######## debounce_event_detector ########
Fig. 1: debounce_event_detector, cell classes on the final placement
Bar = 20 µm.
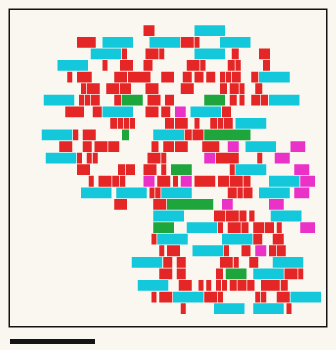

$ cat config.mk
export PLATFORM = sky130hd
export DESIGN_NAME = debounce_event_detector
export DESIGN_NICKNAME = d
export VERILOG_FILES = /design/src/rtl/debounce_event_detector.sv
export SDC_FILE = /design/constraint.sdc
export NUM_CORES = 1
export LEC_CHECK = 0
export CORE_UTILIZATION = 33
export CTS_CLUSTER_SIZE = 12
export DETAILED_ROUTE_END_ITERATION = 7
export GPL_ROUTABILITY_DRIVEN = 0
export PLACE_DENSITY_LB_ADDON = 0.3
export SYNTH_ARGS = -nofsm -noshare
export SYNTH_HDL_FRONTEND = slang
export SYNTH_SLANG_ARGS = --single-unit
$ cat constraint.sdc
create_clock -name clock -period 2.4 [get_ports clock]
set_clock_uncertainty 0.2 [all_clocks]
set_input_delay 0.36 -clock clock [delete_from_list [all_inputs] [get_ports clock]]
set_output_delay 0.36 -clock clock [all_outputs]
set_load 0.01 [all_outputs]
$ cat src/rtl/debounce_event_detector.sv
// Debounces an already-synchronized level and reports rise, fall and long-hold events.
// Every output is a register, so downstream logic sees clean single-cycle pulses.
module debounce_event_detector #(
    parameter int STABLE_CYCLES = 1000,
    parameter int HOLD_CYCLES   = 1000000
) (
    input  logic clock,
    input  logic reset,
    input  logic data_in,
    output logic level_out,
    output logic rise_pulse,
    output logic fall_pulse,
    output logic hold_pulse,
    output logic held
);

    localparam int SW = $clog2(STABLE_CYCLES + 1);
    localparam int HW = $clog2(HOLD_CYCLES + 1);
    localparam logic [SW-1:0] STABLE_LAST = SW'(STABLE_CYCLES - 1);
    localparam logic [HW-1:0] HOLD_LAST   = HW'(HOLD_CYCLES - 1);
    localparam logic [HW-1:0] HOLD_MAX    = HW'(HOLD_CYCLES);

    typedef enum logic [1:0] {
        LOW      = 2'd0,
        RISE_CHK = 2'd1,
        HIGH     = 2'd2,
        FALL_CHK = 2'd3
    } state_t;

    state_t        state, state_n;
    logic [SW-1:0] cnt, cnt_n;
    logic [HW-1:0] hold_cnt, hold_cnt_n;
    logic          level_n, rise_n, fall_n, hold_pulse_n, held_n;

    always_ff @(posedge clock) begin
        if (reset) begin
            state      <= LOW;
            cnt        <= '0;
            hold_cnt   <= '0;
            level_out  <= 1'b0;
            rise_pulse <= 1'b0;
            fall_pulse <= 1'b0;
            hold_pulse <= 1'b0;
            held       <= 1'b0;
        end else begin
            state      <= state_n;
            cnt        <= cnt_n;
            hold_cnt   <= hold_cnt_n;
            level_out  <= level_n;
            rise_pulse <= rise_n;
            fall_pulse <= fall_n;
            hold_pulse <= hold_pulse_n;
            held       <= held_n;
        end
    end

    always_comb begin
        state_n      = state;
        cnt_n        = cnt;
        hold_cnt_n   = hold_cnt;
        level_n      = level_out;
        rise_n       = 1'b0;
        fall_n       = 1'b0;
        hold_pulse_n = 1'b0;
        held_n       = held;

        // Hold timing runs through FALL_CHK too, so a rejected dropout keeps the count.
        if (level_out) begin
            if (hold_cnt == HOLD_LAST) begin
                hold_cnt_n   = HOLD_MAX;
                hold_pulse_n = 1'b1;
                held_n       = 1'b1;
            end else if (hold_cnt != HOLD_MAX) begin
                hold_cnt_n = hold_cnt + 1'b1;
            end
        end

        case (state)
            LOW: begin
                if (data_in) begin
                    state_n = RISE_CHK;
                    cnt_n   = SW'(1);
                end else begin
                    cnt_n = '0;
                end
            end
            RISE_CHK: begin
                if (!data_in) begin
                    state_n = LOW;
                    cnt_n   = '0;
                end else if (cnt == STABLE_LAST) begin
                    state_n    = HIGH;
                    level_n    = 1'b1;
                    rise_n     = 1'b1;
                    cnt_n      = '0;
                    hold_cnt_n = '0;
                end else begin
                    cnt_n = cnt + 1'b1;
                end
            end
            HIGH: begin
                if (!data_in) begin
                    state_n = FALL_CHK;
                    cnt_n   = SW'(1);
                end else begin
                    cnt_n = '0;
                end
            end
            FALL_CHK: begin
                if (data_in) begin
                    state_n = HIGH;
                    cnt_n   = '0;
                end else if (cnt == STABLE_LAST) begin
                    // An accepted fall overrides a hold event landing on the same edge.
                    state_n      = LOW;
                    level_n      = 1'b0;
                    fall_n       = 1'b1;
                    held_n       = 1'b0;
                    hold_pulse_n = 1'b0;
                    cnt_n        = '0;
                    hold_cnt_n   = '0;
                end else begin
                    cnt_n = cnt + 1'b1;
                end
            end
            default: begin
                state_n = LOW;
                cnt_n   = '0;
            end
        endcase
    end

endmodule

######## cgp_grid_rt ########
[src/rtl/cgp_grid_rt.sv]
// rtl/cgp_grid_rt.sv - runtime-reconfigurable CGP grid of 4-input LUT nodes, one pipeline stage per column
module cgp_grid_rt #(
    parameter int N_IN   = 4,
    parameter int N_ROWS = 4,
    parameter int N_COLS = 4,
    localparam int N_NODES = N_ROWS * N_COLS,
    localparam int N_SRC   = 1 + N_IN + N_ROWS * (N_COLS - 1),
    localparam int SEL_W   = $clog2(N_SRC),
    localparam int GENE_W  = 16 + 4 * SEL_W
) (
    input  logic              clk,
    input  logic              rst_n,
    input  logic              cfg_start,
    input  logic              cfg_valid,
    output logic              cfg_ready,
    input  logic [GENE_W-1:0] cfg_gene,
    output logic              cfg_done,
    output logic              cfg_err,
    output logic              configured,
    input  logic              in_valid,
    output logic              in_ready,
    input  logic [N_IN-1:0]   in_data,
    output logic              out_valid,
    output logic [N_ROWS-1:0] out_data
);

    localparam int CNT_W = $clog2(N_NODES);

    typedef enum logic [1:0] {
        S_IDLE,
        S_DRAIN,
        S_LOAD,
        S_RUN
    } state_t;

    state_t            state_q, state_d;
    logic [CNT_W-1:0]  cnt_q, cnt_d;
    logic              cfg_done_q, cfg_done_d;
    logic              cfg_err_q, cfg_err_d;
    logic              configured_q, configured_d;
    logic              gene_we;
    logic              in_fire;
    int                load_col;

    logic [GENE_W-1:0] gene_q [N_NODES];

    // Pipeline: stage c holds the const/input bits plus node outputs of columns 0..c.
    // The last column only needs its own outputs, so it is kept as out_data_q.
    logic [N_COLS-1:0] vld_q, vld_d;
    logic [N_SRC-1:0]  stg_q [N_COLS-1];
    logic [N_SRC-1:0]  stg_d [N_COLS-1];
    logic [N_SRC-1:0]  prev  [N_COLS];
    logic [N_SRC-1:0]  in_vec;
    logic [N_ROWS-1:0] out_data_q, out_data_d;

    // A source is usable by a node in column col only if it is const, an input or an earlier column.
    function automatic logic src_legal(input logic [SEL_W-1:0] sel, input int col);
        return 32'(sel) < 32'(1 + N_IN + N_ROWS * col);
    endfunction

    function automatic logic gene_legal(input logic [GENE_W-1:0] g, input int col);
        logic ok;
        ok = 1'b1;
        for (int j = 0; j < 4; j++) begin
            if (!src_legal(g[16+SEL_W*j +: SEL_W], col)) ok = 1'b0;
        end
        return ok;
    endfunction

    function automatic logic pick(input logic [N_SRC-1:0] vec, input logic [SEL_W-1:0] sel);
        logic b;
        b = 1'b0;
        for (int i = 0; i < N_SRC; i++) begin
            if (32'(sel) == 32'(i)) b = vec[i];
        end
        return b;
    endfunction

    // Illegal sources read as const 0 so a bad genome still evaluates deterministically.
    function automatic logic eval_node(input logic [GENE_W-1:0] g, input logic [N_SRC-1:0] vec,
                                       input int col);
        logic [3:0]       idx;
        logic [15:0]      lut;
        logic [SEL_W-1:0] sel;
        lut = g[15:0];
        for (int j = 0; j < 4; j++) begin
            sel    = g[16+SEL_W*j +: SEL_W];
            idx[j] = src_legal(sel, col) ? pick(vec, sel) : 1'b0;
        end
        return lut[idx];
    endfunction

    assign in_vec     = {{(N_SRC-1-N_IN){1'b0}}, in_data, 1'b0};
    assign cfg_ready  = (state_q == S_LOAD) && !cfg_start;
    assign in_ready   = (state_q == S_RUN);
    assign in_fire    = in_valid && in_ready;
    assign cfg_done   = cfg_done_q;
    assign cfg_err    = cfg_err_q;
    assign configured = configured_q;
    assign out_valid  = vld_q[N_COLS-1];
    assign out_data   = out_data_q;
    assign load_col   = 32'(cnt_q) / N_ROWS;

    // Controller next state: genome loading, draining before reload, and run enable.
    always_comb begin
        state_d      = state_q;
        cnt_d        = cnt_q;
        cfg_done_d   = 1'b0;
        cfg_err_d    = cfg_err_q;
        configured_d = configured_q;
        gene_we      = 1'b0;
        if (cfg_start) begin
            configured_d = 1'b0;
            cfg_err_d    = 1'b0;
            cnt_d        = '0;
            state_d      = ((|vld_q) || in_fire) ? S_DRAIN : S_LOAD;
        end else begin
            case (state_q)
                S_DRAIN: begin
                    if (vld_q == '0) state_d = S_LOAD;
                end
                S_LOAD: begin
                    if (cfg_valid) begin
                        gene_we = 1'b1;
                        if (!gene_legal(cfg_gene, load_col)) cfg_err_d = 1'b1;
                        if (cnt_q == CNT_W'(N_NODES - 1)) begin
                            state_d      = S_RUN;
                            cfg_done_d   = 1'b1;
                            configured_d = 1'b1;
                            cnt_d        = '0;
                        end else begin
                            cnt_d = cnt_q + 1'b1;
                        end
                    end
                end
                default: ;
            endcase
        end
    end

    // Controller state registers.
    always_ff @(posedge clk) begin
        if (!rst_n) begin
            state_q      <= S_IDLE;
            cnt_q        <= '0;
            cfg_done_q   <= 1'b0;
            cfg_err_q    <= 1'b0;
            configured_q <= 1'b0;
        end else begin
            state_q      <= state_d;
            cnt_q        <= cnt_d;
            cfg_done_q   <= cfg_done_d;
            cfg_err_q    <= cfg_err_d;
            configured_q <= configured_d;
        end
    end

    // Gene store, written only while loading with an empty pipeline.
    always_ff @(posedge clk) begin
        if (!rst_n) begin
            for (int k = 0; k < N_NODES; k++) gene_q[k] <= '0;
        end else if (gene_we) begin
            gene_q[cnt_q] <= cfg_gene;
        end
    end

    // Column evaluation: each column reads the vector registered by the previous stage.
    always_comb begin
        prev[0] = in_vec;
        for (int c = 1; c < N_COLS; c++) prev[c] = stg_q[c-1];
        for (int c = 0; c < N_COLS - 1; c++) begin
            stg_d[c] = prev[c];
            for (int r = 0; r < N_ROWS; r++) begin
                stg_d[c][1+N_IN+c*N_ROWS+r] = eval_node(gene_q[c*N_ROWS+r], prev[c], c);
            end
        end
        for (int r = 0; r < N_ROWS; r++) begin
            out_data_d[r] = eval_node(gene_q[(N_COLS-1)*N_ROWS+r], prev[N_COLS-1], N_COLS - 1);
        end
        vld_d = {vld_q[N_COLS-2:0], in_fire};
    end

    // Pipeline registers advance every cycle; there is no output backpressure.
    always_ff @(posedge clk) begin
        if (!rst_n) begin
            vld_q      <= '0;
            out_data_q <= '0;
            for (int c = 0; c < N_COLS - 1; c++) stg_q[c] <= '0;
        end else begin
            vld_q      <= vld_d;
            out_data_q <= out_data_d;
            for (int c = 0; c < N_COLS - 1; c++) stg_q[c] <= stg_d[c];
        end
    end

endmodule
[config.mk]
export PLATFORM = sky130hd
export DESIGN_NAME = cgp_grid_rt
export DESIGN_NICKNAME = d
export VERILOG_FILES = /design/src/rtl/cgp_grid_rt.sv
export SDC_FILE = /design/constraint.sdc
export NUM_CORES = 1
export LEC_CHECK = 0
export ABC_CLOCK_PERIOD_IN_PS = 5000
export CAP_MARGIN = 15
export CORE_AREA = 2 2 213 257
export DETAILED_ROUTE_END_ITERATION = 6
export DIE_AREA = 0 0 215 259
export PLACE_DENSITY = 0.8
export SLEW_MARGIN = 15
export SYNTH_ARGS = -nofsm -noshare
export SYNTH_HDL_FRONTEND = slang
export SYNTH_SLANG_ARGS = --single-unit
[constraint.sdc]
create_clock -name clk -period 5 [get_ports clk]
set_input_delay 1.25 -clock clk [delete_from_list [all_inputs] [get_ports clk]]
set_output_delay 1.25 -clock clk [all_outputs]
set_load 0.02 [all_outputs]
######## score_display ########
### config.mk
export PLATFORM = sky130hd
export DESIGN_NAME = score_display
export DESIGN_NICKNAME = d
export VERILOG_FILES = /design/src/rtl/score_pkg.sv /design/src/rtl/score_display_bin2bcd.sv /design/src/rtl/score_display.sv
export SDC_FILE = /design/constraint.sdc
export NUM_CORES = 1
export LEC_CHECK = 0
export CAP_MARGIN = 10
export CORE_UTILIZATION = 58
export DETAILED_ROUTE_END_ITERATION = 16
export GPL_ROUTABILITY_DRIVEN = 0
export PLACE_DENSITY = 0.8
export SYNTH_ARGS = -nofsm -noshare
export SYNTH_HDL_FRONTEND = slang
export SYNTH_SLANG_ARGS = --single-unit
### constraint.sdc
create_clock -name clk -period 3.9 [get_ports clk]
set_input_delay 0.585 -clock clk [delete_from_list [all_inputs] [get_ports clk]]
set_output_delay 0.585 -clock clk [all_outputs]
set_load 0.01 [all_outputs]
### src/rtl/score_pkg.sv
// Shared widths, converter state type and the active-low 7-segment table for the score display path.
package score_pkg;
    localparam int SCORE_W    = 10;
    localparam int BCD_DIGITS = 4;
    localparam logic [6:0] SEG_BLANK = 7'b1111111;

    typedef enum logic [1:0] {S_IDLE, S_SHIFT, S_DONE} conv_state_t;

    // Segment order {g,f,e,d,c,b,a}, active-low; non-decimal codes blank the digit.
    function automatic logic [6:0] seg_encode(input logic [3:0] d);
        case (d)
            4'd0:    seg_encode = 7'b1000000;
            4'd1:    seg_encode = 7'b1111001;
            4'd2:    seg_encode = 7'b0100100;
            4'd3:    seg_encode = 7'b0110000;
            4'd4:    seg_encode = 7'b0011001;
            4'd5:    seg_encode = 7'b0010010;
            4'd6:    seg_encode = 7'b0000010;
            4'd7:    seg_encode = 7'b1111000;
            4'd8:    seg_encode = 7'b0000000;
            4'd9:    seg_encode = 7'b0010000;
            default: seg_encode = SEG_BLANK;
        endcase
    endfunction
endpackage

### src/rtl/score_display_bin2bcd.sv
// Sequential double-dabble: one shift per clock, result and done pulse one edge after the last shift.
module bin2bcd_seq
    import score_pkg::*;
(
    input  logic                      clk,
    input  logic                      rst,
    input  logic [SCORE_W-1:0]        bin_in,
    input  logic                      start,
    output logic [4*BCD_DIGITS-1:0]   bcd,
    output logic                      done
);
    localparam int SH_W  = 4*BCD_DIGITS + SCORE_W;
    localparam int CNT_W = $clog2(SCORE_W);

    conv_state_t              r_state;
    logic [SH_W-1:0]          r_sh;
    logic [CNT_W-1:0]         r_cnt;
    logic [4*BCD_DIGITS-1:0]  r_bcd;
    logic                     r_done;
    logic [SH_W-1:0]          w_adj;

    always_comb begin
        w_adj = r_sh;
        for (int k = 0; k < BCD_DIGITS; k++)
            if (r_sh[SCORE_W+4*k +: 4] >= 4'd5)
                w_adj[SCORE_W+4*k +: 4] = r_sh[SCORE_W+4*k +: 4] + 4'd3;
    end

    always_ff @(posedge clk or posedge rst) begin
        if (rst) begin
            r_state <= S_IDLE;
            r_sh    <= '0;
            r_cnt   <= '0;
            r_bcd   <= '0;
            r_done  <= 1'b0;
        end else begin
            r_done <= 1'b0;
            case (r_state)
                S_IDLE: if (start) begin
                    r_sh    <= {{(4*BCD_DIGITS){1'b0}}, bin_in};
                    r_cnt   <= '0;
                    r_state <= S_SHIFT;
                end
                S_SHIFT: begin
                    r_sh  <= {w_adj[SH_W-2:0], 1'b0};
                    r_cnt <= r_cnt + 1'b1;
                    if (r_cnt == CNT_W'(SCORE_W-1)) r_state <= S_DONE;
                end
                S_DONE: begin
                    r_bcd   <= r_sh[SH_W-1 -: 4*BCD_DIGITS];
                    r_done  <= 1'b1;
                    r_state <= S_IDLE;
                end
                default: r_state <= S_IDLE;
            endcase
        end
    end

    assign bcd  = r_bcd;
    assign done = r_done;
endmodule

### src/rtl/score_display.sv
// Score change detector, BCD converter and 4-digit multiplexed 7-segment driver with leading-zero blanking.
module score_display
    import score_pkg::*;
#(
    parameter int REFRESH_DIV = 65536
) (
    input  logic                     clk,
    input  logic                     rst,
    input  logic [SCORE_W-1:0]       score_in,
    output logic [4*BCD_DIGITS-1:0]  bcd_out,
    output logic                     bcd_valid,
    output logic [BCD_DIGITS-1:0]    an,
    output logic [6:0]               seg,
    output logic                     dp
);
    localparam int CNT_W = $clog2(REFRESH_DIV);

    logic [SCORE_W-1:0]       r_last;
    logic                     r_busy;
    logic [CNT_W-1:0]         r_cnt;
    logic [1:0]               r_sel;
    logic [BCD_DIGITS-1:0]    r_an;
    logic [6:0]               r_seg;

    logic                     w_start, w_done, w_wrap, w_zero;
    logic [4*BCD_DIGITS-1:0]  w_bcd;
    logic [1:0]               w_sel_nxt;
    logic [BCD_DIGITS-1:0]    w_blank;
    logic [BCD_DIGITS-1:0]    w_one;

    // The converter is free again on the cycle its done pulse is visible.
    assign w_start = (score_in != r_last) && (!r_busy || w_done);

    bin2bcd_seq u_conv (
        .clk    (clk),
        .rst    (rst),
        .bin_in (score_in),
        .start  (w_start),
        .bcd    (w_bcd),
        .done   (w_done)
    );

    always_ff @(posedge clk or posedge rst) begin
        if (rst) begin
            r_last <= '0;
            r_busy <= 1'b0;
        end else if (w_start) begin
            r_last <= score_in;
            r_busy <= 1'b1;
        end else if (w_done) begin
            r_busy <= 1'b0;
        end
    end

    assign w_wrap    = (r_cnt == CNT_W'(REFRESH_DIV-1));
    assign w_sel_nxt = w_wrap ? r_sel + 2'd1 : r_sel;
    assign w_one     = BCD_DIGITS'(1);

    always_comb begin
        w_blank = '0;
        w_zero  = 1'b1;
        for (int k = BCD_DIGITS-1; k >= 1; k--) begin
            w_zero     = w_zero && (w_bcd[4*k +: 4] == 4'd0);
            w_blank[k] = w_zero;
        end
    end

    // an/seg are recomputed every cycle from the next select so a new score shows without waiting a scan.
    always_ff @(posedge clk or posedge rst) begin
        if (rst) begin
            r_cnt <= '0;
            r_sel <= 2'd0;
            r_an  <= 4'b1110;
            r_seg <= 7'b1000000;
        end else begin
            r_cnt <= w_wrap ? '0 : r_cnt + 1'b1;
            r_sel <= w_sel_nxt;
            r_an  <= ~(w_one << w_sel_nxt);
            r_seg <= w_blank[w_sel_nxt] ? SEG_BLANK : seg_encode(w_bcd[4*w_sel_nxt +: 4]);
        end
    end

    assign bcd_out   = w_bcd;
    assign bcd_valid = w_done;
    assign an        = r_an;
    assign seg       = r_seg;
    assign dp        = 1'b1;
endmodule

######## uart_rx ########
### config.mk
export PLATFORM = sky130hd
export DESIGN_NAME = uart_rx
export DESIGN_NICKNAME = d
export VERILOG_FILES = /design/src/rtl/uart_pkg.sv /design/src/rtl/uart_sync.sv /design/src/rtl/uart_rx.sv
export SDC_FILE = /design/constraint.sdc
export NUM_CORES = 1
export LEC_CHECK = 0
export ABC_AREA = 0
export CORE_ASPECT_RATIO = 0.9
export CORE_UTILIZATION = 30
export DETAILED_ROUTE_END_ITERATION = 8
export HOLD_SLACK_MARGIN = 0.03
export MAX_ROUTING_LAYER = met4
export PLACE_DENSITY = 0.45
export REMOVE_ABC_BUFFERS = 1
export SYNTH_ARGS = -nofsm -noshare
export SYNTH_HDL_FRONTEND = slang
export SYNTH_SLANG_ARGS = --single-unit
### constraint.sdc
create_clock -name clk -period 2 [get_ports clk]
set_input_delay 0.6 -clock clk [delete_from_list [all_inputs] [get_ports clk]]
set_output_delay 0.6 -clock clk [all_outputs]
set_load 0.01 [all_outputs]
### src/rtl/uart_pkg.sv
// Shared UART definitions: receiver state encoding and standard bit-period constants
// used by both the receiver and the transmitter.
package uart_pkg;

  localparam int unsigned CLKS_PER_BIT_9600   = 10417;
  localparam int unsigned CLKS_PER_BIT_115200 = 868;

  typedef enum logic [2:0] {
    IDLE,
    START,
    DATA,
    STOP,
    WAIT_IDLE
  } rx_state_e;

endpackage

### src/rtl/uart_sync.sv
// Two-flop synchronizer for the asynchronous serial line; resets to the idle-high level.
module uart_sync (
  input  logic clk,
  input  logic reset,
  input  logic d_i,
  output logic q_o
);

  logic [1:0] sync_q;

  always_ff @(posedge clk) begin
    if (reset) begin
      sync_q <= 2'b11;
    end else begin
      sync_q <= {sync_q[0], d_i};
    end
  end

  assign q_o = sync_q[1];

endmodule

### src/rtl/uart_rx.sv
// 8N1 UART receiver: centre-samples each bit of the synchronized line, reports good
// bytes with rx_done and bad stop bits with frame_err.
module uart_rx
  import uart_pkg::*;
#(
  parameter int unsigned CLKS_PER_BIT = CLKS_PER_BIT_9600
) (
  input  logic       clk,
  input  logic       reset,
  input  logic       rx,
  output logic [7:0] data,
  output logic       rx_done,
  output logic       frame_err
);

  localparam logic [15:0] LAST_CNT = 16'(CLKS_PER_BIT - 1);
  localparam logic [15:0] HALF_CNT = 16'((CLKS_PER_BIT / 2) - 1);

  logic       rxS;
  rx_state_e  state_q, state_d;
  logic [15:0] cnt_q, cnt_d;
  logic [2:0] bitIdx_q, bitIdx_d;
  logic [7:0] shift_q, shift_d;
  logic [7:0] data_q, data_d;
  logic       rxDone_q, rxDone_d;
  logic       frameErr_q, frameErr_d;

  uart_sync uSync (
    .clk   (clk),
    .reset (reset),
    .d_i   (rx),
    .q_o   (rxS)
  );

  always_ff @(posedge clk) begin
    if (reset) begin
      state_q    <= IDLE;
      cnt_q      <= '0;
      bitIdx_q   <= '0;
      shift_q    <= '0;
      data_q     <= '0;
      rxDone_q   <= 1'b0;
      frameErr_q <= 1'b0;
    end else begin
      state_q    <= state_d;
      cnt_q      <= cnt_d;
      bitIdx_q   <= bitIdx_d;
      shift_q    <= shift_d;
      data_q     <= data_d;
      rxDone_q   <= rxDone_d;
      frameErr_q <= frameErr_d;
    end
  end

  // Counter saturates rather than wrapping, so a long idle never aliases a sample point.
  always_comb begin
    state_d    = state_q;
    cnt_d      = (cnt_q == 16'hFFFF) ? cnt_q : cnt_q + 16'd1;
    bitIdx_d   = bitIdx_q;
    shift_d    = shift_q;
    data_d     = data_q;
    rxDone_d   = 1'b0;
    frameErr_d = 1'b0;

    case (state_q)
      IDLE: begin
        if (!rxS) begin
          cnt_d   = '0;
          state_d = START;
        end
      end
      START: begin
        if (cnt_q == HALF_CNT) begin
          cnt_d    = '0;
          bitIdx_d = '0;
          state_d  = rxS ? IDLE : DATA;
        end
      end
      DATA: begin
        if (cnt_q == LAST_CNT) begin
          shift_d[bitIdx_q] = rxS;
          cnt_d             = '0;
          bitIdx_d          = bitIdx_q + 3'd1;
          if (bitIdx_q == 3'd7) begin
            state_d = STOP;
          end
        end
      end
      STOP: begin
        if (cnt_q == LAST_CNT) begin
          cnt_d = '0;
          if (rxS) begin
            data_d   = shift_q;
            rxDone_d = 1'b1;
            state_d  = IDLE;
          end else begin
            frameErr_d = 1'b1;
            state_d    = WAIT_IDLE;
          end
        end
      end
      WAIT_IDLE: begin
        if (rxS) begin
          state_d = IDLE;
        end
      end
      default: begin
        state_d = IDLE;
      end
    endcase
  end

  assign data      = data_q;
  assign rx_done   = rxDone_q;
  assign frame_err = frameErr_q;

endmodule
######## stream_mux_rr ########
--- config.mk ---
export PLATFORM = sky130hd
export DESIGN_NAME = stream_mux_rr
export DESIGN_NICKNAME = d
export VERILOG_FILES = /design/src/rtl/stream_mux_rr.sv
export SDC_FILE = /design/constraint.sdc
export NUM_CORES = 1
export LEC_CHECK = 0
export ABC_CLOCK_PERIOD_IN_PS = 2660
export CORE_MARGIN = 8
export CORE_UTILIZATION = 32
export DETAILED_ROUTE_END_ITERATION = 10
export PLACE_DENSITY = 0.7
export SETUP_SLACK_MARGIN = 0.05
export SLEW_MARGIN = 15
export SYNTH_ARGS = -nofsm -noshare
export SYNTH_HDL_FRONTEND = slang
export SYNTH_SLANG_ARGS = --single-unit
--- constraint.sdc ---
create_clock -name clk_i -period 2.66 [get_ports clk_i]
set_clock_uncertainty 0.2 [all_clocks]
set_input_delay 0.665 -clock clk_i [delete_from_list [all_inputs] [get_ports clk_i]]
set_output_delay 0.665 -clock clk_i [all_outputs]
set_load 0.05 [all_outputs]
--- src/rtl/stream_mux_rr.sv ---
// NUM_CH-to-1 valid/ready stream multiplexer with a registered output stage.
// The channel is chosen either by a fixed select or by round-robin arbitration.
module stream_mux_rr #(
  parameter int NUM_CH = 4,
  parameter int WIDTH  = 8,
  localparam int SEL_W = $clog2(NUM_CH)
) (
  input  logic                    clk_i,
  input  logic                    reset_i,
  input  logic [NUM_CH*WIDTH-1:0] in_data_i,
  input  logic [NUM_CH-1:0]       in_valid_i,
  output logic [NUM_CH-1:0]       in_ready_o,
  input  logic                    mode_i,
  input  logic [SEL_W-1:0]        sel_i,
  output logic [WIDTH-1:0]        out_data_o,
  output logic [SEL_W-1:0]        out_ch_o,
  output logic                    out_valid_o,
  input  logic                    out_ready_i
);

  logic [SEL_W-1:0] ptr;
  logic [SEL_W-1:0] rr_idx;
  logic             rr_valid;
  logic             fix_valid;
  logic [SEL_W-1:0] grant_idx;
  logic             grant_valid;
  logic             load;
  logic             xfer;

  assign load = !out_valid_o || out_ready_i;

  // Walk offsets from the highest down so the channel closest to ptr wins.
  always_comb begin
    int               idx;
    logic [SEL_W-1:0] idx_w;
    rr_valid = 1'b0;
    rr_idx   = '0;
    idx      = 0;
    idx_w    = '0;
    for (int i = NUM_CH - 1; i >= 0; i--) begin
      idx = int'(ptr) + i;
      if (idx >= NUM_CH) idx = idx - NUM_CH;
      idx_w = SEL_W'(idx);
      if (in_valid_i[idx_w]) begin
        rr_valid = 1'b1;
        rr_idx   = idx_w;
      end
    end
  end

  always_comb begin
    fix_valid = 1'b0;
    if (int'(sel_i) < NUM_CH) fix_valid = in_valid_i[sel_i];
  end

  assign grant_idx   = mode_i ? rr_idx : sel_i;
  assign grant_valid = mode_i ? rr_valid : fix_valid;

  always_comb begin
    in_ready_o = '0;
    if (!reset_i && load && grant_valid) in_ready_o[grant_idx] = 1'b1;
  end

  assign xfer = |in_ready_o;

  // A transfer refills the output register; otherwise a consumed beat drains it.
  always_ff @(posedge clk_i) begin
    if (reset_i) begin
      out_valid_o <= 1'b0;
      out_data_o  <= '0;
      out_ch_o    <= '0;
      ptr         <= '0;
    end else begin
      if (xfer) begin
        out_valid_o <= 1'b1;
        out_data_o  <= in_data_i[int'(grant_idx)*WIDTH +: WIDTH];
        out_ch_o    <= grant_idx;
        if (mode_i)
          ptr <= (grant_idx == SEL_W'(NUM_CH - 1)) ? '0 : grant_idx + 1'b1;
      end else if (out_ready_i) begin
        out_valid_o <= 1'b0;
      end
    end
  end

endmodule

Fig. 2: cgp_grid_rt, wiring heat map
Bar = 50 µm. 22 x 26 tiles, from dark purple (low) to yellow (high), scaled to the fullest tile. Values are wire area over tile area, all layers added.
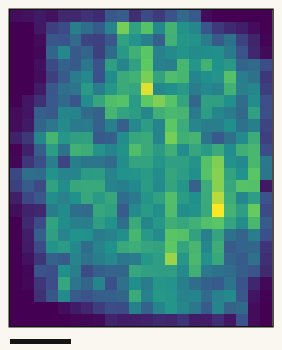
- fullest tile: 0.76
- tiles over half the peak: 33%
- nearly empty tiles: 8.0%
- emptiest ninth of the die: top left
- mean over tiles: 0.29
final WL: 93.3 mm
via count: 23700
Total GRT Usage: 33.3%

==> flow_summary.ini, cgp_grid_rt <==
; physical design summary
[logic_synthesis]
edf_count = 576
post_synth_fa_ha_maj_area_fraction_pct = 0.752
synth.avg_cell_area_um2 = 11.9
area_leaders = edfxtp_1 (52%), and2_1 (11%), mux2i_1 (4.8%)
xor_share_pct = 0
fp_nets = 2868

[placed_design]
dp_slack_ns = 0.962
port_buffers = 54
placed_area_um2 = 34500

[final_layout]
flops = 629
num-nonclk-buffers = 156
regMostFlops = gene_q

[worst_setup_path]
end_kind = primary output
crit_arrival_ns = 2.58

[status]
outcome = finished clean

[clocking]
root_buffer = clkbuf_16
cts_setup_buffers = 0

[power]
switchingPower_mw = 2.82
p_leak_nw = 13.7

[global_route]
antenna_found_initial = 10
grt_first_pass_wirelength_mm = 138
met3_usage_pct = 5.37

[detailed_routing]
postRouteAntennaNets = 0
drc = 0

[floorplan]
dieArea_um2 = 55700

[min_path]
min_path_type = flip-flop to flip-flop
## cgp_grid_rt: placed cells by master, fill, tap and decap left out, types with 46 or more instances in the layout
cell and n:
nor2_1 118, and2_1 611, buf_4 101, mux2i_1 161, mux2_2 48, edfxtp_1 576
mux4_2 68, dfxtp_1 53, nand2b_1 61, inv_1 53, clkbuf_16 59, o21ai_0 80
clkdlybuf4s50_1 49, nand2_1 103, a21oi_1 96, o211ai_1 46
## cgp_grid_rt: critical path, cell delays in order
cell             delay (ns)
clkdlybuf4s50_1        0.45
inv_1                  0.10
nand2_1                0.08
nor2_1                 0.09
clkdlybuf4s50_1        0.61
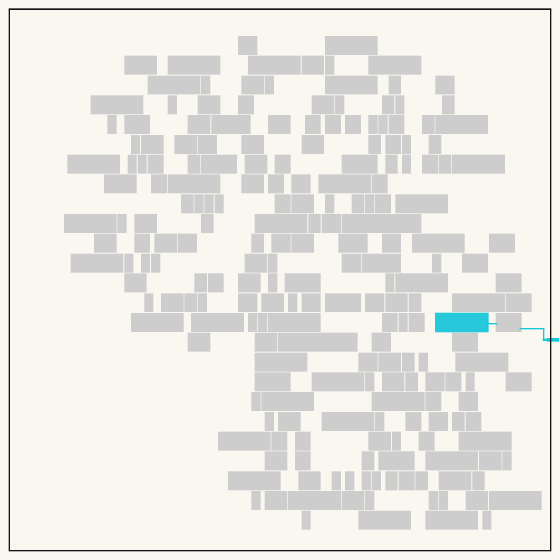
Fig. 3. Wires at chosen ports, followed through buffers (debounce_event_detector).
- cyan: rise_pulse (bits 1; direction output; end cells 1; buffers 1; wire 7.50 µm)
PortBufs: 7
Ports: 8

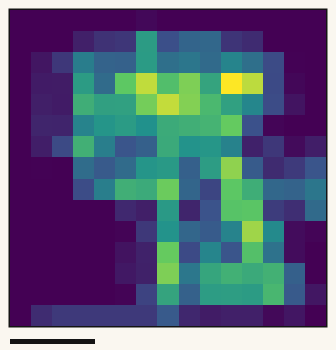
Fig. 4. Wiring heat map (debounce_event_detector).
Bar = 20 µm. 15 x 15 tiles, from dark purple (low) to yellow (high), scaled to the fullest tile. Values are wire area over tile area, all layers added.
- mean over tiles: 0.090
- nearly empty tiles: 32%
- emptiest ninth of the die: bottom left
- tiles over half the peak: 24%
- fullest tile: 0.35
final WL: 3.16 mm
Total GRT Usage: 13.2%
routed len/inst: 11.3 µm
via count: 1340

## Picture notes: Fig. 1
- green: clock drivers and dummy loads (cells 8; share of their area 6.8%)
- red: combinational and other logic (cells 154; share of their area 49%)
- magenta: remaining buffers and delay cells (cells 14; share of their area 6.3%)
- cyan: sequential cells (cells 37; share of their area 38%)
row count: 25
Core Util, Final: 41.8%
core box area: 4880 µm²

==> flow_summary.ini, debounce_event_detector <==
; physical design summary
[status]
outcome = finished clean

[logic_synthesis]
yosysChipArea_um2 = 1720
ys_seq_share_pct = 43.0
area_leaders = dfxtp_1 (43%), nor2_1 (7.4%), xor2_1 (6.1%)
synthTopCellsByCount = dfxtp_1 (37), nor2_1 (34), xor2_1 (12)
synthFlopType = dfxtp_1

[final_layout]
buffer_area_share_pct = 6.01
layout_top_cell = dfxtp_1

[floorplan]
n_tap_cell = 67
die_y_um = 74.2

[worst_setup_path]
path_cells = or3b_2, or4_1, or3_4, nand2b_4, nor2_1
critPathKind = flip-flop to flip-flop
reg2reg_to = hold_cnt[7]
r2r_setup_slack_ns = 0.11

[min_path]
min_to = held
min_path_type = flip-flop to flip-flop
hold_depth = 2

[power]
pwr-share-comb_pct = 5.8
switchingPower_uw = 278

[clocking]
numCtsBuffers = 5
cts.hold.buffers_added = 0
[debounce_event_detector: through the flow]
stage / util, % / std cells
2_1_floorplan: - / 197
3_3_place_gp: 38.9 / 272
3_5_place_dp: 38.9 / 272
4_1_cts: 41.6 / 280
5_1_grt: 41.8 / 280
6_report: 41.8 / 280
[debounce_event_detector: metal layers]
| layer | wire [µm] | GRT usage, % | vias up |
|---|---|---|---|
| li1 | - | - | 722 |
| met3 | 100 | 4.61 | 6 |
| met2 | 1340 | 20.0 | 14 |
| met5 | 0 | 0 | - |
| met4 | 75 | 6.92 | 0 |
| met1 | 1640 | 16.5 | 598 |
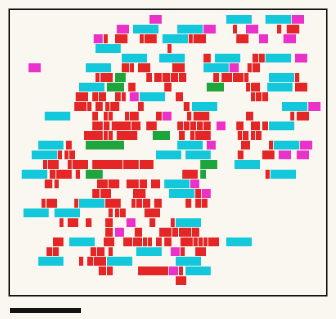
Fig. 5. Cell classes on the final placement (uart_rx).
Bar = 20 µm.
- cyan: sequential cells (cells 42; share of their area 36%)
- green: clock drivers and dummy loads (cells 8; share of their area 4.8%)
- red: combinational and other logic (cells 174; share of their area 50%)
- magenta: remaining buffers and delay cells (cells 25; share of their area 9.4%)
Seq/total area: 34.5%
row count: 28
post-route cell area: 2430 µm²
Core Util, Final: 37.2%
core box area: 6550 µm²

==> flow_summary.ini, uart_rx <==
; physical design summary
[status]
outcome = finished clean

[placed_design]
globalplace.congestion = 0.759
dp_slack_ns = 0.163

[power]
power_density_nw_per_um2 = 735
ir_worst_vdd_v = 0.000386

[worst_setup_path]
path_cells = inv_1, ha_1, nor4b_4, nand4_2, a221oi_2, a21o_2, nor2_1
critPathBufInv = 1
ff2ff_path_depth = 7
crit_path_start_kind = flip-flop

[logic_synthesis]
xor_share_pct = 2.58

[floorplan]
n_tap_cell = 90
fp_util_pct = 31.1

[detailed_routing]
via_per_inst = 4.98
drc = 0
detail_route.wl_per_cell_um = 13.7

[sta]
fmax_mhz = 536
rsz0062_at_grt = true
worst_pin_slew_ns = 0.449

[final_layout]
lay_top_cells = dfxtp_1 (42), nor2_1 (34), a21oi_1 (15)
fillers = 676

[clocking]
cts_resized = 0
==> uart_rx: power by group <==
part,internal (mW),switching [mW],total [mW]
logic,0.0795,0.117,0.197
registers,0.858,0.0328,0.891
clock network,0.375,0.328,0.702
total,1.31,0.478,1.79
==> uart_rx: stage by stage <==
step	instance area, µm²	hold WS [ns]	util [%]	std cells	power [mW]
after CTS	2410	0.425	36.8	338	1.79
after detailed placement	2300	0.402	35.1	330	1.08
after global placement	2300	0.393	35.1	330	1.09
final	2430	0.424	37.2	339	1.79
after floorplan	1970	0.389	-	215	1.03
after global routing	2430	0.430	37.2	339	1.87
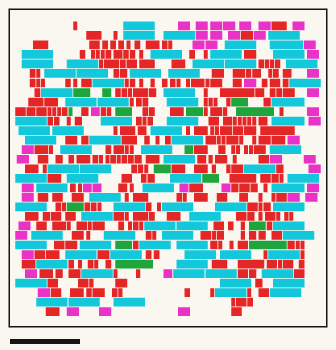
Fig. 6. Cell classes on the final placement (score_display).
Bar = 20 µm.
- cyan: sequential cells (cells 89; share of their area 44%)
- red: combinational and other logic (cells 328; share of their area 43%)
- magenta: remaining buffers and delay cells (cells 45; share of their area 8.6%)
- green: clock drivers and dummy loads (cells 15; share of their area 4.6%)
core box area: 7370 µm²
post-route cell area: 5190 µm²
Seq/total area: 43.0%
Core Util, Final: 70.4%
row count: 31

==> flow_summary.ini, score_display <==
; physical design summary
[status]
outcome = finished clean

[power]
largestPowerGroup = registers
ir_worst_vdd_v = 0.000216

[sta]
fin_crit_ns = 3.47
fin_hold_ws_ns = 0.490
fmax_mhz = 288

[final_layout]
register_area_um2 = 2230
comb_area_um2 = 2100
regMostFlops = u_conv.r_sh
sh_comb_area_pct = 40.5

[clocking]
cts_max_level = 3

[detailed_routing]
postRouteAntennaNets = 0
m1WireLength_mm = 3.61

[global_route]
antenna_found_initial = 0
grtUsageMet1_pct = 28.2

[logic_synthesis]
synthFlopType = dfrtp_1
fp_nets = 462
synth.avg_cell_area_um2 = 10.3
mux_area_share_pct = 10.2

[worst_setup_path]
startpoint = r_cnt[0]
## score_display: metrics by stage
step                      area (µm²)  worst slack (ns)
after detailed placement        4960             0.514
after global routing            5190             0.167
final                           5190             0.434
after CTS                       5190             0.440
after floorplan                 4510              1.01
after global placement          4960             0.692
## score_display: worst max-delay path, stage by stage (launching register included)
cell and delay, ns:
dfrtp_1 0.39, ha_1 0.20, nand3_1 0.25, nor4_4 0.81
mux2i_1 0.25, a2111oi_4 0.50, inv_1 0.20, ha_1 0.35
a21boi_0 0.10, a311o_1 0.30
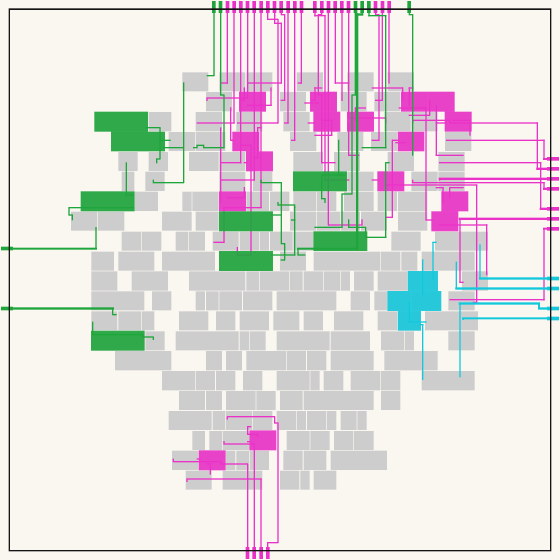
Fig. 7. Wires at chosen ports, followed through buffers (stream_mux_rr).
- magenta: in_data_i (bits 32; direction input; end cells 16; buffers 32; wire 819 µm)
- green: out_data_o (bits 8; direction output; end cells 8; buffers 8; wire 300 µm)
- cyan: in_ready_o (bits 4; direction output; end cells 4; buffers 4; wire 86.5 µm)
PortBufs: 56
Ports: 57

==> flow_summary.ini, stream_mux_rr <==
; physical design summary
[sta]
fmax_mhz = 335
slew_viol_final = 0
setup_tns_ns = -1.21
finalSetupViolCount = 4
fin_crit_ns = 2.98
layout_setup_ws_ns = -0.321

[worst_setup_path]
crit_path_start_kind = input pin
r2r_setup_slack_ns = 0.05
end_kind = primary output

[clocking]
cts_max_level = 1

[logic_synthesis]
top_area_cell = dfxtp_1
fp_nets = 159
top_cell = mux2i_1
edf_count = 0

[power]
seq_power_share_pct = 28.4

[placed_design]
placed_area_um2 = 1890

[floorplan]
rows = 21

[status]
outcome = finished with violations
violations = negative setup slack

[detailed_routing]
route.met3.wl_um = 186
detail_route.wl_per_cell_um = 15.7
drc = 0

[run]
cap_viol_max_count = 0
## stream_mux_rr: layout by cell type, fill, tap and decap left out, drive strengths merged, types with 3 or more instances in the layout
cell type      Yosys  routed
or3                3       3
buf                6      39
dlygate4sd2        0       4
nor2               7       7
nand2b             4       4
mux2i             17      17
clkdlybuf4s50      0      44
dfxtp             13      13
inv                7       7
nand3b             9       9
a21oi              6       6
nand2              4       4
mux2               8       8
clkbuf             1       3
o21ai             12      12
## stream_mux_rr: sequential cells by signal, summed over array words and instances, names as in the netlist
signal,flops
ptr,2
out_data_o,8
out_valid_o,1
out_ch_o,2

######## mem_arbiter ########
Fig. 8: mem_arbiter, cell classes on the final placement
Bar = 20 µm.
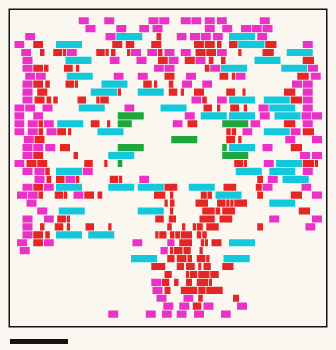

<file path="src/rtl/pdp8_mem_pkg.sv">
// pdp8_mem_pkg: requester indices, FSM states and width defaults for the core memory arbiter.
package pdp8_mem_pkg;
    localparam int AW_DEF       = 12;
    localparam int DW_DEF       = 12;
    localparam int LOCK_MAX_DEF = 2;
    localparam int REQ_PANEL    = 0;
    localparam int REQ_CPU      = 1;
    localparam int REQ_DMA      = 2;
    typedef enum logic [1:0] {
        IDLE     = 2'd0,
        ACCESS   = 2'd1,
        COMPLETE = 2'd2,
        LOCKED   = 2'd3
    } state_t;
endpackage

</file>
<file path="src/rtl/mem_arb_pick.sv">
// mem_arb_pick: eligible mask -> one-hot winner; bit 2 beats bit 1 unless rot swaps them, bit 0 always last.
module mem_arb_pick (
    input  logic [2:0] elig,
    input  logic       rot,
    output logic [2:0] pick
);
    assign pick = (elig[2] && !(rot && elig[1])) ? 3'b100 :
                  elig[1] ? 3'b010 :
                  elig[0] ? 3'b001 : 3'b000;
endmodule

</file>
<file path="src/rtl/mem_arbiter.sv">
// mem_arbiter: three-way single-port core RAM arbiter with locked RMW chaining.
// Define MEM_ARB_RR_EN for rotating DMA/CPU priority; default is fixed DMA > CPU > panel.
module mem_arbiter
    import pdp8_mem_pkg::*;
#(
    parameter int AW       = AW_DEF,
    parameter int DW       = DW_DEF,
    parameter int LOCK_MAX = LOCK_MAX_DEF
) (
    input  logic            SYSCLK,
    input  logic            CLEAR,
    input  logic            HALTED,
    input  logic [2:0]      REQ,
    input  logic [2:0]      WE,
    input  logic [2:0]      LOCK,
    input  logic [3*AW-1:0] ADDR,
    input  logic [3*DW-1:0] WDATA,
    output logic [2:0]      ACK,
    output logic [DW-1:0]   RDATA,
    output logic [2:0]      GNT,
    output logic            BUSY,
    output logic [AW-1:0]   RAM_ADDR,
    output logic [DW-1:0]   RAM_WDATA,
    output logic            RAM_WE,
    output logic            RAM_OE,
    input  logic [DW-1:0]   RAM_RDATA
);
    localparam int CW = $clog2(LOCK_MAX + 1);
    state_t        state, state_n;
    logic [2:0]    gnt_n, pick, src;
    logic [CW-1:0] cnt, cnt_n;
    logic          we_q, load, rot, we_sel, lock_sel, req_sel;
    logic [AW-1:0] addr_sel;
    logic [DW-1:0] wdata_sel, rdata_q;

    mem_arb_pick u_pick (.elig(REQ & {2'b11, HALTED}), .rot(rot), .pick(pick));

`ifdef MEM_ARB_RR_EN
    logic rr_dma;
    // rr_dma remembers whether DMA (1) or CPU (0) was granted last
    always_ff @(posedge SYSCLK or posedge CLEAR)
        if (CLEAR) rr_dma <= 1'b0;
        else if (state == IDLE && |pick[2:1]) rr_dma <= pick[2];
    assign rot = rr_dma;
`else
    assign rot = 1'b0;
`endif

    assign src = (state == IDLE) ? pick : GNT;

    always_comb begin
        addr_sel  = '0;
        wdata_sel = '0;
        we_sel    = 1'b0;
        lock_sel  = 1'b0;
        req_sel   = 1'b0;
        for (int i = 0; i < 3; i++)
            if (src[i]) begin
                addr_sel  = ADDR[i*AW +: AW];
                wdata_sel = WDATA[i*DW +: DW];
                we_sel    = WE[i];
                lock_sel  = LOCK[i];
                req_sel   = REQ[i];
            end
    end

    always_comb begin
        state_n = state;
        gnt_n   = GNT;
        cnt_n   = cnt;
        load    = 1'b0;
        case (state)
            IDLE: if (|pick) begin
                state_n = ACCESS;
                gnt_n   = pick;
                load    = 1'b1;
            end
            ACCESS: state_n = COMPLETE;
            COMPLETE: if (lock_sel && int'(cnt) + 1 < LOCK_MAX) begin
                state_n = LOCKED;
                cnt_n   = cnt + 1'b1;
            end else begin
                state_n = IDLE;
                cnt_n   = '0;
                gnt_n   = '0;
            end
            LOCKED: if (req_sel) begin
                state_n = ACCESS;
                load    = 1'b1;
            end else if (!lock_sel) begin
                state_n = IDLE;
                cnt_n   = '0;
                gnt_n   = '0;
            end
            default: state_n = IDLE;
        endcase
    end

    always_ff @(posedge SYSCLK or posedge CLEAR)
        if (CLEAR) begin
            state     <= IDLE;
            GNT       <= '0;
            cnt       <= '0;
            RAM_ADDR  <= '0;
            RAM_WDATA <= '0;
            we_q      <= 1'b0;
            rdata_q   <= '0;
        end else begin
            state <= state_n;
            GNT   <= gnt_n;
            cnt   <= cnt_n;
            if (load) begin
                RAM_ADDR  <= addr_sel;
                RAM_WDATA <= wdata_sel;
                we_q      <= we_sel;
            end
            if (state == COMPLETE && !we_q) rdata_q <= RAM_RDATA;
        end

    // strobes and ACK decode from registered state so CLEAR kills them at once
    assign RAM_WE = (state == ACCESS) && we_q;
    assign RAM_OE = (state == ACCESS) && !we_q;
    assign ACK    = (state == COMPLETE) ? GNT : 3'b000;
    assign RDATA  = (state == COMPLETE && !we_q) ? RAM_RDATA : rdata_q;
    assign BUSY   = (state != IDLE);
endmodule
</file>
<file path="config.mk">
export PLATFORM = sky130hd
export DESIGN_NAME = mem_arbiter
export DESIGN_NICKNAME = d
export VERILOG_FILES = /design/src/rtl/pdp8_mem_pkg.sv /design/src/rtl/mem_arb_pick.sv /design/src/rtl/mem_arbiter.sv
export SDC_FILE = /design/constraint.sdc
export NUM_CORES = 1
export LEC_CHECK = 0
export CORE_UTILIZATION = 23
export DETAILED_ROUTE_END_ITERATION = 10
export PLACE_DENSITY_LB_ADDON = 0.3
export SLEW_MARGIN = 20
export SYNTH_ARGS = -nofsm -noshare
export SYNTH_HDL_FRONTEND = slang
export SYNTH_SLANG_ARGS = --single-unit
</file>
<file path="constraint.sdc">
create_clock -name SYSCLK -period 3.88 [get_ports SYSCLK]
set_input_delay 0.776 -clock SYSCLK [delete_from_list [all_inputs] [get_ports SYSCLK]]
set_output_delay 0.776 -clock SYSCLK [all_outputs]
set_load 0.01 [all_outputs]
</file>
######## lcd_write_queue_flat ########
**config.mk**
```make
export PLATFORM = sky130hd
export DESIGN_NAME = lcd_write_queue_flat
export DESIGN_NICKNAME = d
export VERILOG_FILES = /design/src/rtl/lcd_write_queue_if.sv /design/src/rtl/lcd_write_queue.sv /design/src/flat_wrapper.sv
export SDC_FILE = /design/constraint.sdc
export NUM_CORES = 1
export LEC_CHECK = 0
export ABC_CLOCK_PERIOD_IN_PS = 4000
export CORE_UTILIZATION = 51
export CTS_CLUSTER_SIZE = 12
export DETAILED_ROUTE_END_ITERATION = 12
export GPL_ROUTABILITY_DRIVEN = 0
export HOLD_SLACK_MARGIN = 0.06
export PLACE_DENSITY_LB_ADDON = 0.3
export SLEW_MARGIN = 10
export SYNTH_ARGS = -nofsm -noshare
export SYNTH_HDL_FRONTEND = slang
export SYNTH_SLANG_ARGS = --single-unit
export TNS_END_PERCENT = 20
```
**constraint.sdc**
```tcl
create_clock -name clk -period 4 [get_ports clk]
set_input_delay 1 -clock clk [delete_from_list [all_inputs] [get_ports clk]]
set_output_delay 1 -clock clk [all_outputs]
set_load 0.01 [all_outputs]
```
**src/rtl/lcd_write_queue_if.sv**
```systemverilog
// Upstream entry handshake for the LCD write queue.
// valid/ready: an entry {in_rs, in_data} transfers on a rising clk edge where in_valid && in_ready; the master holds it stable until then.
interface lcd_write_queue_if;
  logic       in_valid;
  logic       in_ready;
  logic       in_rs;
  logic [7:0] in_data;

  modport master (output in_valid, output in_rs, output in_data, input in_ready);
  modport slave  (input in_valid, input in_rs, input in_data, output in_ready);
endinterface

```
**src/rtl/lcd_write_queue.sv**
```systemverilog
// Buffered HD44780 write engine: FIFO of {rs, data} entries, each replayed as
// setup / e pulse / hold / execution wait on the LCD pins.
module lcd_write_queue #(
  parameter int DEPTH        = 16,
  parameter int T_SETUP      = 2,
  parameter int T_PULSE      = 12,
  parameter int T_HOLD       = 2,
  parameter int T_WAIT_CHAR  = 2000,
  parameter int T_WAIT_CLEAR = 82000
) (
  input  logic                    clk,
  input  logic                    reset,
  lcd_write_queue_if.slave        up,
  output logic                    lcd_e,
  output logic                    lcd_rs,
  output logic                    lcd_rw,
  output logic [7:0]              lcd_data,
  output logic                    busy,
  output logic [$clog2(DEPTH):0]  fifo_count,
  output logic [2:0]              dbg_state
);
  localparam int AW = $clog2(DEPTH);
  localparam int CW = 20;
  localparam logic [AW:0]   FULL      = (AW+1)'(DEPTH);
  localparam logic [CW-1:0] LD_SETUP  = CW'(T_SETUP - 1);
  localparam logic [CW-1:0] LD_PULSE  = CW'(T_PULSE - 1);
  localparam logic [CW-1:0] LD_HOLD   = CW'(T_HOLD - 1);
  localparam logic [CW-1:0] LD_CHAR   = CW'(T_WAIT_CHAR - 1);
  localparam logic [CW-1:0] LD_CLEAR  = CW'(T_WAIT_CLEAR - 1);

  typedef enum logic [2:0] {IDLE, SETUP, PULSE, HOLD, WAIT} state_e;

  state_e        state_q;
  logic [8:0]    mem_q [DEPTH];
  logic [AW-1:0] wr_ptr_q, rd_ptr_q;
  logic [AW:0]   count_q, count_d;
  logic [CW-1:0] cnt_q;
  logic          clear_q;
  logic          lcd_e_q, lcd_rs_q;
  logic [7:0]    lcd_data_q;
  logic          push, pop, head_clear;
  logic [8:0]    head;

  assign up.in_ready = (count_q != FULL);
  assign push        = up.in_valid && up.in_ready;
  assign pop         = (state_q == IDLE) && (count_q != '0);
  assign head        = mem_q[rd_ptr_q];
  // Clear display (0x01) and return home (0x02/0x03) need the long execution wait.
  assign head_clear  = !head[8] && (head[7:2] == 6'd0) && (head[1:0] != 2'd0);

  always_comb begin
    count_d = count_q;
    if (push && !pop)      count_d = count_q + 1'b1;
    else if (!push && pop) count_d = count_q - 1'b1;
  end

  always_ff @(posedge clk) begin
    if (push) mem_q[wr_ptr_q] <= {up.in_rs, up.in_data};
  end

  always_ff @(posedge clk) begin
    if (reset) begin
      wr_ptr_q <= '0;
      rd_ptr_q <= '0;
      count_q  <= '0;
    end else begin
      if (push) wr_ptr_q <= wr_ptr_q + 1'b1;
      if (pop)  rd_ptr_q <= rd_ptr_q + 1'b1;
      count_q <= count_d;
    end
  end

  // Every phase loads cnt_q with its length minus one and advances when it reaches zero.
  always_ff @(posedge clk) begin
    if (reset) begin
      state_q    <= IDLE;
      cnt_q      <= '0;
      clear_q    <= 1'b0;
      lcd_e_q    <= 1'b0;
      lcd_rs_q   <= 1'b0;
      lcd_data_q <= '0;
    end else begin
      case (state_q)
        IDLE: begin
          if (pop) begin
            lcd_rs_q   <= head[8];
            lcd_data_q <= head[7:0];
            clear_q    <= head_clear;
            cnt_q      <= LD_SETUP;
            state_q    <= SETUP;
          end
        end
        SETUP: begin
          if (cnt_q == '0) begin
            lcd_e_q <= 1'b1;
            cnt_q   <= LD_PULSE;
            state_q <= PULSE;
          end else cnt_q <= cnt_q - 1'b1;
        end
        PULSE: begin
          if (cnt_q == '0) begin
            lcd_e_q <= 1'b0;
            cnt_q   <= LD_HOLD;
            state_q <= HOLD;
          end else cnt_q <= cnt_q - 1'b1;
        end
        HOLD: begin
          if (cnt_q == '0) begin
            cnt_q   <= clear_q ? LD_CLEAR : LD_CHAR;
            state_q <= WAIT;
          end else cnt_q <= cnt_q - 1'b1;
        end
        WAIT: begin
          if (cnt_q == '0) state_q <= IDLE;
          else             cnt_q   <= cnt_q - 1'b1;
        end
        default: begin
          lcd_e_q <= 1'b0;
          state_q <= IDLE;
        end
      endcase
    end
  end

  assign lcd_e      = lcd_e_q;
  assign lcd_rs     = lcd_rs_q;
  assign lcd_rw     = 1'b0;
  assign lcd_data   = lcd_data_q;
  assign busy       = (state_q != IDLE) || (count_q != '0);
  assign fifo_count = count_q;
  assign dbg_state  = state_q;
endmodule

```
**src/flat_wrapper.sv**
```systemverilog
// flat-port wrapper written by rule: the top's interface ports become plain ports
module lcd_write_queue_flat 
#(
  parameter int DEPTH        = 16,
  parameter int T_SETUP      = 2,
  parameter int T_PULSE      = 12,
  parameter int T_HOLD       = 2,
  parameter int T_WAIT_CHAR  = 2000,
  parameter int T_WAIT_CLEAR = 82000
)
  (clk, reset, lcd_e, lcd_rs, lcd_rw, lcd_data, busy, fifo_count, dbg_state, up_in_valid, up_in_rs, up_in_data, up_in_ready);
  lcd_write_queue_if up_i ();
  input  logic clk;
  input  logic reset;
  output logic lcd_e;
  output logic lcd_rs;
  output logic lcd_rw;
  output logic [7:0] lcd_data;
  output logic busy;
  output logic [$clog2(DEPTH):0] fifo_count;
  output logic [2:0] dbg_state;
  input wire logic [$bits(up_i.in_valid)-1:0] up_in_valid;
  input wire logic [$bits(up_i.in_rs)-1:0] up_in_rs;
  input wire logic [$bits(up_i.in_data)-1:0] up_in_data;
  output wire logic [$bits(up_i.in_ready)-1:0] up_in_ready;
  assign up_i.in_valid = up_in_valid;
  assign up_i.in_rs = up_in_rs;
  assign up_i.in_data = up_in_data;
  assign up_in_ready = up_i.in_ready;
  lcd_write_queue #(.DEPTH(DEPTH), .T_SETUP(T_SETUP), .T_PULSE(T_PULSE), .T_HOLD(T_HOLD), .T_WAIT_CHAR(T_WAIT_CHAR), .T_WAIT_CLEAR(T_WAIT_CLEAR)) u_core (.clk(clk), .reset(reset), .up(up_i), .lcd_e(lcd_e), .lcd_rs(lcd_rs), .lcd_rw(lcd_rw), .lcd_data(lcd_data), .busy(busy), .fifo_count(fifo_count), .dbg_state(dbg_state));
endmodule
```
######## activation_skew_feeder ########
`config.mk`:
```
export PLATFORM = sky130hd
export DESIGN_NAME = activation_skew_feeder
export DESIGN_NICKNAME = d
export VERILOG_FILES = /design/src/rtl/activation_skew_feeder.sv
export SDC_FILE = /design/constraint.sdc
export NUM_CORES = 1
export LEC_CHECK = 0
export CAP_MARGIN = 25
export CORE_ASPECT_RATIO = 1.2
export CORE_UTILIZATION = 40
export CTS_CLUSTER_SIZE = 24
export DETAILED_ROUTE_END_ITERATION = 10
export PLACE_DENSITY = 0.68
export SLEW_MARGIN = 15
export SYNTH_ARGS = -nofsm -noshare
export SYNTH_HDL_FRONTEND = slang
export SYNTH_SLANG_ARGS = --single-unit
```
`constraint.sdc`:
```
create_clock -name clk -period 2.35 [get_ports clk]
set_input_delay 0.3525 -clock clk [delete_from_list [all_inputs] [get_ports clk]]
set_output_delay 0.3525 -clock clk [all_outputs]
set_load 0.005 [all_outputs]
```
`src/rtl/activation_skew_feeder.sv`:
```
// activation_skew_feeder
// Upstream stage of the systolic PE array. Accepts one activation column per
// cycle over valid/ready and re-times it into a diagonal wavefront: row r of
// the column reaches the left-edge PE of row r delayed by r cycles. Each
// vector is closed with a per-row END pulse; input is stalled until the last
// row has seen its END.
//
// Ports:
//   clk, rst        clock, synchronous active-high reset
//   in_data         column, row r at [r*DATA_WIDTH +: DATA_WIDTH]
//   in_valid        column valid
//   in_last         column is the final K element of the vector
//   in_ready        feeder can accept a column (decoded from state)
//   act_o           per-row activation, zero whenever its enable is low
//   act_en_o        per-row ACTIVATION_ENABLE
//   end_o           per-row END_SIGNAL pulse
//   busy_o          vector in progress (decoded from state)
//   done_o          one-cycle pulse when the vector is fully flushed
//   beat_cnt_o      beats accepted in the current vector, saturating
module activation_skew_feeder #(
   parameter int unsigned ROWS       = 4,
   parameter int unsigned DATA_WIDTH = 16,
   parameter int unsigned MAX_LEN    = 64
) (
   input  logic                           clk,
   input  logic                           rst,
   input  logic [ROWS*DATA_WIDTH-1:0]     in_data,
   input  logic                           in_valid,
   input  logic                           in_last,
   output logic                           in_ready,
   output logic [ROWS*DATA_WIDTH-1:0]     act_o,
   output logic [ROWS-1:0]                act_en_o,
   output logic [ROWS-1:0]                end_o,
   output logic                           busy_o,
   output logic                           done_o,
   output logic [$clog2(MAX_LEN+1)-1:0]   beat_cnt_o
);

   localparam int unsigned BUS_W  = ROWS * DATA_WIDTH;
   localparam int unsigned CNT_W  = (ROWS > 1) ? $clog2(ROWS) : 1;
   localparam int unsigned BEAT_W = $clog2(MAX_LEN + 1);

   localparam logic [1:0] IDLE   = 2'd0;
   localparam logic [1:0] STREAM = 2'd1;
   localparam logic [1:0] FLUSH  = 2'd2;

   logic [1:0]       state;
   logic [1:0]       state_nxt;
   logic [CNT_W-1:0] flush_cnt;
   logic             accept;
   logic             flush_first;
   logic             flush_last;

   // Common input register feeding every row's skew line
   logic [BUS_W-1:0] in_d;
   logic             in_en;
   logic             in_end;

   assign in_ready    = (state != FLUSH);
   assign busy_o      = (state != IDLE);
   assign accept      = in_valid && in_ready;
   assign flush_first = (state == FLUSH) && (flush_cnt == CNT_W'(ROWS - 1));
   assign flush_last  = (state == FLUSH) && (flush_cnt == '0);

   // State register
   always_ff @(posedge clk) begin
      if (rst) begin
         state <= IDLE;
      end else begin
         state <= state_nxt;
      end
   end

   // Next-state decode
   always_comb begin
      state_nxt = state;
      case (state)
         IDLE, STREAM: begin
            if (accept) begin
               state_nxt = in_last ? FLUSH : STREAM;
            end
         end
         FLUSH: begin
            if (flush_cnt == '0) begin
               state_nxt = IDLE;
            end
         end
         default: state_nxt = IDLE;
      endcase
   end

   // Flush counter, done pulse and beat counter
   always_ff @(posedge clk) begin
      if (rst) begin
         flush_cnt  <= '0;
         done_o     <= 1'b0;
         beat_cnt_o <= '0;
      end else begin
         // Held at ROWS-1 outside FLUSH so it is already loaded on entry
         if (state != FLUSH) begin
            flush_cnt <= CNT_W'(ROWS - 1);
         end else if (flush_cnt != '0) begin
            flush_cnt <= flush_cnt - CNT_W'(1);
         end
         done_o <= flush_last;
         if (flush_last) begin
            beat_cnt_o <= '0;
         end else if (accept && (beat_cnt_o != BEAT_W'(MAX_LEN))) begin
            beat_cnt_o <= beat_cnt_o + BEAT_W'(1);
         end
      end
   end

   // Input register; data is zeroed on bubbles so act_o is 0 whenever enable is 0.
   // The END slot is inserted in the first FLUSH cycle, right behind the last beat.
   always_ff @(posedge clk) begin
      if (rst) begin
         in_d   <= '0;
         in_en  <= 1'b0;
         in_end <= 1'b0;
      end else begin
         in_d   <= accept ? in_data : '0;
         in_en  <= accept;
         in_end <= flush_first;
      end
   end

   // Per-row skew: row r sits r registers behind the common input register
   for (genvar r = 0; r < ROWS; r++) begin : g_row
      if (r == 0) begin : g_direct
         assign act_o[0 +: DATA_WIDTH] = in_d[0 +: DATA_WIDTH];
         assign act_en_o[0]            = in_en;
         assign end_o[0]               = in_end;
      end else begin : g_skew
         logic [DATA_WIDTH-1:0] sd [r];
         logic [r-1:0]          se;
         logic [r-1:0]          sn;

         always_ff @(posedge clk) begin
            if (rst) begin
               for (int k = 0; k < r; k++) begin
                  sd[k] <= '0;
               end
               se <= '0;
               sn <= '0;
            end else begin
               sd[0] <= in_d[r*DATA_WIDTH +: DATA_WIDTH];
               se[0] <= in_en;
               sn[0] <= in_end;
               for (int k = 1; k < r; k++) begin
                  sd[k] <= sd[k-1];
                  se[k] <= se[k-1];
                  sn[k] <= sn[k-1];
               end
            end
         end

         assign act_o[r*DATA_WIDTH +: DATA_WIDTH] = sd[r-1];
         assign act_en_o[r]                       = se[r-1];
         assign end_o[r]                          = sn[r-1];
      end
   end

endmodule
```
######## flog_issue_ctrl ########
--- config.mk ---
export PLATFORM = sky130hd
export DESIGN_NAME = flog_issue_ctrl
export DESIGN_NICKNAME = d
export VERILOG_FILES = /design/src/rtl/flog_issue_ctrl.sv
export SDC_FILE = /design/constraint.sdc
export NUM_CORES = 1
export LEC_CHECK = 0
export CAP_MARGIN = 20
export CORE_ASPECT_RATIO = 2
export CORE_MARGIN = 1
export CORE_UTILIZATION = 40
export CTS_CLUSTER_DIAMETER = 100
export CTS_CLUSTER_SIZE = 24
export DETAILED_ROUTE_END_ITERATION = 10
export GPL_TIMING_DRIVEN = 0
export PLACE_DENSITY = 0.61
export SETUP_SLACK_MARGIN = 0.05
export SLEW_MARGIN = 10
export SYNTH_ARGS = -nofsm -noshare
export SYNTH_HDL_FRONTEND = slang
export SYNTH_SLANG_ARGS = --single-unit
--- constraint.sdc ---
create_clock -name clk -period 6.2 [get_ports clk]
set_clock_uncertainty 0.05 [all_clocks]
set_input_delay 0.93 -clock clk [delete_from_list [all_inputs] [get_ports clk]]
set_output_delay 0.93 -clock clk [all_outputs]
set_load 0.02 [all_outputs]
--- src/rtl/flog_issue_ctrl.sv ---
// flog_issue_ctrl: operand FIFO plus issue/wait/timeout sequencer in front of a bfloat16 log2 core.
module flog_issue_ctrl #(
  parameter int DEPTH = 4,
  parameter int TIMEOUT = 64,
  parameter int EXP_WIDTH = 8,
  parameter int FRACT_WIDTH = 7,
  localparam int W = 1 + EXP_WIDTH + FRACT_WIDTH
) (
  input  logic                   clk,
  input  logic                   rst,
  input  logic [W-1:0]           in_data_i,
  input  logic                   in_valid_i,
  output logic                   in_ready_o,
  output logic                   sign_o,
  output logic [EXP_WIDTH-1:0]   exponent_o,
  output logic [FRACT_WIDTH-1:0] fractional_o,
  output logic                   core_valid_o,
  input  logic                   core_s_i,
  input  logic [EXP_WIDTH-1:0]   core_e_i,
  input  logic [FRACT_WIDTH-1:0] core_f_i,
  input  logic                   core_valid_i,
  output logic [W-1:0]           out_data_o,
  output logic                   out_timeout_o,
  output logic                   out_valid_o,
  input  logic                   out_ready_i,
  output logic                   busy_o
);
  localparam int AW = $clog2(DEPTH);
  localparam int CW = $clog2(TIMEOUT);
  localparam logic [W-1:0] QNAN = {1'b0, {EXP_WIDTH{1'b1}}, 1'b1, {(FRACT_WIDTH-1){1'b0}}};
  typedef enum logic [1:0] {IDLE, ISSUE, WAIT} state_t;
  state_t state, state_nx;
  logic [W-1:0] mem [DEPTH];
  logic [AW-1:0] wr_ptr, rd_ptr;
  logic [AW:0] count;
  logic [CW-1:0] wait_cnt;
  logic push, pop, hit, expire;
  assign in_ready_o = count != (AW+1)'(DEPTH);
  assign push = in_valid_i & in_ready_o;
  assign hit = state == WAIT && core_valid_i;
  assign expire = state == WAIT && wait_cnt == CW'(TIMEOUT - 1);
  // a core result arriving on the last wait cycle takes priority over the timeout
  assign pop = hit | expire;
  assign {sign_o, exponent_o, fractional_o} = count != '0 ? mem[rd_ptr] : '0;
  assign core_valid_o = state == ISSUE;
  assign busy_o = state != IDLE || count != '0 || out_valid_o;
  always_comb begin
    state_nx = state;
    state_nx = state == IDLE  ? (count != '0 && !out_valid_o ? ISSUE : IDLE)
             : state == ISSUE ? WAIT
             : pop ? IDLE : WAIT;
  end
  always_ff @(posedge clk)
    if (push) mem[wr_ptr] <= in_data_i;
  always_ff @(posedge clk) begin
    if (rst) begin
      state <= IDLE;
      wr_ptr <= '0;
      rd_ptr <= '0;
      count <= '0;
      wait_cnt <= '0;
      out_valid_o <= 1'b0;
      out_data_o <= '0;
      out_timeout_o <= 1'b0;
    end else begin
      state <= state_nx;
      if (push) wr_ptr <= wr_ptr + 1'b1;
      if (pop) rd_ptr <= rd_ptr + 1'b1;
      count <= count + (AW+1)'(push) - (AW+1)'(pop);
      wait_cnt <= state == ISSUE ? '0 : state == WAIT ? wait_cnt + 1'b1 : wait_cnt;
      if (pop) begin
        out_data_o <= hit ? {core_s_i, core_e_i, core_f_i} : QNAN;
        out_timeout_o <= !hit;
        out_valid_o <= 1'b1;
      end else if (out_ready_i) begin
        out_valid_o <= 1'b0;
      end
    end
  end
endmodule

######## scan_sequencer ########
[config.mk]
export PLATFORM = sky130hd
export DESIGN_NAME = scan_sequencer
export DESIGN_NICKNAME = d
export VERILOG_FILES = /design/src/rtl/scan_pkg.sv /design/src/rtl/down_counter.sv /design/src/rtl/scan_sequencer.sv
export SDC_FILE = /design/constraint.sdc
export NUM_CORES = 1
export LEC_CHECK = 0
export CAP_MARGIN = 40
export CORE_AREA = 2 2 44 46
export CTS_CLUSTER_DIAMETER = 40
export CTS_CLUSTER_SIZE = 20
export DETAILED_ROUTE_END_ITERATION = 12
export DIE_AREA = 0 0 46 48
export DONT_BUFFER_PORTS = 1
export PLACE_DENSITY = 0.72
export SKIP_LAST_GASP = 1
export SYNTH_ARGS = -nofsm -noshare
export SYNTH_HDL_FRONTEND = slang
export SYNTH_SLANG_ARGS = --single-unit
[constraint.sdc]
create_clock -name clk -period 3.2 [get_ports clk]
set_input_delay 0.96 -clock clk [delete_from_list [all_inputs] [get_ports clk]]
set_output_delay 0.96 -clock clk [all_outputs]
set_load 0.01 [all_outputs]
[src/rtl/scan_pkg.sv]
// Shared definitions for the scan sequencer: FSM state encoding and small helpers.
package scan_pkg;

   typedef enum logic [1:0] {
      IDLE = 2'd0,
      SCAN = 2'd1,
      DONE = 2'd2
   } scan_state_t;

   localparam logic [1:0] STATE_IDLE = 2'd0;
   localparam logic [1:0] STATE_SCAN = 2'd1;
   localparam logic [1:0] STATE_DONE = 2'd2;

endpackage

[src/rtl/down_counter.sv]
// Loadable down counter with a zero flag; holds at zero instead of wrapping.
module down_counter #(
   parameter int WIDTH = 4
) (
   input  logic             clk,
   input  logic             rst,
   input  logic             load,
   input  logic             dec,
   input  logic [WIDTH-1:0] load_value,
   output logic             zero
);

   logic [WIDTH-1:0] count;

   // Load has priority so a reload on the terminal cycle restarts the dwell cleanly.
   always_ff @(posedge clk or posedge rst) begin
      if (rst) begin
         count <= '0;
      end else if (load) begin
         count <= load_value;
      end else if (dec && (count != '0)) begin
         count <= count - WIDTH'(1);
      end
   end

   assign zero = (count == '0);

endmodule

[src/rtl/scan_sequencer.sv]
// Steps a decoder address from 0 up to a captured last address, holding each for dwell+1 cycles.
module scan_sequencer
   import scan_pkg::*;
#(
   parameter int ADDR_WIDTH  = 4,
   parameter int DWELL_WIDTH = 4
) (
   input  logic                   clk,
   input  logic                   rst,
   input  logic                   start,
   input  logic                   stop,
   input  logic [DWELL_WIDTH-1:0] dwell,
   input  logic [ADDR_WIDTH-1:0]  last_addr,
   output logic [ADDR_WIDTH-1:0]  address_out,
   output logic                   en_out,
   output logic                   busy,
   output logic                   done
);

   scan_state_t            state;
   scan_state_t            next_state;
   logic [ADDR_WIDTH-1:0]  addr_reg;
   logic [ADDR_WIDTH-1:0]  addr_next;
   logic [DWELL_WIDTH-1:0] dwell_cap;
   logic [ADDR_WIDTH-1:0]  last_cap;
   logic                   capture;
   logic                   cnt_load;
   logic                   cnt_dec;
   logic [DWELL_WIDTH-1:0] cnt_value;
   logic                   cnt_zero;

   down_counter #(
      .WIDTH(DWELL_WIDTH)
   ) u_dwell_counter (
      .clk       (clk),
      .rst       (rst),
      .load      (cnt_load),
      .dec       (cnt_dec),
      .load_value(cnt_value),
      .zero      (cnt_zero)
   );

   // Next-state, next-address and counter control; stop beats everything in SCAN.
   always_comb begin
      next_state = state;
      addr_next  = addr_reg;
      capture    = 1'b0;
      cnt_load   = 1'b0;
      cnt_dec    = 1'b0;
      cnt_value  = dwell_cap;
      case (state)
         IDLE: begin
            addr_next = '0;
            if (start && !stop) begin
               next_state = SCAN;
               capture    = 1'b1;
               cnt_load   = 1'b1;
               cnt_value  = dwell;
            end
         end
         SCAN: begin
            if (stop) begin
               next_state = IDLE;
               addr_next  = '0;
            end else if (cnt_zero) begin
               if (addr_reg == last_cap) begin
                  next_state = DONE;
                  addr_next  = '0;
               end else begin
                  addr_next = addr_reg + ADDR_WIDTH'(1);
                  cnt_load  = 1'b1;
               end
            end else begin
               cnt_dec = 1'b1;
            end
         end
         DONE: begin
            next_state = IDLE;
            addr_next  = '0;
         end
         default: begin
            next_state = IDLE;
            addr_next  = '0;
         end
      endcase
   end

   // The address is registered so the decoder never sees combinational glitches.
   always_ff @(posedge clk or posedge rst) begin
      if (rst) begin
         state     <= IDLE;
         addr_reg  <= '0;
         dwell_cap <= '0;
         last_cap  <= '0;
      end else begin
         state    <= next_state;
         addr_reg <= addr_next;
         if (capture) begin
            dwell_cap <= dwell;
            last_cap  <= last_addr;
         end
      end
   end

   assign address_out = addr_reg;
   assign en_out      = (state == SCAN);
   assign busy        = (state == SCAN);
   assign done        = (state == DONE);

endmodule

==> screenshots <==
Routing congestion.
picture 1
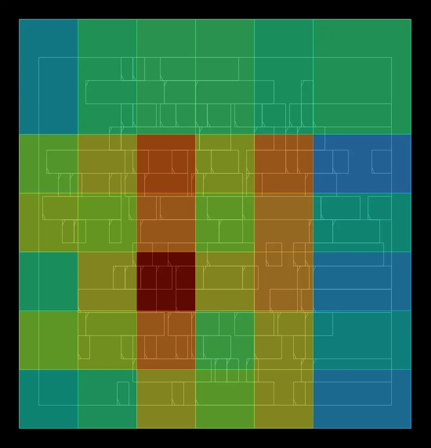
picture 2
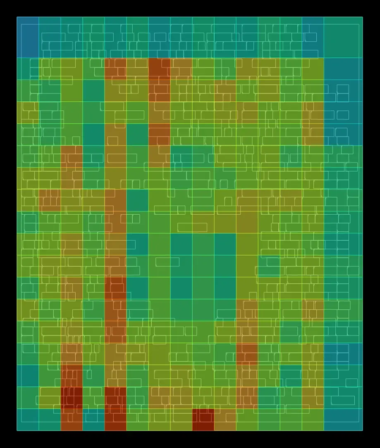
picture 3
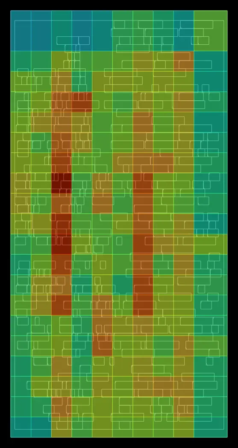
picture 4
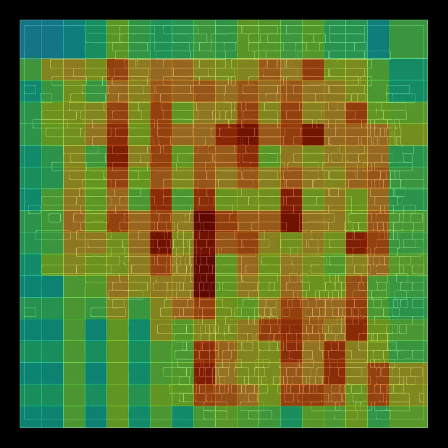
picture 5
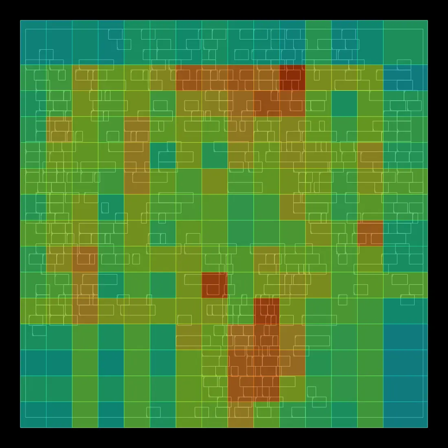
scan_sequencer -> picture 1
lcd_write_queue_flat -> picture 4
activation_skew_feeder -> picture 2
flog_issue_ctrl -> picture 3
mem_arbiter -> picture 5
The one with the lowest utilization is picture 5.

Fig. 9: lcd_write_queue_flat, wiring heat map
Bar = 50 µm. 26 x 26 tiles, from dark purple (low) to yellow (high), scaled to the fullest tile. Values are wire area over tile area, all layers added.
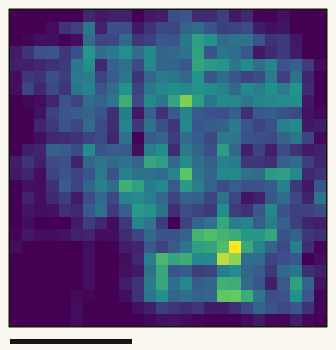
- fullest tile: 0.71
- tiles over half the peak: 7.7%
- mean over tiles: 0.17
Total GRT Usage: 22.0%
via count: 5022
final WL: 17.3 mm

==> flow_summary.ini, lcd_write_queue_flat <==
; physical design summary
[status]
outcome = finished clean

[global_route]
busiest_layer = met2
grt_first_pass_wirelength_mm = 26.6

[power]
ir_worst_vdd_v = 0.000358
largestPowerGroup = registers
seq_power_share_pct = 39.8

[logic_synthesis]
mux_area_share_pct = 12.4

[final_layout]
final-clk-cell-share_pct = 6.53
dominant_cells = sequential cells
register_area_um2 = 5350
diodes = 0
num-clock-buffers = 17

[worst_setup_path]
reg2reg_to = u_core.fifo_count[4]
startpoint = u_core.fifo_count[0]
worstPathMaxFanout = 11

[sta]
slew_viol_final = 0
layout_setup_ws_ns = 0.690

[clocking]
root_buffer = clkbuf_16
[lcd_write_queue_flat: registers in the layout, indices dropped and copies added, names as in the netlist, named ones only]
name               flops
u_core.cnt_q          20
u_core.mem_q         144
u_core.lcd_data        8
u_core.lcd_e           1
u_core.rd_ptr_q        4
u_core.clear_q         1
u_core.wr_ptr_q        4
u_core.fifo_count      5
u_core.dbg_state       3
u_core.lcd_rs          1
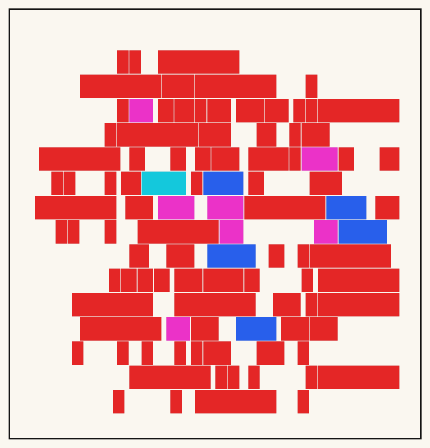
Fig. 10. Cell sizes after repair (scan_sequencer).
- magenta: _3 and _4 cells (cells 7; share 6.9%)
- blue: _2 cells (cells 5; share 5.0%)
- red: _0 and _1 cells (cells 88; share 87%)
- cyan: _6 and larger (cells 1; share 0.99%)
post-route cell area: 1010 µm²
buffers outside the clock class: 1
layout overhead on the synthesized area: 4.92%

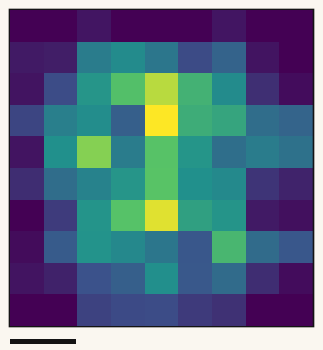
Fig. 11. Wiring heat map (scan_sequencer).
Bar = 10 µm. 9 x 10 tiles, from dark purple (low) to yellow (high), scaled to the fullest tile. Values are wire area over tile area, all layers added.
- fullest tile: 0.43
- densest ninth of the die: middle
- tiles over half the peak: 21%
- nearly empty tiles: 14%
- emptiest ninth of the die: top right
- mean over tiles: 0.13
Total GRT Usage: 19.4%
routed len/inst: 15.2 µm
via count: 721
final WL: 1.79 mm

==> flow_summary.ini, scan_sequencer <==
; physical design summary
[status]
outcome = finished clean

[logic_synthesis]
post_synth_fa_ha_maj_area_fraction_pct = 2.59
ys_seq_share_pct = 46.6
area_leaders = dfrtp_1 (47%), nand2_1 (11%), xnor2_1 (4.5%)

[clocking]
root_buffer = clkbuf_4
cts.hold.buffers_added = 0
cts_resized = 0

[worst_setup_path]
crit_arrival_ns = 1.14
cp_slowest_stage_delay_ns = 0.45
slowest_stage = dfrtp_1

[run]
warnings = 26
cap_viol_max_count = 0

[global_route]
grt_max_degree = 19
busiest_layer = met1

[sta]
worst_pin_slew_ns = 0.682
layout_setup_ws_ns = 1.10

[final_layout]
nets = 116

[floorplan]
dieArea_um2 = 2210
fp_util_pct = 57.2
core_um2 = 1690

[min_path]
min_path_type = flip-flop to flip-flop

[power]
pg_clk_uw = 146
p_clk_share_pct = 23.6
[scan_sequencer: sequential cells by signal, indices dropped and copies added, names as in the netlist]
| name | count |
|---|---|
| address_out | 4 |
| last_cap | 4 |
| u_dwell_counter.count | 4 |
| state | 2 |
| dwell_cap | 4 |
[scan_sequencer: cell type report]
type	instances	area share (%)
clock buffers	4	3.58
inverters	3	1.11
flip-flops and latches	18	44.4
well taps	17	2.10
repair buffers	1	0.741
multi-input cells	75	48.0
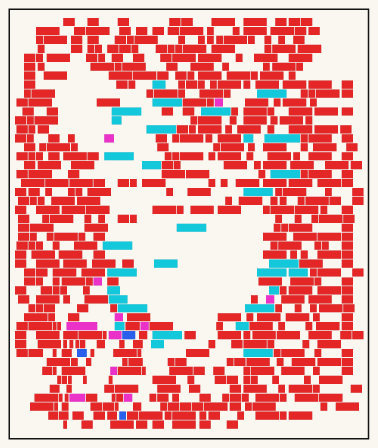
Fig. 12. Cell sizes after repair (activation_skew_feeder).
- magenta: _3 and _4 cells (cells 11; share 1.9%)
- cyan: _6 and larger (cells 30; share 5.1%)
- blue: _2 cells (cells 3; share 0.51%)
- red: _0 and _1 cells (cells 540; share 92%)
slack of the critical path: 0.334 ns
buffers outside the clock class: 153

==> flow_summary.ini, activation_skew_feeder <==
; physical design summary
[final_layout]
diodes = 0
largest_register_ffs = 96

[min_path]
min_to = state[1]

[placed_design]
globalplace.congestion = 0.755

[floorplan]
fp_util_pct = 41.2

[detailed_routing]
firstDrtPassIters = 4
wl_met2_mm = 4.14

[logic_synthesis]
syn_inst = 471
post_synth_fa_ha_maj_area_fraction_pct = 0.914
ys.flops = 180

[status]
outcome = finished clean

[global_route]
antenna_found_initial = 0

[sta]
fin_hold_ws_ns = 0.395

[power]
power_mw = 6.31

[worst_setup_path]
path_cells = nor2b_1, buf_4, inv_4, clkdlybuf4s50_1
==> activation_skew_feeder: power by group through the flow <==
| stage | logic (mW) | clock network (mW) | registers [mW] |
|---|---|---|---|
| 3_5_place_dp | 0.353 | 0 | 3.24 |
| 5_1_grt | 0.383 | 3.01 | 3.18 |
| 3_3_place_gp | 0.345 | 0 | 3.24 |
| 2_1_floorplan | 0.169 | 0 | 3.23 |
| 4_1_cts | 0.355 | 2.89 | 3.17 |
| 6_report | 0.347 | 2.80 | 3.17 |
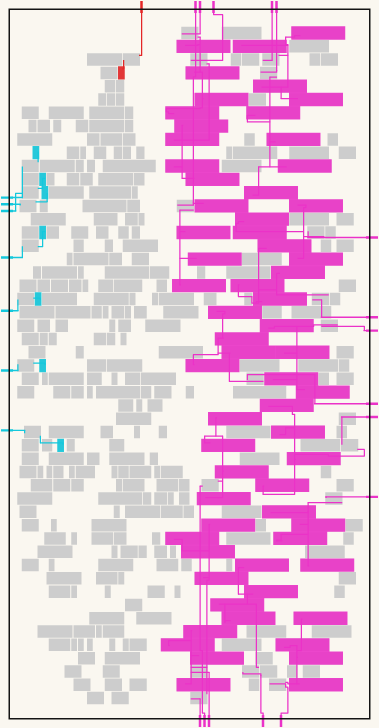
Fig. 13. Wires at chosen ports, followed through buffers (flog_issue_ctrl).
- magenta: in_data_i (bits 16; direction input; end cells 64; buffers 16; wire 845 µm)
- cyan: core_f_i (bits 7; direction input; end cells 7; buffers 7; wire 53.4 µm)
- red: core_valid_o (bits 1; direction output; end cells 1; buffers 1; wire 11.4 µm)
Ports: 74
PortBufs: 72

==> flow_summary.ini, flog_issue_ctrl <==
; physical design summary
[worst_setup_path]
ff2ff_path_depth = 12
worstPathMaxFanout = 10
r2r_setup_slack_ns = 3.63
path_depth = 4
cp_slowest_stage_delay_ns = 0.59

[final_layout]
seq_share_pct = 49.7

[clocking]
path_clk_slew_ns = 0.06
cts_buffer_depth = 2

[power]
sw_frac_of_total_pct = 28.8
ir_worst_vdd_v = 0.000261
switchingPower_uw = 575

[logic_synthesis]
ys_seq_share_pct = 64.3
area_leaders = edfxtp_1 (47%), dfxtp_1 (17%), mux4_2 (8.8%)
syn_inst = 281
mux_area_share_pct = 9.11

[placed_design]
dp_slack_ns = 2.72
dp_hpwl_mm = 5.59

[detailed_routing]
firstDrtPassIters = 4
via_per_inst = 5.00
wl_met2_mm = 4.53
highest_layer = met4
route.met3.wl_um = 210

[global_route]
busiest_layer = met2
grt.met2_usage_pct = 30.8

[status]
outcome = finished clean

[sta]
slew_headroom_pct = 39.7
fmax_mhz = 307

[floorplan]
rows = 51
dieArea_um2 = 10600
flog_issue_ctrl: how the worst min path moves through the flow:
stage | from | endpoint | depth (start not counted)
after global routing | out_timeout_o | out_timeout_o | 1
after detailed placement | out_timeout_o | out_timeout_o | 1
final | out_timeout_o | out_timeout_o | 1
after global placement | out_timeout_o | out_timeout_o | 1
after CTS | out_timeout_o | out_timeout_o | 1
after floorplan | wait_cnt[1] | wait_cnt[1] | 2
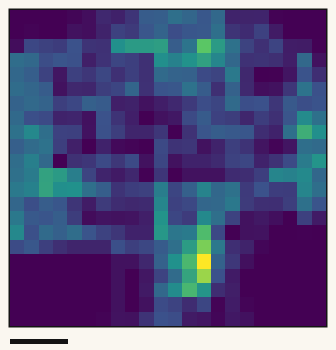
Fig. 14. Wiring heat map (mem_arbiter).
Bar = 20 µm. 22 x 22 tiles, from dark purple (low) to yellow (high), scaled to the fullest tile. Values are wire area over tile area, all layers added.
- fullest tile: 0.55
- mean over tiles: 0.10
- nearly empty tiles: 22%
Total GRT Usage: 12.7%
via count: 2399

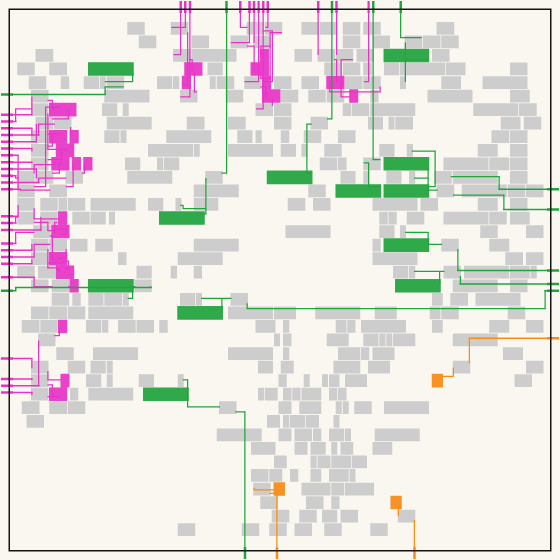
Fig. 15. Wires at chosen ports, followed through buffers (mem_arbiter).
- orange: ACK (bits 3; direction output; end cells 3; buffers 3; wire 51.3 µm)
- magenta: WDATA (bits 36; direction input; end cells 24; buffers 36; wire 507 µm)
- green: RAM_ADDR (bits 12; direction output; end cells 12; buffers 12; wire 447 µm)
Ports: 141
PortBufs: 140

About Fig. 8:
- green: clock drivers and dummy loads (cells 8; share of their area 3.7%)
- magenta: remaining buffers and delay cells (cells 142; share of their area 35%)
- red: combinational and other logic (cells 186; share of their area 34%)
- cyan: sequential cells (cells 44; share of their area 27%)
Core Util, Final: 38.6%
core box area: 10900 µm²
post-route cell area: 4230 µm²
Seq/total area: 26.1%
row count: 38

==> flow_summary.ini, mem_arbiter <==
; physical design summary
[final_layout]
lay_top_cells = clkdlybuf4s50_1 (140), dfrtp_1 (44), nand2_1 (30)
register_area_um2 = 1100
diodes = 0

[global_route]
grt.met2_usage_pct = 22.6

[worst_setup_path]
ff2ff_path_depth = 8
worstPathRequired_ns = 3.10
worstPathMaxFanout = 12
critPathBufInv = 2

[min_path]
min_path_type = flip-flop to flip-flop
hold_depth = 2

[logic_synthesis]
syn-cell-area_um2 = 2600
ys_seq_share_pct = 42.3
synthFlopType = dfrtp_1
syn_inst = 247

[sta]
finalHoldViolations = 0
worst_pin_slew_ns = 0.931
setup_tns_ns = 0

[clocking]
clk_latency_ns = 0.27
cts_resized = 0
root_buffer = clkbuf_16

[placed_design]
globalplace.congestion = 0.823

[power]
p_clk_share_pct = 13.0

[status]
outcome = finished clean
mem_arbiter: kinds of logic after synthesis:
logic type / after synthesis / share of synthesized area [%]
flip-flops: 44 / 42.3
multiplexers: 17 / 7.35
AND-OR/OR-AND: 99 / 29.7
adder cells (fa/ha/maj): 6 / 2.88
AND/OR/NAND/NOR: 56 / 11.6
buffers and inverters: 25 / 6.10
mem_arbiter: tightest hold or removal path, delay by kind of cell (launching register included):
family | cells | cell delay [ns]
and+or+nand+nor | 1 | 0.06
AOI/OAI and AO/OA | 1 | 0.05
DFF | 1 | 0.34

######## muldiv_unit ########
Fig. 16: muldiv_unit, wiring heat map
Bar = 50 µm. 33 x 33 tiles, from dark purple (low) to yellow (high), scaled to the fullest tile. Values are wire area over tile area, all layers added.
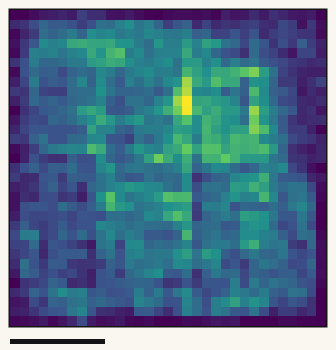

**config.mk**
```make
export PLATFORM = sky130hd
export DESIGN_NAME = muldiv_unit
export DESIGN_NICKNAME = d
export VERILOG_FILES = /design/src/rtl/muldiv_unit.sv
export SDC_FILE = /design/constraint.sdc
export NUM_CORES = 1
export LEC_CHECK = 0
export ABC_CLOCK_PERIOD_IN_PS = 10300
export CORE_MARGIN = 2
export CORE_UTILIZATION = 60
export CTS_BUF_LIST = sky130_fd_sc_hd__clkbuf_8
export DETAILED_ROUTE_END_ITERATION = 8
export PLACE_DENSITY = 0.78
export SKIP_LAST_GASP = 1
export SLEW_MARGIN = 15
export SYNTH_ARGS = -nofsm -noshare
export SYNTH_HDL_FRONTEND = slang
export SYNTH_SLANG_ARGS = --single-unit
```
**constraint.sdc**
```tcl
create_clock -name clk -period 10.3 [get_ports clk]
set_clock_uncertainty 0.1 [all_clocks]
set_input_delay 2.06 -clock clk [delete_from_list [all_inputs] [get_ports clk]]
set_output_delay 2.06 -clock clk [all_outputs]
set_load 0.05 [all_outputs]
```
**src/rtl/muldiv_unit.sv**
```systemverilog
// Iterative RISC-V M-extension execute unit: shift-add multiply, restoring divide.
// Fixed XLEN+2 cycle latency from accept to register-file write strobe, one op in flight.
module muldiv_unit #(
  parameter int XLEN       = 32,
  parameter int REG_ADDR_W = 5
) (
  input  logic                  clk,
  input  logic                  rst_n,
  input  logic                  start,
  input  logic [2:0]            op,
  input  logic [XLEN-1:0]       op_a,
  input  logic [XLEN-1:0]       op_b,
  input  logic [REG_ADDR_W-1:0] rd_addr,
  input  logic                  kill,
  output logic                  busy,
  output logic                  write_reg,
  output logic [REG_ADDR_W-1:0] write_reg_addr,
  output logic [XLEN-1:0]       write_reg_data,
  output logic [1:0]            dbg_state_o
);

  localparam int CW = $clog2(XLEN);

  localparam logic [2:0] OP_MUL    = 3'b000;
  localparam logic [2:0] OP_MULH   = 3'b001;
  localparam logic [2:0] OP_MULHSU = 3'b010;
  localparam logic [2:0] OP_MULHU  = 3'b011;
  localparam logic [2:0] OP_DIV    = 3'b100;
  localparam logic [2:0] OP_DIVU   = 3'b101;
  localparam logic [2:0] OP_REM    = 3'b110;
  localparam logic [2:0] OP_REMU   = 3'b111;

  typedef enum logic [1:0] {
    IDLE = 2'd0,
    CALC = 2'd1,
    FIX  = 2'd2
  } state_t;

  state_t                  state_q;
  logic [CW-1:0]           cnt_q;
  logic [2:0]              op_q;
  logic [REG_ADDR_W-1:0]   rd_q;
  logic [XLEN-1:0]         a_q;
  logic [XLEN-1:0]         mag_b_q;
  logic [2*XLEN-1:0]       prod_q;
  logic                    sa_q;
  logic                    sb_q;

  logic                    a_signed;
  logic                    b_signed;
  logic                    sa_in;
  logic                    sb_in;
  logic [XLEN-1:0]         mag_a;
  logic [XLEN-1:0]         mag_b;

  logic [XLEN:0]           mul_sum;
  logic [XLEN:0]           div_part;
  logic                    div_ge;
  logic [XLEN-1:0]         div_rem;
  logic [2*XLEN-1:0]       prod_d;

  logic [2*XLEN-1:0]       prod_neg;
  logic [2*XLEN-1:0]       mul_res;
  logic [XLEN-1:0]         quo;
  logic [XLEN-1:0]         rem;
  logic                    b_zero;
  logic [XLEN-1:0]         result_d;

  assign dbg_state_o = state_q;

  // Operand signedness depends on the op being launched.
  always_comb begin
    a_signed = 1'b0;
    b_signed = 1'b0;
    case (op)
      OP_MUL, OP_MULH, OP_DIV, OP_REM: begin
        a_signed = 1'b1;
        b_signed = 1'b1;
      end
      OP_MULHSU: a_signed = 1'b1;
      default: begin
        a_signed = 1'b0;
        b_signed = 1'b0;
      end
    endcase
    sa_in = a_signed & op_a[XLEN-1];
    sb_in = b_signed & op_b[XLEN-1];
    mag_a = sa_in ? (~op_a + 1'b1) : op_a;
    mag_b = sb_in ? (~op_b + 1'b1) : op_b;
  end

  // prod_q holds {accumulator, multiplier} for multiply and {remainder, quotient} for divide.
  always_comb begin
    mul_sum  = {1'b0, prod_q[2*XLEN-1:XLEN]} +
               (prod_q[0] ? {1'b0, mag_b_q} : {(XLEN+1){1'b0}});
    div_part = prod_q[2*XLEN-1:XLEN-1];
    div_ge   = (div_part >= {1'b0, mag_b_q});
    div_rem  = div_part[XLEN-1:0] - mag_b_q;
    prod_d   = prod_q;
    if (op_q[2]) begin
      if (div_ge) begin
        prod_d = {div_rem, prod_q[XLEN-2:0], 1'b1};
      end else begin
        prod_d = {div_part[XLEN-1:0], prod_q[XLEN-2:0], 1'b0};
      end
    end else begin
      prod_d = {mul_sum, prod_q[XLEN-1:1]};
    end
  end

  // Divide by zero bypasses sign correction and returns the raw dividend as remainder.
  always_comb begin
    prod_neg = ~prod_q + 1'b1;
    mul_res  = (sa_q ^ sb_q) ? prod_neg : prod_q;
    quo      = prod_q[XLEN-1:0];
    rem      = prod_q[2*XLEN-1:XLEN];
    b_zero   = (mag_b_q == {XLEN{1'b0}});
    result_d = {XLEN{1'b0}};
    case (op_q)
      OP_MUL:                        result_d = mul_res[XLEN-1:0];
      OP_MULH, OP_MULHSU, OP_MULHU:  result_d = mul_res[2*XLEN-1:XLEN];
      OP_DIV, OP_DIVU: begin
        if (b_zero)            result_d = {XLEN{1'b1}};
        else if (sa_q ^ sb_q)  result_d = ~quo + 1'b1;
        else                   result_d = quo;
      end
      default: begin
        if (b_zero)      result_d = a_q;
        else if (sa_q)   result_d = ~rem + 1'b1;
        else             result_d = rem;
      end
    endcase
  end

  always_ff @(posedge clk or negedge rst_n) begin
    if (!rst_n) begin
      state_q        <= IDLE;
      cnt_q          <= '0;
      op_q           <= '0;
      rd_q           <= '0;
      a_q            <= '0;
      mag_b_q        <= '0;
      prod_q         <= '0;
      sa_q           <= 1'b0;
      sb_q           <= 1'b0;
      busy           <= 1'b0;
      write_reg      <= 1'b0;
      write_reg_addr <= '0;
      write_reg_data <= '0;
    end else begin
      write_reg <= 1'b0;
      case (state_q)
        IDLE: begin
          if (start && !kill) begin
            op_q    <= op;
            rd_q    <= rd_addr;
            a_q     <= op_a;
            mag_b_q <= mag_b;
            sa_q    <= sa_in;
            sb_q    <= sb_in;
            prod_q  <= {{XLEN{1'b0}}, mag_a};
            cnt_q   <= '0;
            busy    <= 1'b1;
            state_q <= CALC;
          end
        end
        CALC: begin
          if (kill) begin
            busy    <= 1'b0;
            state_q <= IDLE;
          end else begin
            prod_q <= prod_d;
            cnt_q  <= cnt_q + 1'b1;
            if (cnt_q == CW'(XLEN-1)) begin
              state_q <= FIX;
            end
          end
        end
        FIX: begin
          busy    <= 1'b0;
          state_q <= IDLE;
          if (!kill) begin
            write_reg_data <= result_d;
            write_reg_addr <= rd_q;
            write_reg      <= (rd_q != '0);
          end
        end
        default: begin
          busy    <= 1'b0;
          state_q <= IDLE;
        end
      endcase
    end
  end

endmodule
```
######## chaser_ctrl ########
## src/rtl/chaser_ctrl.sv

```systemverilog
// chaser_ctrl -- upstream control stage for the dual-pattern LED chaser.
//
// Conditions the two raw push-buttons into latched run/speed levels
// (synchronise -> sampled debounce -> one-pulse -> toggle) and generates the
// two single-cycle step strobes that advance the 1-LED and 3-LED patterns.
// Single clock domain; the ticks are clock enables for downstream logic.
//
// Parameters:
//   DB_DIV  debounce sample strobe every 2^DB_DIV clk cycles
//   DB_LEN  consecutive equal samples needed to change a debounced level (>=2)
//   FAST_W  fast tick period = 2^FAST_W cycles
//   SLOW_W  slow tick period = 2^SLOW_W cycles (SLOW_W > FAST_W)
//
// Ports:
//   clk        system clock
//   rst        synchronous, active-high reset
//   btn_en     raw asynchronous bouncy enable button (1 = pressed)
//   btn_speed  raw asynchronous bouncy speed button (1 = pressed)
//   en         latched run enable, toggles once per debounced press
//   speed      latched speed select, toggles once per debounced press
//   tick_1     one-cycle step strobe for the 1-LED pattern
//   tick_3     one-cycle step strobe for the 3-LED pattern
//
// Optional build macro:
//   TICK_GATE_EN  when defined, tick_1/tick_3 are held at 0 while en = 0.
//                 The tick counter keeps running so the phase survives a
//                 pause/resume. When undefined, ticks run regardless of en.

module chaser_ctrl #(
  parameter int DB_DIV = 16,
  parameter int DB_LEN = 4,
  parameter int FAST_W = 23,
  parameter int SLOW_W = 25
) (
  input  logic clk,
  input  logic rst,
  input  logic btn_en,
  input  logic btn_speed,
  output logic en,
  output logic speed,
  output logic tick_1,
  output logic tick_3
);

  // New debounced level from the sample window: all-ones sets, all-zeros
  // clears, any mixture holds the current level.
  function automatic logic db_level(input logic [DB_LEN-1:0] win,
                                    input logic              cur);
    if (&win)
      return 1'b1;
    else if (~|win)
      return 1'b0;
    else
      return cur;
  endfunction

  logic              sync_en_p0, sync_en_p1;
  logic              sync_sp_p0, sync_sp_p1;
  logic [DB_DIV-1:0] div_cnt;
  logic              samp;
  logic [DB_LEN-1:0] win_en_p0, win_sp_p0;
  logic              db_en_p1, db_sp_p1;
  logic              db_en_p2, db_sp_p2;
  logic              press_en, press_speed;
  logic [SLOW_W-1:0] cnt;
  logic              f, s;
  logic              tick_1_p0, tick_3_p0;

  // Stage: two-flop synchronisers on the raw buttons
  always_ff @(posedge clk) begin
    if (rst) begin
      sync_en_p0 <= 1'b0;
      sync_en_p1 <= 1'b0;
      sync_sp_p0 <= 1'b0;
      sync_sp_p1 <= 1'b0;
    end else begin
      sync_en_p0 <= btn_en;
      sync_en_p1 <= sync_en_p0;
      sync_sp_p0 <= btn_speed;
      sync_sp_p1 <= sync_sp_p0;
    end
  end

  // Stage: free-running sample divider; strobe on the all-ones count
  always_ff @(posedge clk) begin
    if (rst)
      div_cnt <= '0;
    else
      div_cnt <= div_cnt + DB_DIV'(1);
  end

  assign samp = &div_cnt;

  // Stage: sample shift registers, advanced only on the sample strobe
  always_ff @(posedge clk) begin
    if (rst) begin
      win_en_p0 <= '0;
      win_sp_p0 <= '0;
    end else if (samp) begin
      win_en_p0 <= {win_en_p0[DB_LEN-2:0], sync_en_p1};
      win_sp_p0 <= {win_sp_p0[DB_LEN-2:0], sync_sp_p1};
    end
  end

  // Stage: debounced levels plus their previous-cycle copies
  always_ff @(posedge clk) begin
    if (rst) begin
      db_en_p1 <= 1'b0;
      db_sp_p1 <= 1'b0;
      db_en_p2 <= 1'b0;
      db_sp_p2 <= 1'b0;
    end else begin
      db_en_p1 <= db_level(win_en_p0, db_en_p1);
      db_sp_p1 <= db_level(win_sp_p0, db_sp_p1);
      db_en_p2 <= db_en_p1;
      db_sp_p2 <= db_sp_p1;
    end
  end

  // A press is the single cycle where the level is new at 1; holding the
  // button keeps the level at 1 and so cannot produce a second press.
  assign press_en    = db_en_p1 & ~db_en_p2;
  assign press_speed = db_sp_p1 & ~db_sp_p2;

  // Stage: toggle latches
  always_ff @(posedge clk) begin
    if (rst) begin
      en    <= 1'b0;
      speed <= 1'b0;
    end else begin
      en    <= en ^ press_en;
      speed <= speed ^ press_speed;
    end
  end

  // Stage: tick counter; the slow wrap is also a fast wrap, so the two
  // strobes coincide every 2^(SLOW_W-FAST_W) fast strobes.
  always_ff @(posedge clk) begin
    if (rst)
      cnt <= '0;
    else
      cnt <= cnt + SLOW_W'(1);
  end

  assign f = &cnt[FAST_W-1:0];
  assign s = &cnt;

  // Stage: registered tick mux; speed is sampled together with f/s so a
  // speed change swaps streams without adding or dropping a pulse.
  always_ff @(posedge clk) begin
    if (rst) begin
      tick_1_p0 <= 1'b0;
      tick_3_p0 <= 1'b0;
    end else begin
      tick_1_p0 <= speed ? s : f;
      tick_3_p0 <= speed ? f : s;
    end
  end

`ifdef TICK_GATE_EN
  assign tick_1 = tick_1_p0 & en;
  assign tick_3 = tick_3_p0 & en;
`else
  assign tick_1 = tick_1_p0;
  assign tick_3 = tick_3_p0;
`endif

endmodule

```

## config.mk

```make
export PLATFORM = sky130hd
export DESIGN_NAME = chaser_ctrl
export DESIGN_NICKNAME = d
export VERILOG_FILES = /design/src/rtl/chaser_ctrl.sv
export SDC_FILE = /design/constraint.sdc
export NUM_CORES = 1
export LEC_CHECK = 0
export CORE_AREA = 4 4 73 75
export CTS_CLUSTER_SIZE = 10
export DETAILED_ROUTE_END_ITERATION = 6
export DIE_AREA = 0 0 77 79
export GPL_ROUTABILITY_DRIVEN = 0
export HOLD_SLACK_MARGIN = 0.15
export PLACE_DENSITY = 0.71
export SLEW_MARGIN = 20
export SYNTH_ARGS = -nofsm -noshare
export SYNTH_HDL_FRONTEND = slang
export SYNTH_SLANG_ARGS = --single-unit
```

## constraint.sdc

```tcl
create_clock -name clk -period 2.6 [get_ports clk]
set_clock_uncertainty 0.1 [all_clocks]
set_input_delay 0.52 -clock clk [delete_from_list [all_inputs] [get_ports clk]]
set_output_delay 0.52 -clock clk [all_outputs]
set_load 0.01 [all_outputs]
```

Fig. 17: chaser_ctrl, wiring heat map
Bar = 20 µm. 15 x 16 tiles, from dark purple (low) to yellow (high), scaled to the fullest tile. Values are wire area over tile area, all layers added.
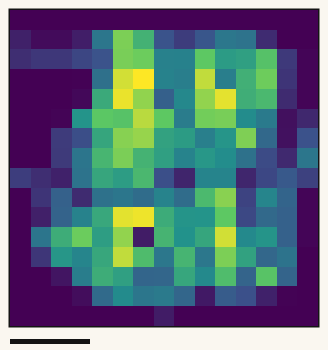
- fullest tile: 0.31
- densest ninth of the die: middle
- tiles over half the peak: 30%
- mean over tiles: 0.10
- emptiest ninth of the die: top left
- nearly empty tiles: 27%
via count: 1836
final WL: 3.91 mm

==> flow_summary.ini, chaser_ctrl <==
; physical design summary
[logic_synthesis]
post_synth_fa_ha_maj_area_fraction_pct = 0.990
top_cell = dfxtp_1
top_area_share_pct = 48.3
xor_share_pct = 8.66
ys_sh_simple_pct = 27.9
ys.flops = 61

[sta]
layout_setup_ws_ns = 0.576
period_used_pct = 77.9

[detailed_routing]
detail_route.wl_per_cell_um = 11.6
firstDrtPassIters = 4

[worst_setup_path]
end_kind = flip-flop
crit_path_start_kind = flip-flop
startpoint = div_cnt[0]

[final_layout]
num-nonclk-buffers = 8
areaGrowthSynthToFinish_pct = 10.9
flops = 61

[global_route]
grtUsageMet1_pct = 18.1
antenna_found_initial = 0

[min_path]
holdCritStartpoint = sync_sp_p0

[clocking]
path_clk_slew_ns = 0.07
cts_buffer_depth = 2
cts_tree = yes
clk_latency_ns = 0.33
cts.sinks = 61

[power]
power_mw = 1.80

[run]
cap_viol_max_count = 0

[status]
outcome = finished clean
-- chaser_ctrl: sequential cells by signal, indices dropped and copies added (netlist names) --
signal	flops
div_cnt	16
win_sp_p0	4
cnt	25
sync_en_p0	1
sync_en_p1	1
sync_sp_p1	1
sync_sp_p0	1
tick_3	1
db_sp_p1	1
en	1
tick_1	1
db_en_p1	1
win_en_p0	4
speed	1
db_sp_p2	1
db_en_p2	1
-- chaser_ctrl: report_power, final --
part	switching, mW	internal [mW]
clock	0.344	0.462
combinational	0.0211	0.0156
sequential	0.00839	0.945
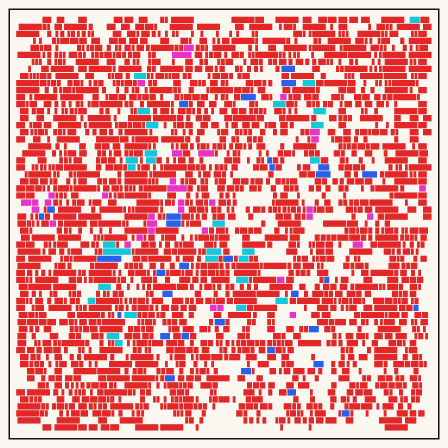
Fig. 18. Cell sizes after repair (muldiv_unit).
- red: _0 and _1 cells (cells 1992; share 95%)
- blue: _2 cells (cells 32; share 1.5%)
- cyan: _6 and larger (cells 28; share 1.3%)
- magenta: _3 and _4 cells (cells 35; share 1.7%)
buffers outside the clock class: 137
slack of the critical path: 5.72 ns
layout overhead on the synthesized area: 10.6%
post-route cell area: 17300 µm²

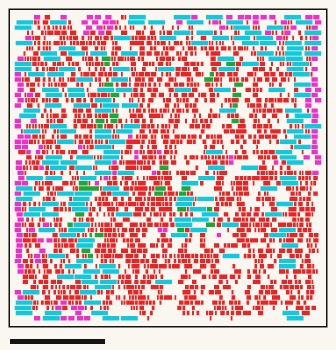
Fig. 19. Cell classes on the final placement (muldiv_unit).
Bar = 50 µm.
- green: clock drivers and dummy loads (cells 32; share of their area 2.4%)
- red: combinational and other logic (cells 1734; share of their area 63%)
- magenta: remaining buffers and delay cells (cells 137; share of their area 7.8%)
- cyan: sequential cells (cells 184; share of their area 27%)
Seq/total area: 26.6%
core box area: 25800 µm²

Notes on Fig. 16 above:
- nearly empty tiles: 2.8%
- fullest tile: 1.0
- tiles over half the peak: 14%
- mean over tiles: 0.33
via count: 15800
Total GRT Usage: 38.1%

==> flow_summary.ini, muldiv_unit <==
; physical design summary
[global_route]
grt_first_pass_wirelength_mm = 83.1

[power]
p_comb_mw = 2.39
pg_clk_uw = 526

[clocking]
path_clk_slew_ns = 0.11
cts_buffer_depth = 2

[detailed_routing]
drt-initial-drc-count = 2128

[worst_setup_path]
end_kind = flip-flop
crit_path_start_kind = input pin
path_cells = clkdlybuf4s50_1, nor4_1, and2_1, nand2_1, or4_1, o41ai_1, nand2_1, xnor2_1, o21ai_0

[logic_synthesis]
synthFlopType = dfrtp_1

[sta]
fin_hold_ws_ns = 0.387

[placed_design]
globalplace.congestion = 0.985
place_inst = 2390

[final_layout]
diodes = 0
nMultiInputCombCells = 1674
post-route-util_pct = 67.1

[status]
outcome = finished clean
[muldiv_unit: worst paths after layout]
| check | to | cells past startpoint | slack (ns) | start |
|---|---|---|---|---|
| worst max-delay path | mag_b_q[30] | 9 | 5.72 | op_b[2] |
| worst min-delay path | write_reg_addr[3] | 2 | 0.39 | write_reg_addr[3] |
| worst max register to register | prod_q[61] | 13 | 5.88 | prod_q[0] |
| worst min register to register | write_reg_addr[3] | 2 | 0.39 | write_reg_addr[3] |
| max in group asynchronous | op_q[2] | 2 | 7.33 | rst_n |
| min in group asynchronous | write_reg_addr[2] | 1 | 1.43 | rst_n |

==> layout pictures side by side <==
Wires at chosen ports, followed through buffers.
panel A
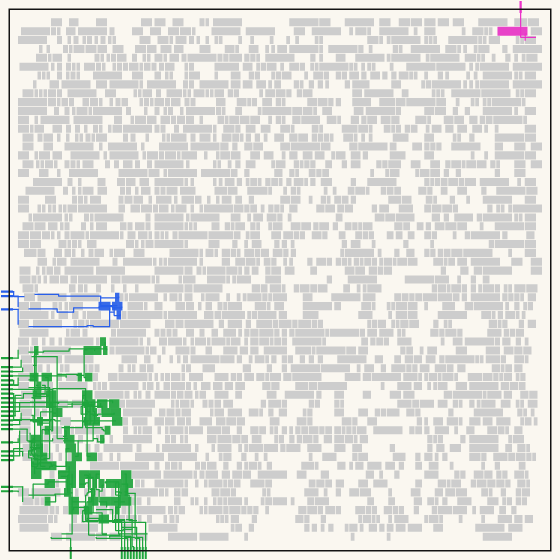
panel B
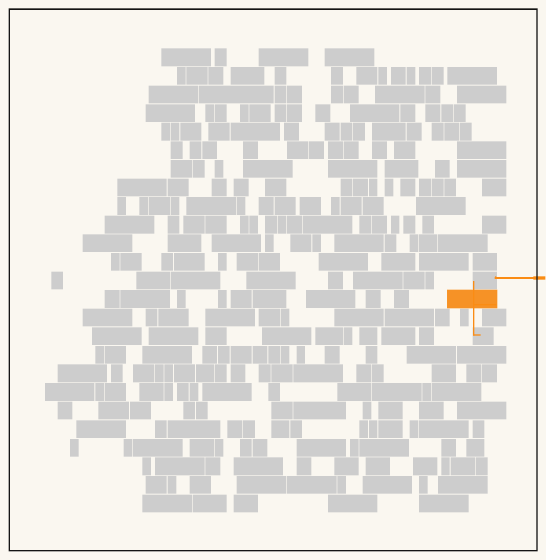
Panel A comes from muldiv_unit.
Panel B comes from chaser_ctrl.
- most cells: panel A

Key to panel B:
- orange: en (bits 1; direction output; end cells 1; buffers 1; wire 17.9 µm)


######## controlador_de_carga ########
Fig. 20: controlador_de_carga, routing congestion
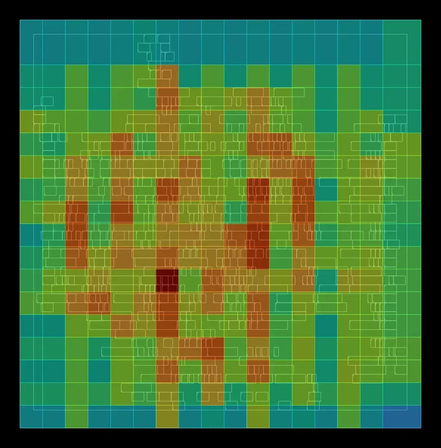

`src/rtl/controlador_de_carga.sv`:
```
// controlador_de_carga
// ---------------------------------------------------------------------------
// Boot / program-load sequencer.
//
// The processor is held in reset while program words arrive on a valid/ready
// handshake. Each word is written to consecutive instruction-memory addresses,
// starting at 0. After the last write, the block waits a guard interval. It
// then releases the processor. From EXEC, a new legal start reloads the
// program.
//
// Ports
//   clock        : system clock, rising edge
//   resetn       : asynchronous active-low reset
//   start        : request a (re)load, sampled on every rising edge
//   n_words      : number of words to load, latched when start is accepted
//   in_valid     : in_data holds a valid word
//   in_data      : program word
//   in_ready     : block accepts a word this cycle (high only in CARGA)
//   mem_wr       : instruction-memory write enable (registered)
//   mem_addr     : write address (registered)
//   mem_data     : write data (registered)
//   proc_resetn  : active-low processor reset (registered)
//   busy         : load or guard interval in progress
//   done         : program loaded, processor running
//   erro         : last start carried an illegal n_words (sticky)
// ---------------------------------------------------------------------------
module controlador_de_carga #(
  parameter int DATA_W      = 16,
  parameter int ADDR_W      = 16,
  parameter int MAX_WORDS   = 256,
  parameter int HOLD_CYCLES = 4
) (
  input  logic              clock,
  input  logic              resetn,
  input  logic              start,
  input  logic [ADDR_W-1:0] n_words,
  input  logic              in_valid,
  input  logic [DATA_W-1:0] in_data,
  output logic              in_ready,
  output logic              mem_wr,
  output logic [ADDR_W-1:0] mem_addr,
  output logic [DATA_W-1:0] mem_data,
  output logic              proc_resetn,
  output logic              busy,
  output logic              done,
  output logic              erro
);

  localparam logic [1:0] OCIOSO = 2'd0;
  localparam logic [1:0] CARGA  = 2'd1;
  localparam logic [1:0] ESPERA = 2'd2;
  localparam logic [1:0] EXEC   = 2'd3;

  // The hold counter runs from 0 to HOLD_CYCLES-1.
  // One extra bit in the size compare lets MAX_WORDS reach 2**ADDR_W.
  localparam int               HOLD_W    = (HOLD_CYCLES > 1) ? $clog2(HOLD_CYCLES) : 1;
  localparam logic [HOLD_W-1:0] HOLD_LAST = HOLD_W'(HOLD_CYCLES - 1);
  localparam logic [ADDR_W:0]   MAX_LEGAL = (ADDR_W + 1)'(MAX_WORDS);

  logic [1:0]        state_q,       state_d;
  logic [ADDR_W-1:0] count_q,       count_d;
  logic [ADDR_W-1:0] addr_q,        addr_d;
  logic [HOLD_W-1:0] hold_q,        hold_d;
  logic              mem_wr_q,      mem_wr_d;
  logic [ADDR_W-1:0] mem_addr_q,    mem_addr_d;
  logic [DATA_W-1:0] mem_data_q,    mem_data_d;
  logic              proc_resetn_q, proc_resetn_d;
  logic              busy_q,        busy_d;
  logic              done_q,        done_d;
  logic              erro_q,        erro_d;

  logic sizeLegal;
  logic handshake;
  logic lastWord;

  assign sizeLegal = (n_words != '0) && ({1'b0, n_words} <= MAX_LEGAL);

  // in_ready depends only on the state, never on an input.
  assign in_ready  = (state_q == CARGA);
  assign handshake = in_ready && in_valid;

  // addr_q never goes past count_q-1. So this compare also stops the address
  // from wrapping.
  assign lastWord  = (addr_q == (count_q - ADDR_W'(1)));

  always_comb begin
    state_d       = state_q;
    count_d       = count_q;
    addr_d        = addr_q;
    hold_d        = hold_q;
    mem_wr_d      = 1'b0;
    mem_addr_d    = mem_addr_q;
    mem_data_d    = mem_data_q;
    proc_resetn_d = proc_resetn_q;
    busy_d        = busy_q;
    done_d        = done_q;
    erro_d        = erro_q;

    case (state_q)
      OCIOSO: begin
        if (start) begin
          if (sizeLegal) begin
            count_d = n_words;
            addr_d  = '0;
            erro_d  = 1'b0;
            busy_d  = 1'b1;
            state_d = CARGA;
          end else begin
            erro_d = 1'b1;
          end
        end
      end

      CARGA: begin
        // A start request during the load is ignored.
        if (handshake) begin
          mem_wr_d   = 1'b1;
          mem_addr_d = addr_q;
          mem_data_d = in_data;
          addr_d     = addr_q + ADDR_W'(1);
          if (lastWord) begin
            hold_d  = '0;
            state_d = ESPERA;
          end
        end
      end

      ESPERA: begin
        // The final write lands during the first ESPERA cycle. The processor
        // is released HOLD_CYCLES edges after ESPERA is entered.
        if (hold_q == HOLD_LAST) begin
          proc_resetn_d = 1'b1;
          done_d        = 1'b1;
          busy_d        = 1'b0;
          state_d       = EXEC;
        end else begin
          hold_d = hold_q + HOLD_W'(1);
        end
      end

      default: begin
        // EXEC: a legal start puts the processor back in reset on this edge.
        if (start) begin
          if (sizeLegal) begin
            count_d       = n_words;
            addr_d        = '0;
            erro_d        = 1'b0;
            busy_d        = 1'b1;
            done_d        = 1'b0;
            proc_resetn_d = 1'b0;
            state_d       = CARGA;
          end else begin
            erro_d = 1'b1;
          end
        end
      end
    endcase
  end

  always_ff @(posedge clock or negedge resetn) begin
    if (!resetn) begin
      state_q       <= OCIOSO;
      count_q       <= '0;
      addr_q        <= '0;
      hold_q        <= '0;
      mem_wr_q      <= 1'b0;
      mem_addr_q    <= '0;
      mem_data_q    <= '0;
      proc_resetn_q <= 1'b0;
      busy_q        <= 1'b0;
      done_q        <= 1'b0;
      erro_q        <= 1'b0;
    end else begin
      state_q       <= state_d;
      count_q       <= count_d;
      addr_q        <= addr_d;
      hold_q        <= hold_d;
      mem_wr_q      <= mem_wr_d;
      mem_addr_q    <= mem_addr_d;
      mem_data_q    <= mem_data_d;
      proc_resetn_q <= proc_resetn_d;
      busy_q        <= busy_d;
      done_q        <= done_d;
      erro_q        <= erro_d;
    end
  end

  assign mem_wr      = mem_wr_q;
  assign mem_addr    = mem_addr_q;
  assign mem_data    = mem_data_q;
  assign proc_resetn = proc_resetn_q;
  assign busy        = busy_q;
  assign done        = done_q;
  assign erro        = erro_q;

endmodule

```
`config.mk`:
```
export PLATFORM = sky130hd
export DESIGN_NAME = controlador_de_carga
export DESIGN_NICKNAME = d
export VERILOG_FILES = /design/src/rtl/controlador_de_carga.sv
export SDC_FILE = /design/constraint.sdc
export NUM_CORES = 1
export LEC_CHECK = 0
export ABC_AREA = 1
export CAP_MARGIN = 10
export CORE_AREA = 4 4 118 120
export DETAILED_ROUTE_END_ITERATION = 8
export DIE_AREA = 0 0 122 124
export HOLD_SLACK_MARGIN = 0.12
export SETUP_SLACK_MARGIN = 0.1
export SKIP_CTS_REPAIR_TIMING = 1
export SYNTH_ARGS = -nofsm -noshare
export SYNTH_HDL_FRONTEND = slang
export SYNTH_SLANG_ARGS = --single-unit
```
`constraint.sdc`:
```
create_clock -name clock -period 1.7 [get_ports clock]
set_input_delay 0.255 -clock clock [delete_from_list [all_inputs] [get_ports clock]]
set_output_delay 0.255 -clock clock [all_outputs]
set_load 0.01 [all_outputs]
```
######## lockstep_cmp ########
File: config.mk
export PLATFORM = sky130hd
export DESIGN_NAME = lockstep_cmp
export DESIGN_NICKNAME = d
export VERILOG_FILES = /design/src/rtl/lockstep_pkg.sv /design/src/rtl/lockstep_cmp.sv
export SDC_FILE = /design/constraint.sdc
export NUM_CORES = 1
export LEC_CHECK = 0
export ABC_AREA = 1
export CAP_MARGIN = 10
export CORE_AREA = 2 2 83 85
export CTS_BUF_LIST = sky130_fd_sc_hd__clkbuf_2
export CTS_CLUSTER_DIAMETER = 200
export CTS_CLUSTER_SIZE = 30
export DETAILED_ROUTE_END_ITERATION = 10
export DIE_AREA = 0 0 85 87
export DONT_BUFFER_PORTS = 1
export SLEW_MARGIN = 20
export SYNTH_ARGS = -nofsm -noshare
export SYNTH_HDL_FRONTEND = slang
export SYNTH_SLANG_ARGS = --single-unit
File: constraint.sdc
create_clock -name clk_i -period 1.1 [get_ports clk_i]
set_clock_uncertainty 0.05 [all_clocks]
set_input_delay 0.165 -clock clk_i [delete_from_list [all_inputs] [get_ports clk_i]]
set_output_delay 0.165 -clock clk_i [all_outputs]
set_load 0.01 [all_outputs]
File: src/rtl/lockstep_pkg.sv
// Shared types for the lockstep checker: FSM states, mismatch vector bit
// positions and the per-core bus bundle compared every cycle.
package lockstep_pkg;

  typedef enum logic [1:0] {
    StCheck   = 2'd0,
    StSuspect = 2'd1,
    StError   = 2'd2
  } state_t;

  // Bit positions inside the mismatch vector.
  localparam int unsigned MV_IREQ  = 0;
  localparam int unsigned MV_IADDR = 1;
  localparam int unsigned MV_DREQ  = 2;
  localparam int unsigned MV_DCTRL = 3;
  localparam int unsigned MV_WDATA = 4;
  localparam int unsigned MV_W     = 5;

  typedef struct packed {
    logic        ireq;
    logic [31:0] iaddr;
    logic        dreq;
    logic        dwe;
    logic [3:0]  dbe;
    logic [31:0] daddr;
    logic [31:0] dwdata;
  } core_bus_t;

  // Expand a 4-bit byte enable into a 32-bit bit mask.
  function automatic logic [31:0] be_to_mask(input logic [3:0] be);
    logic [31:0] mask;
    mask = '0;
    for (int i = 0; i < 4; i++) begin
      mask[8*i +: 8] = {8{be[i]}};
    end
    return mask;
  endfunction

endpackage

File: src/rtl/lockstep_cmp.sv
// Registered field comparator between the two lockstepped core buses.
// Fields are only compared when the request that qualifies them is active.
module lockstep_cmp
  import lockstep_pkg::*;
(
  input  logic            clk_i,
  input  logic            rst_ni,
  input  logic            enable_i,
  input  core_bus_t       bus0_i,
  input  core_bus_t       bus1_i,
  output logic [MV_W-1:0] vec_o
);

  logic [MV_W-1:0] vec_d, vec_q;
  logic [31:0]     wmask;
  logic            ireq_any, dreq_any, wr_any;

  // Per-field divergence for this cycle; forced clean while checking is disabled.
  always_comb begin
    vec_d    = '0;
    ireq_any = bus0_i.ireq | bus1_i.ireq;
    dreq_any = bus0_i.dreq | bus1_i.dreq;
    wr_any   = (bus0_i.dreq & bus0_i.dwe) | (bus1_i.dreq & bus1_i.dwe);
    // Only bytes enabled by either core are meaningful write data.
    wmask    = be_to_mask(bus0_i.dbe | bus1_i.dbe);
    if (enable_i) begin
      vec_d[MV_IREQ]  = bus0_i.ireq != bus1_i.ireq;
      vec_d[MV_IADDR] = ireq_any && (bus0_i.iaddr != bus1_i.iaddr);
      vec_d[MV_DREQ]  = bus0_i.dreq != bus1_i.dreq;
      vec_d[MV_DCTRL] = dreq_any &&
                        ({bus0_i.dwe, bus0_i.dbe, bus0_i.daddr} !=
                         {bus1_i.dwe, bus1_i.dbe, bus1_i.daddr});
      vec_d[MV_WDATA] = wr_any && ((bus0_i.dwdata & wmask) != (bus1_i.dwdata & wmask));
    end
  end

  // Compare register: one cycle of latency from bus to mismatch vector.
  always_ff @(posedge clk_i or negedge rst_ni) begin
    if (!rst_ni) begin
      vec_q <= '0;
    end else begin
      vec_q <= vec_d;
    end
  end

  assign vec_o = vec_q;

endmodule

Fig. 21: lockstep_cmp, wiring heat map
Bar = 20 µm. 17 x 17 tiles, from dark purple (low) to yellow (high), scaled to the fullest tile. Values are wire area over tile area, all layers added.
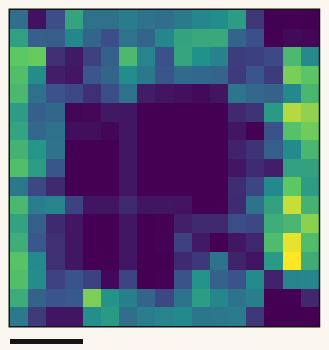
- tiles over half the peak: 19%
- fullest tile: 0.44
- emptiest ninth of the die: middle
- mean over tiles: 0.12
- nearly empty tiles: 22%
via count: 2008
routed len/inst: 12.2 µm
final WL: 5.17 mm
Total GRT Usage: 12.8%

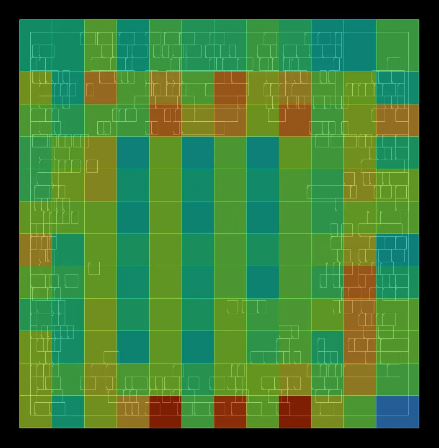
Fig. 22. Routing congestion (lockstep_cmp).
GRT Max-Usage Layer: met2
GR met2 Demand/Resource: 26.3%
global routing usage on met1: 11.8%
routing usage on met3: 5.02%

==> flow_summary.ini, lockstep_cmp <==
; physical design summary
[sta]
fin_hold_ws_ns = 0.0449
layout_setup_ws_ns = 0.0856
finalSetupViolCount = 0
slew_headroom_pct = 84.4

[worst_setup_path]
worstPathMaxFanout = 1
path_cells = inv_12, ha_4, nor2_2, nand2_1, nor2_2, nand3_1, nor2_2, nand2_2, nor2_2, nor2_1

[floorplan]
fp_util_pct = 30.3

[status]
outcome = finished clean

[logic_synthesis]
top_area_cell = nand3b_1
synth_cell_type_count = 19
top_area_share_pct = 21.5
yosysWarningCount = 0
mux_area_share_pct = 0
async_flop_share_pct = 100
syn-cell-area_um2 = 1990

[power]
p_leak_nw = 1.06
power_density_nw_per_um2 = 436
ir_worst_vdd_v = 0.000276
pwr-share-comb_pct = 61.2

[clocking]
cts_tree = yes
path_clk_slew_ns = 0.07
cts.hold.buffers_added = 2
cts_buffer_depth = 2

[detailed_routing]
firstDrtPassIters = 5

[final_layout]
dominant_cells = multi-input combinational cells
lay_top_cells = nand2_1 (91), nand3b_1 (57), nor2_1 (52)
final-clk-cell-share_pct = 0.908
sh_comb_area_pct = 77.3
post-route-util_pct = 33.6
## lockstep_cmp: cells in the mapped netlist, types with 2 or more instances
cell      count
a21oi_1       2
buf_6         4
dfrtp_1       5
ha_1          6
inv_1        44
inv_2         4
nand2_1      92
nand3_1       8
nand3b_1     57
nand4_1       5
nor2_1       58
xnor2_1      30
xor2_1       21
## lockstep_cmp: metal layers
metal	wire, µm	global-route usage [%]	share of wire, %	up-vias
met5	0	0	0	-
met4	6	2.16	0.12	0
met3	685	5.02	13	2
met2	2790	26.3	54	131
met1	1690	11.8	33	805
li1	-	-	-	1070
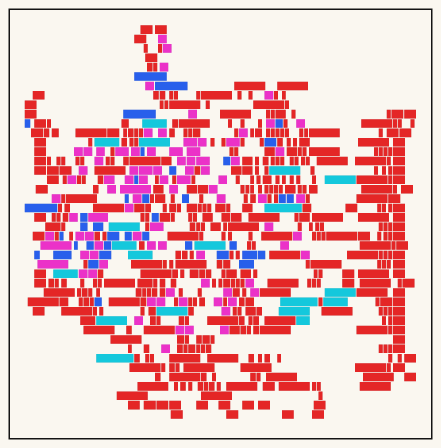
Fig. 23. Cell sizes after repair (controlador_de_carga).
- blue: _2 cells (cells 38; share 5.9%)
- cyan: _6 and larger (cells 19; share 2.9%)
- red: _0 and _1 cells (cells 502; share 77%)
- magenta: _3 and _4 cells (cells 89; share 14%)
slack of the critical path: -0.159 ns
post-route cell area: 5850 µm²

About Fig. 20:
routing usage on met3: 3.41%
GRT Max-Usage Layer: met2
GR met2 Demand/Resource: 25.5%
Total GRT Usage: 13.9%

==> flow_summary.ini, controlador_de_carga <==
; physical design summary
[status]
outcome = finished with violations
violations = negative setup slack

[logic_synthesis]
top_cell = nand2_1
synth_cell_type_count = 29

[detailed_routing]
vias = 3571
via_per_inst = 4.33

[worst_setup_path]
worstReg2RegStart = count_q[0]
worstPathMaxFanout = 6
path_cells = inv_2, ha_4, nand2_4, nor2_4, nand3_2, nand2_1, inv_1, nor2_1, nand2_1, nor2_2, nand2_2, nand2_4, nand2_2, nand2_1, nand2_1
crit_path_start_kind = flip-flop

[sta]
layout_setup_ws_ns = -0.159
finalSetupViolCount = 15

[min_path]
min_path_type = input pin to asynchronous set/reset pin

[final_layout]
num-clock-buffers = 10
diodes = 0

[power]
ir_worst_vdd_v = 0.000916
controlador_de_carga: power by group:
part           internal [mW]  total, mW  switching, mW
registers               2.16       2.47          0.311
logic                   1.64       3.18           1.54
clock network           1.43       2.15          0.722
controlador_de_carga: state kept, by name (all words and copies together) (netlist names):
signal / count
addr_q: 16
count_q: 16
mem_addr: 16
mem_data: 16
hold_q: 2
state_q: 2
busy: 1
done: 1
erro: 1
mem_wr: 1
controlador_de_carga: cell families after synthesis:
logic type	after synthesis	synth area share (%)
compound gates	45	6.36
simple gates	275	30.5
buf+inv	67	7.09
flops	72	47.7
fa+ha+maj	7	2.32
xor+xnor	26	6.03


==> layout pictures side by side <==
Wires at chosen ports, followed through buffers.
Plate I
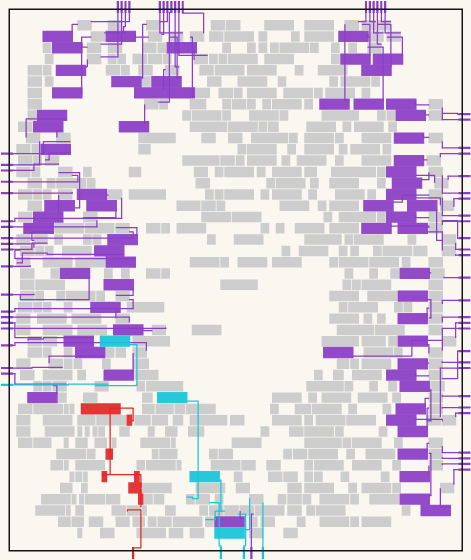
Plate II
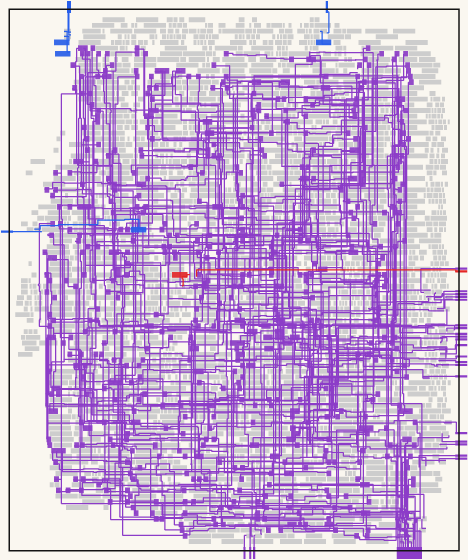
Plate III
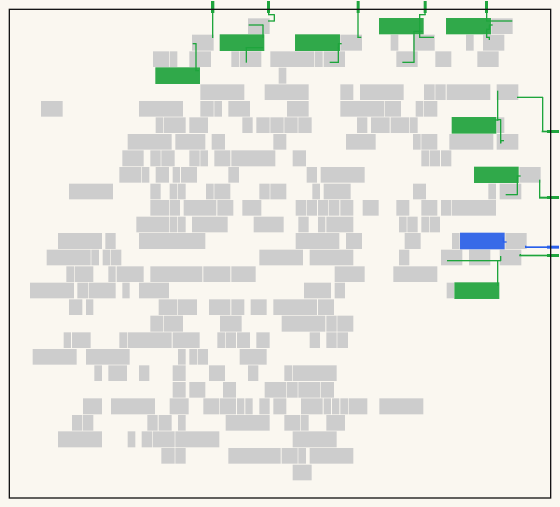
Plate IV
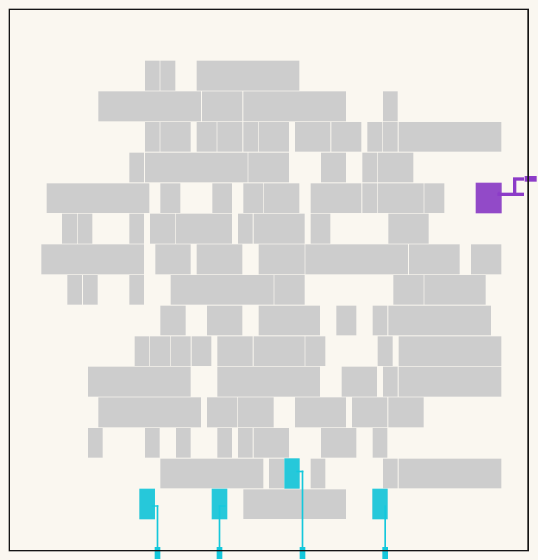
Plate V
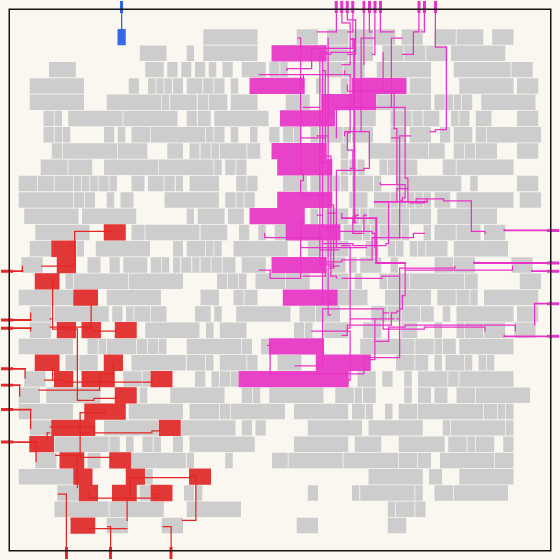
Plate VI
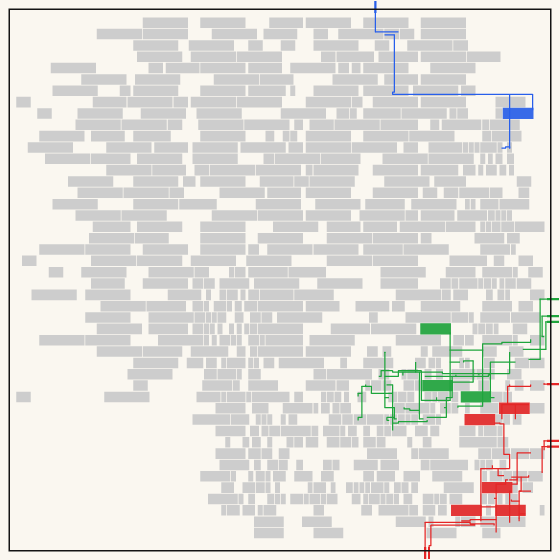
Plate II -> cgp_grid_rt
Plate I -> activation_skew_feeder
Plate V -> score_display
Plate IV -> scan_sequencer
Plate VI -> lcd_write_queue_flat
Plate III -> uart_rx
- fewest cells: Plate IV
- most cells: Plate II

Key to Plate III:
- blue: rx_done (bits 1; direction output; end cells 1; buffers 1; wire 4.90 µm)
- green: data (bits 8; direction output; end cells 8; buffers 8; wire 106 µm)


==> gallery <==
Cell classes on the final placement.
shot_01.png
Bar = 20 µm.
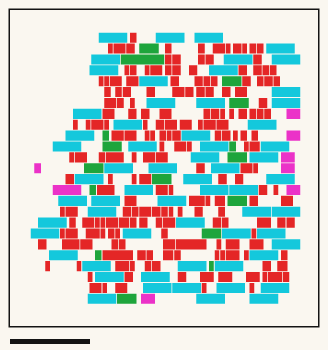
shot_02.png
Bar = 20 µm.
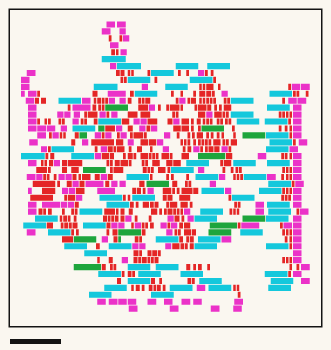
shot_03.png
Bar = 10 µm.
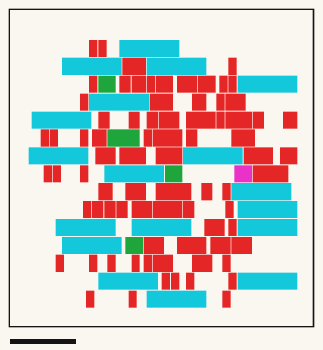
shot_04.png
Bar = 20 µm.
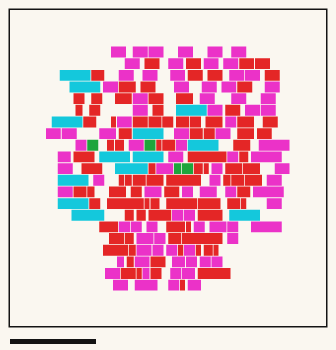
shot_05.png
Bar = 20 µm.
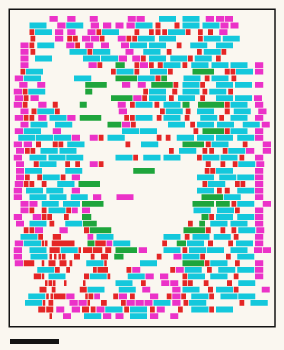
shot_06.png
Bar = 50 µm.
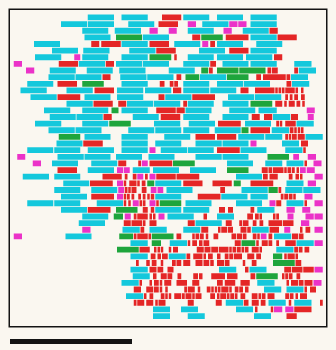
chaser_ctrl is shot_01.png.
stream_mux_rr is shot_04.png.
scan_sequencer is shot_03.png.
lcd_write_queue_flat is shot_06.png.
controlador_de_carga is shot_02.png.
activation_skew_feeder is shot_05.png.

Key to shot_04.png:
- cyan: sequential cells (cells 13; share of their area 13%)
- magenta: remaining buffers and delay cells (cells 87; share of their area 42%)
- red: combinational and other logic (cells 95; share of their area 44%)
- green: clock drivers and dummy loads (cells 4; share of their area 1.4%)

Power is estimated from default activity; no workload was simulated.
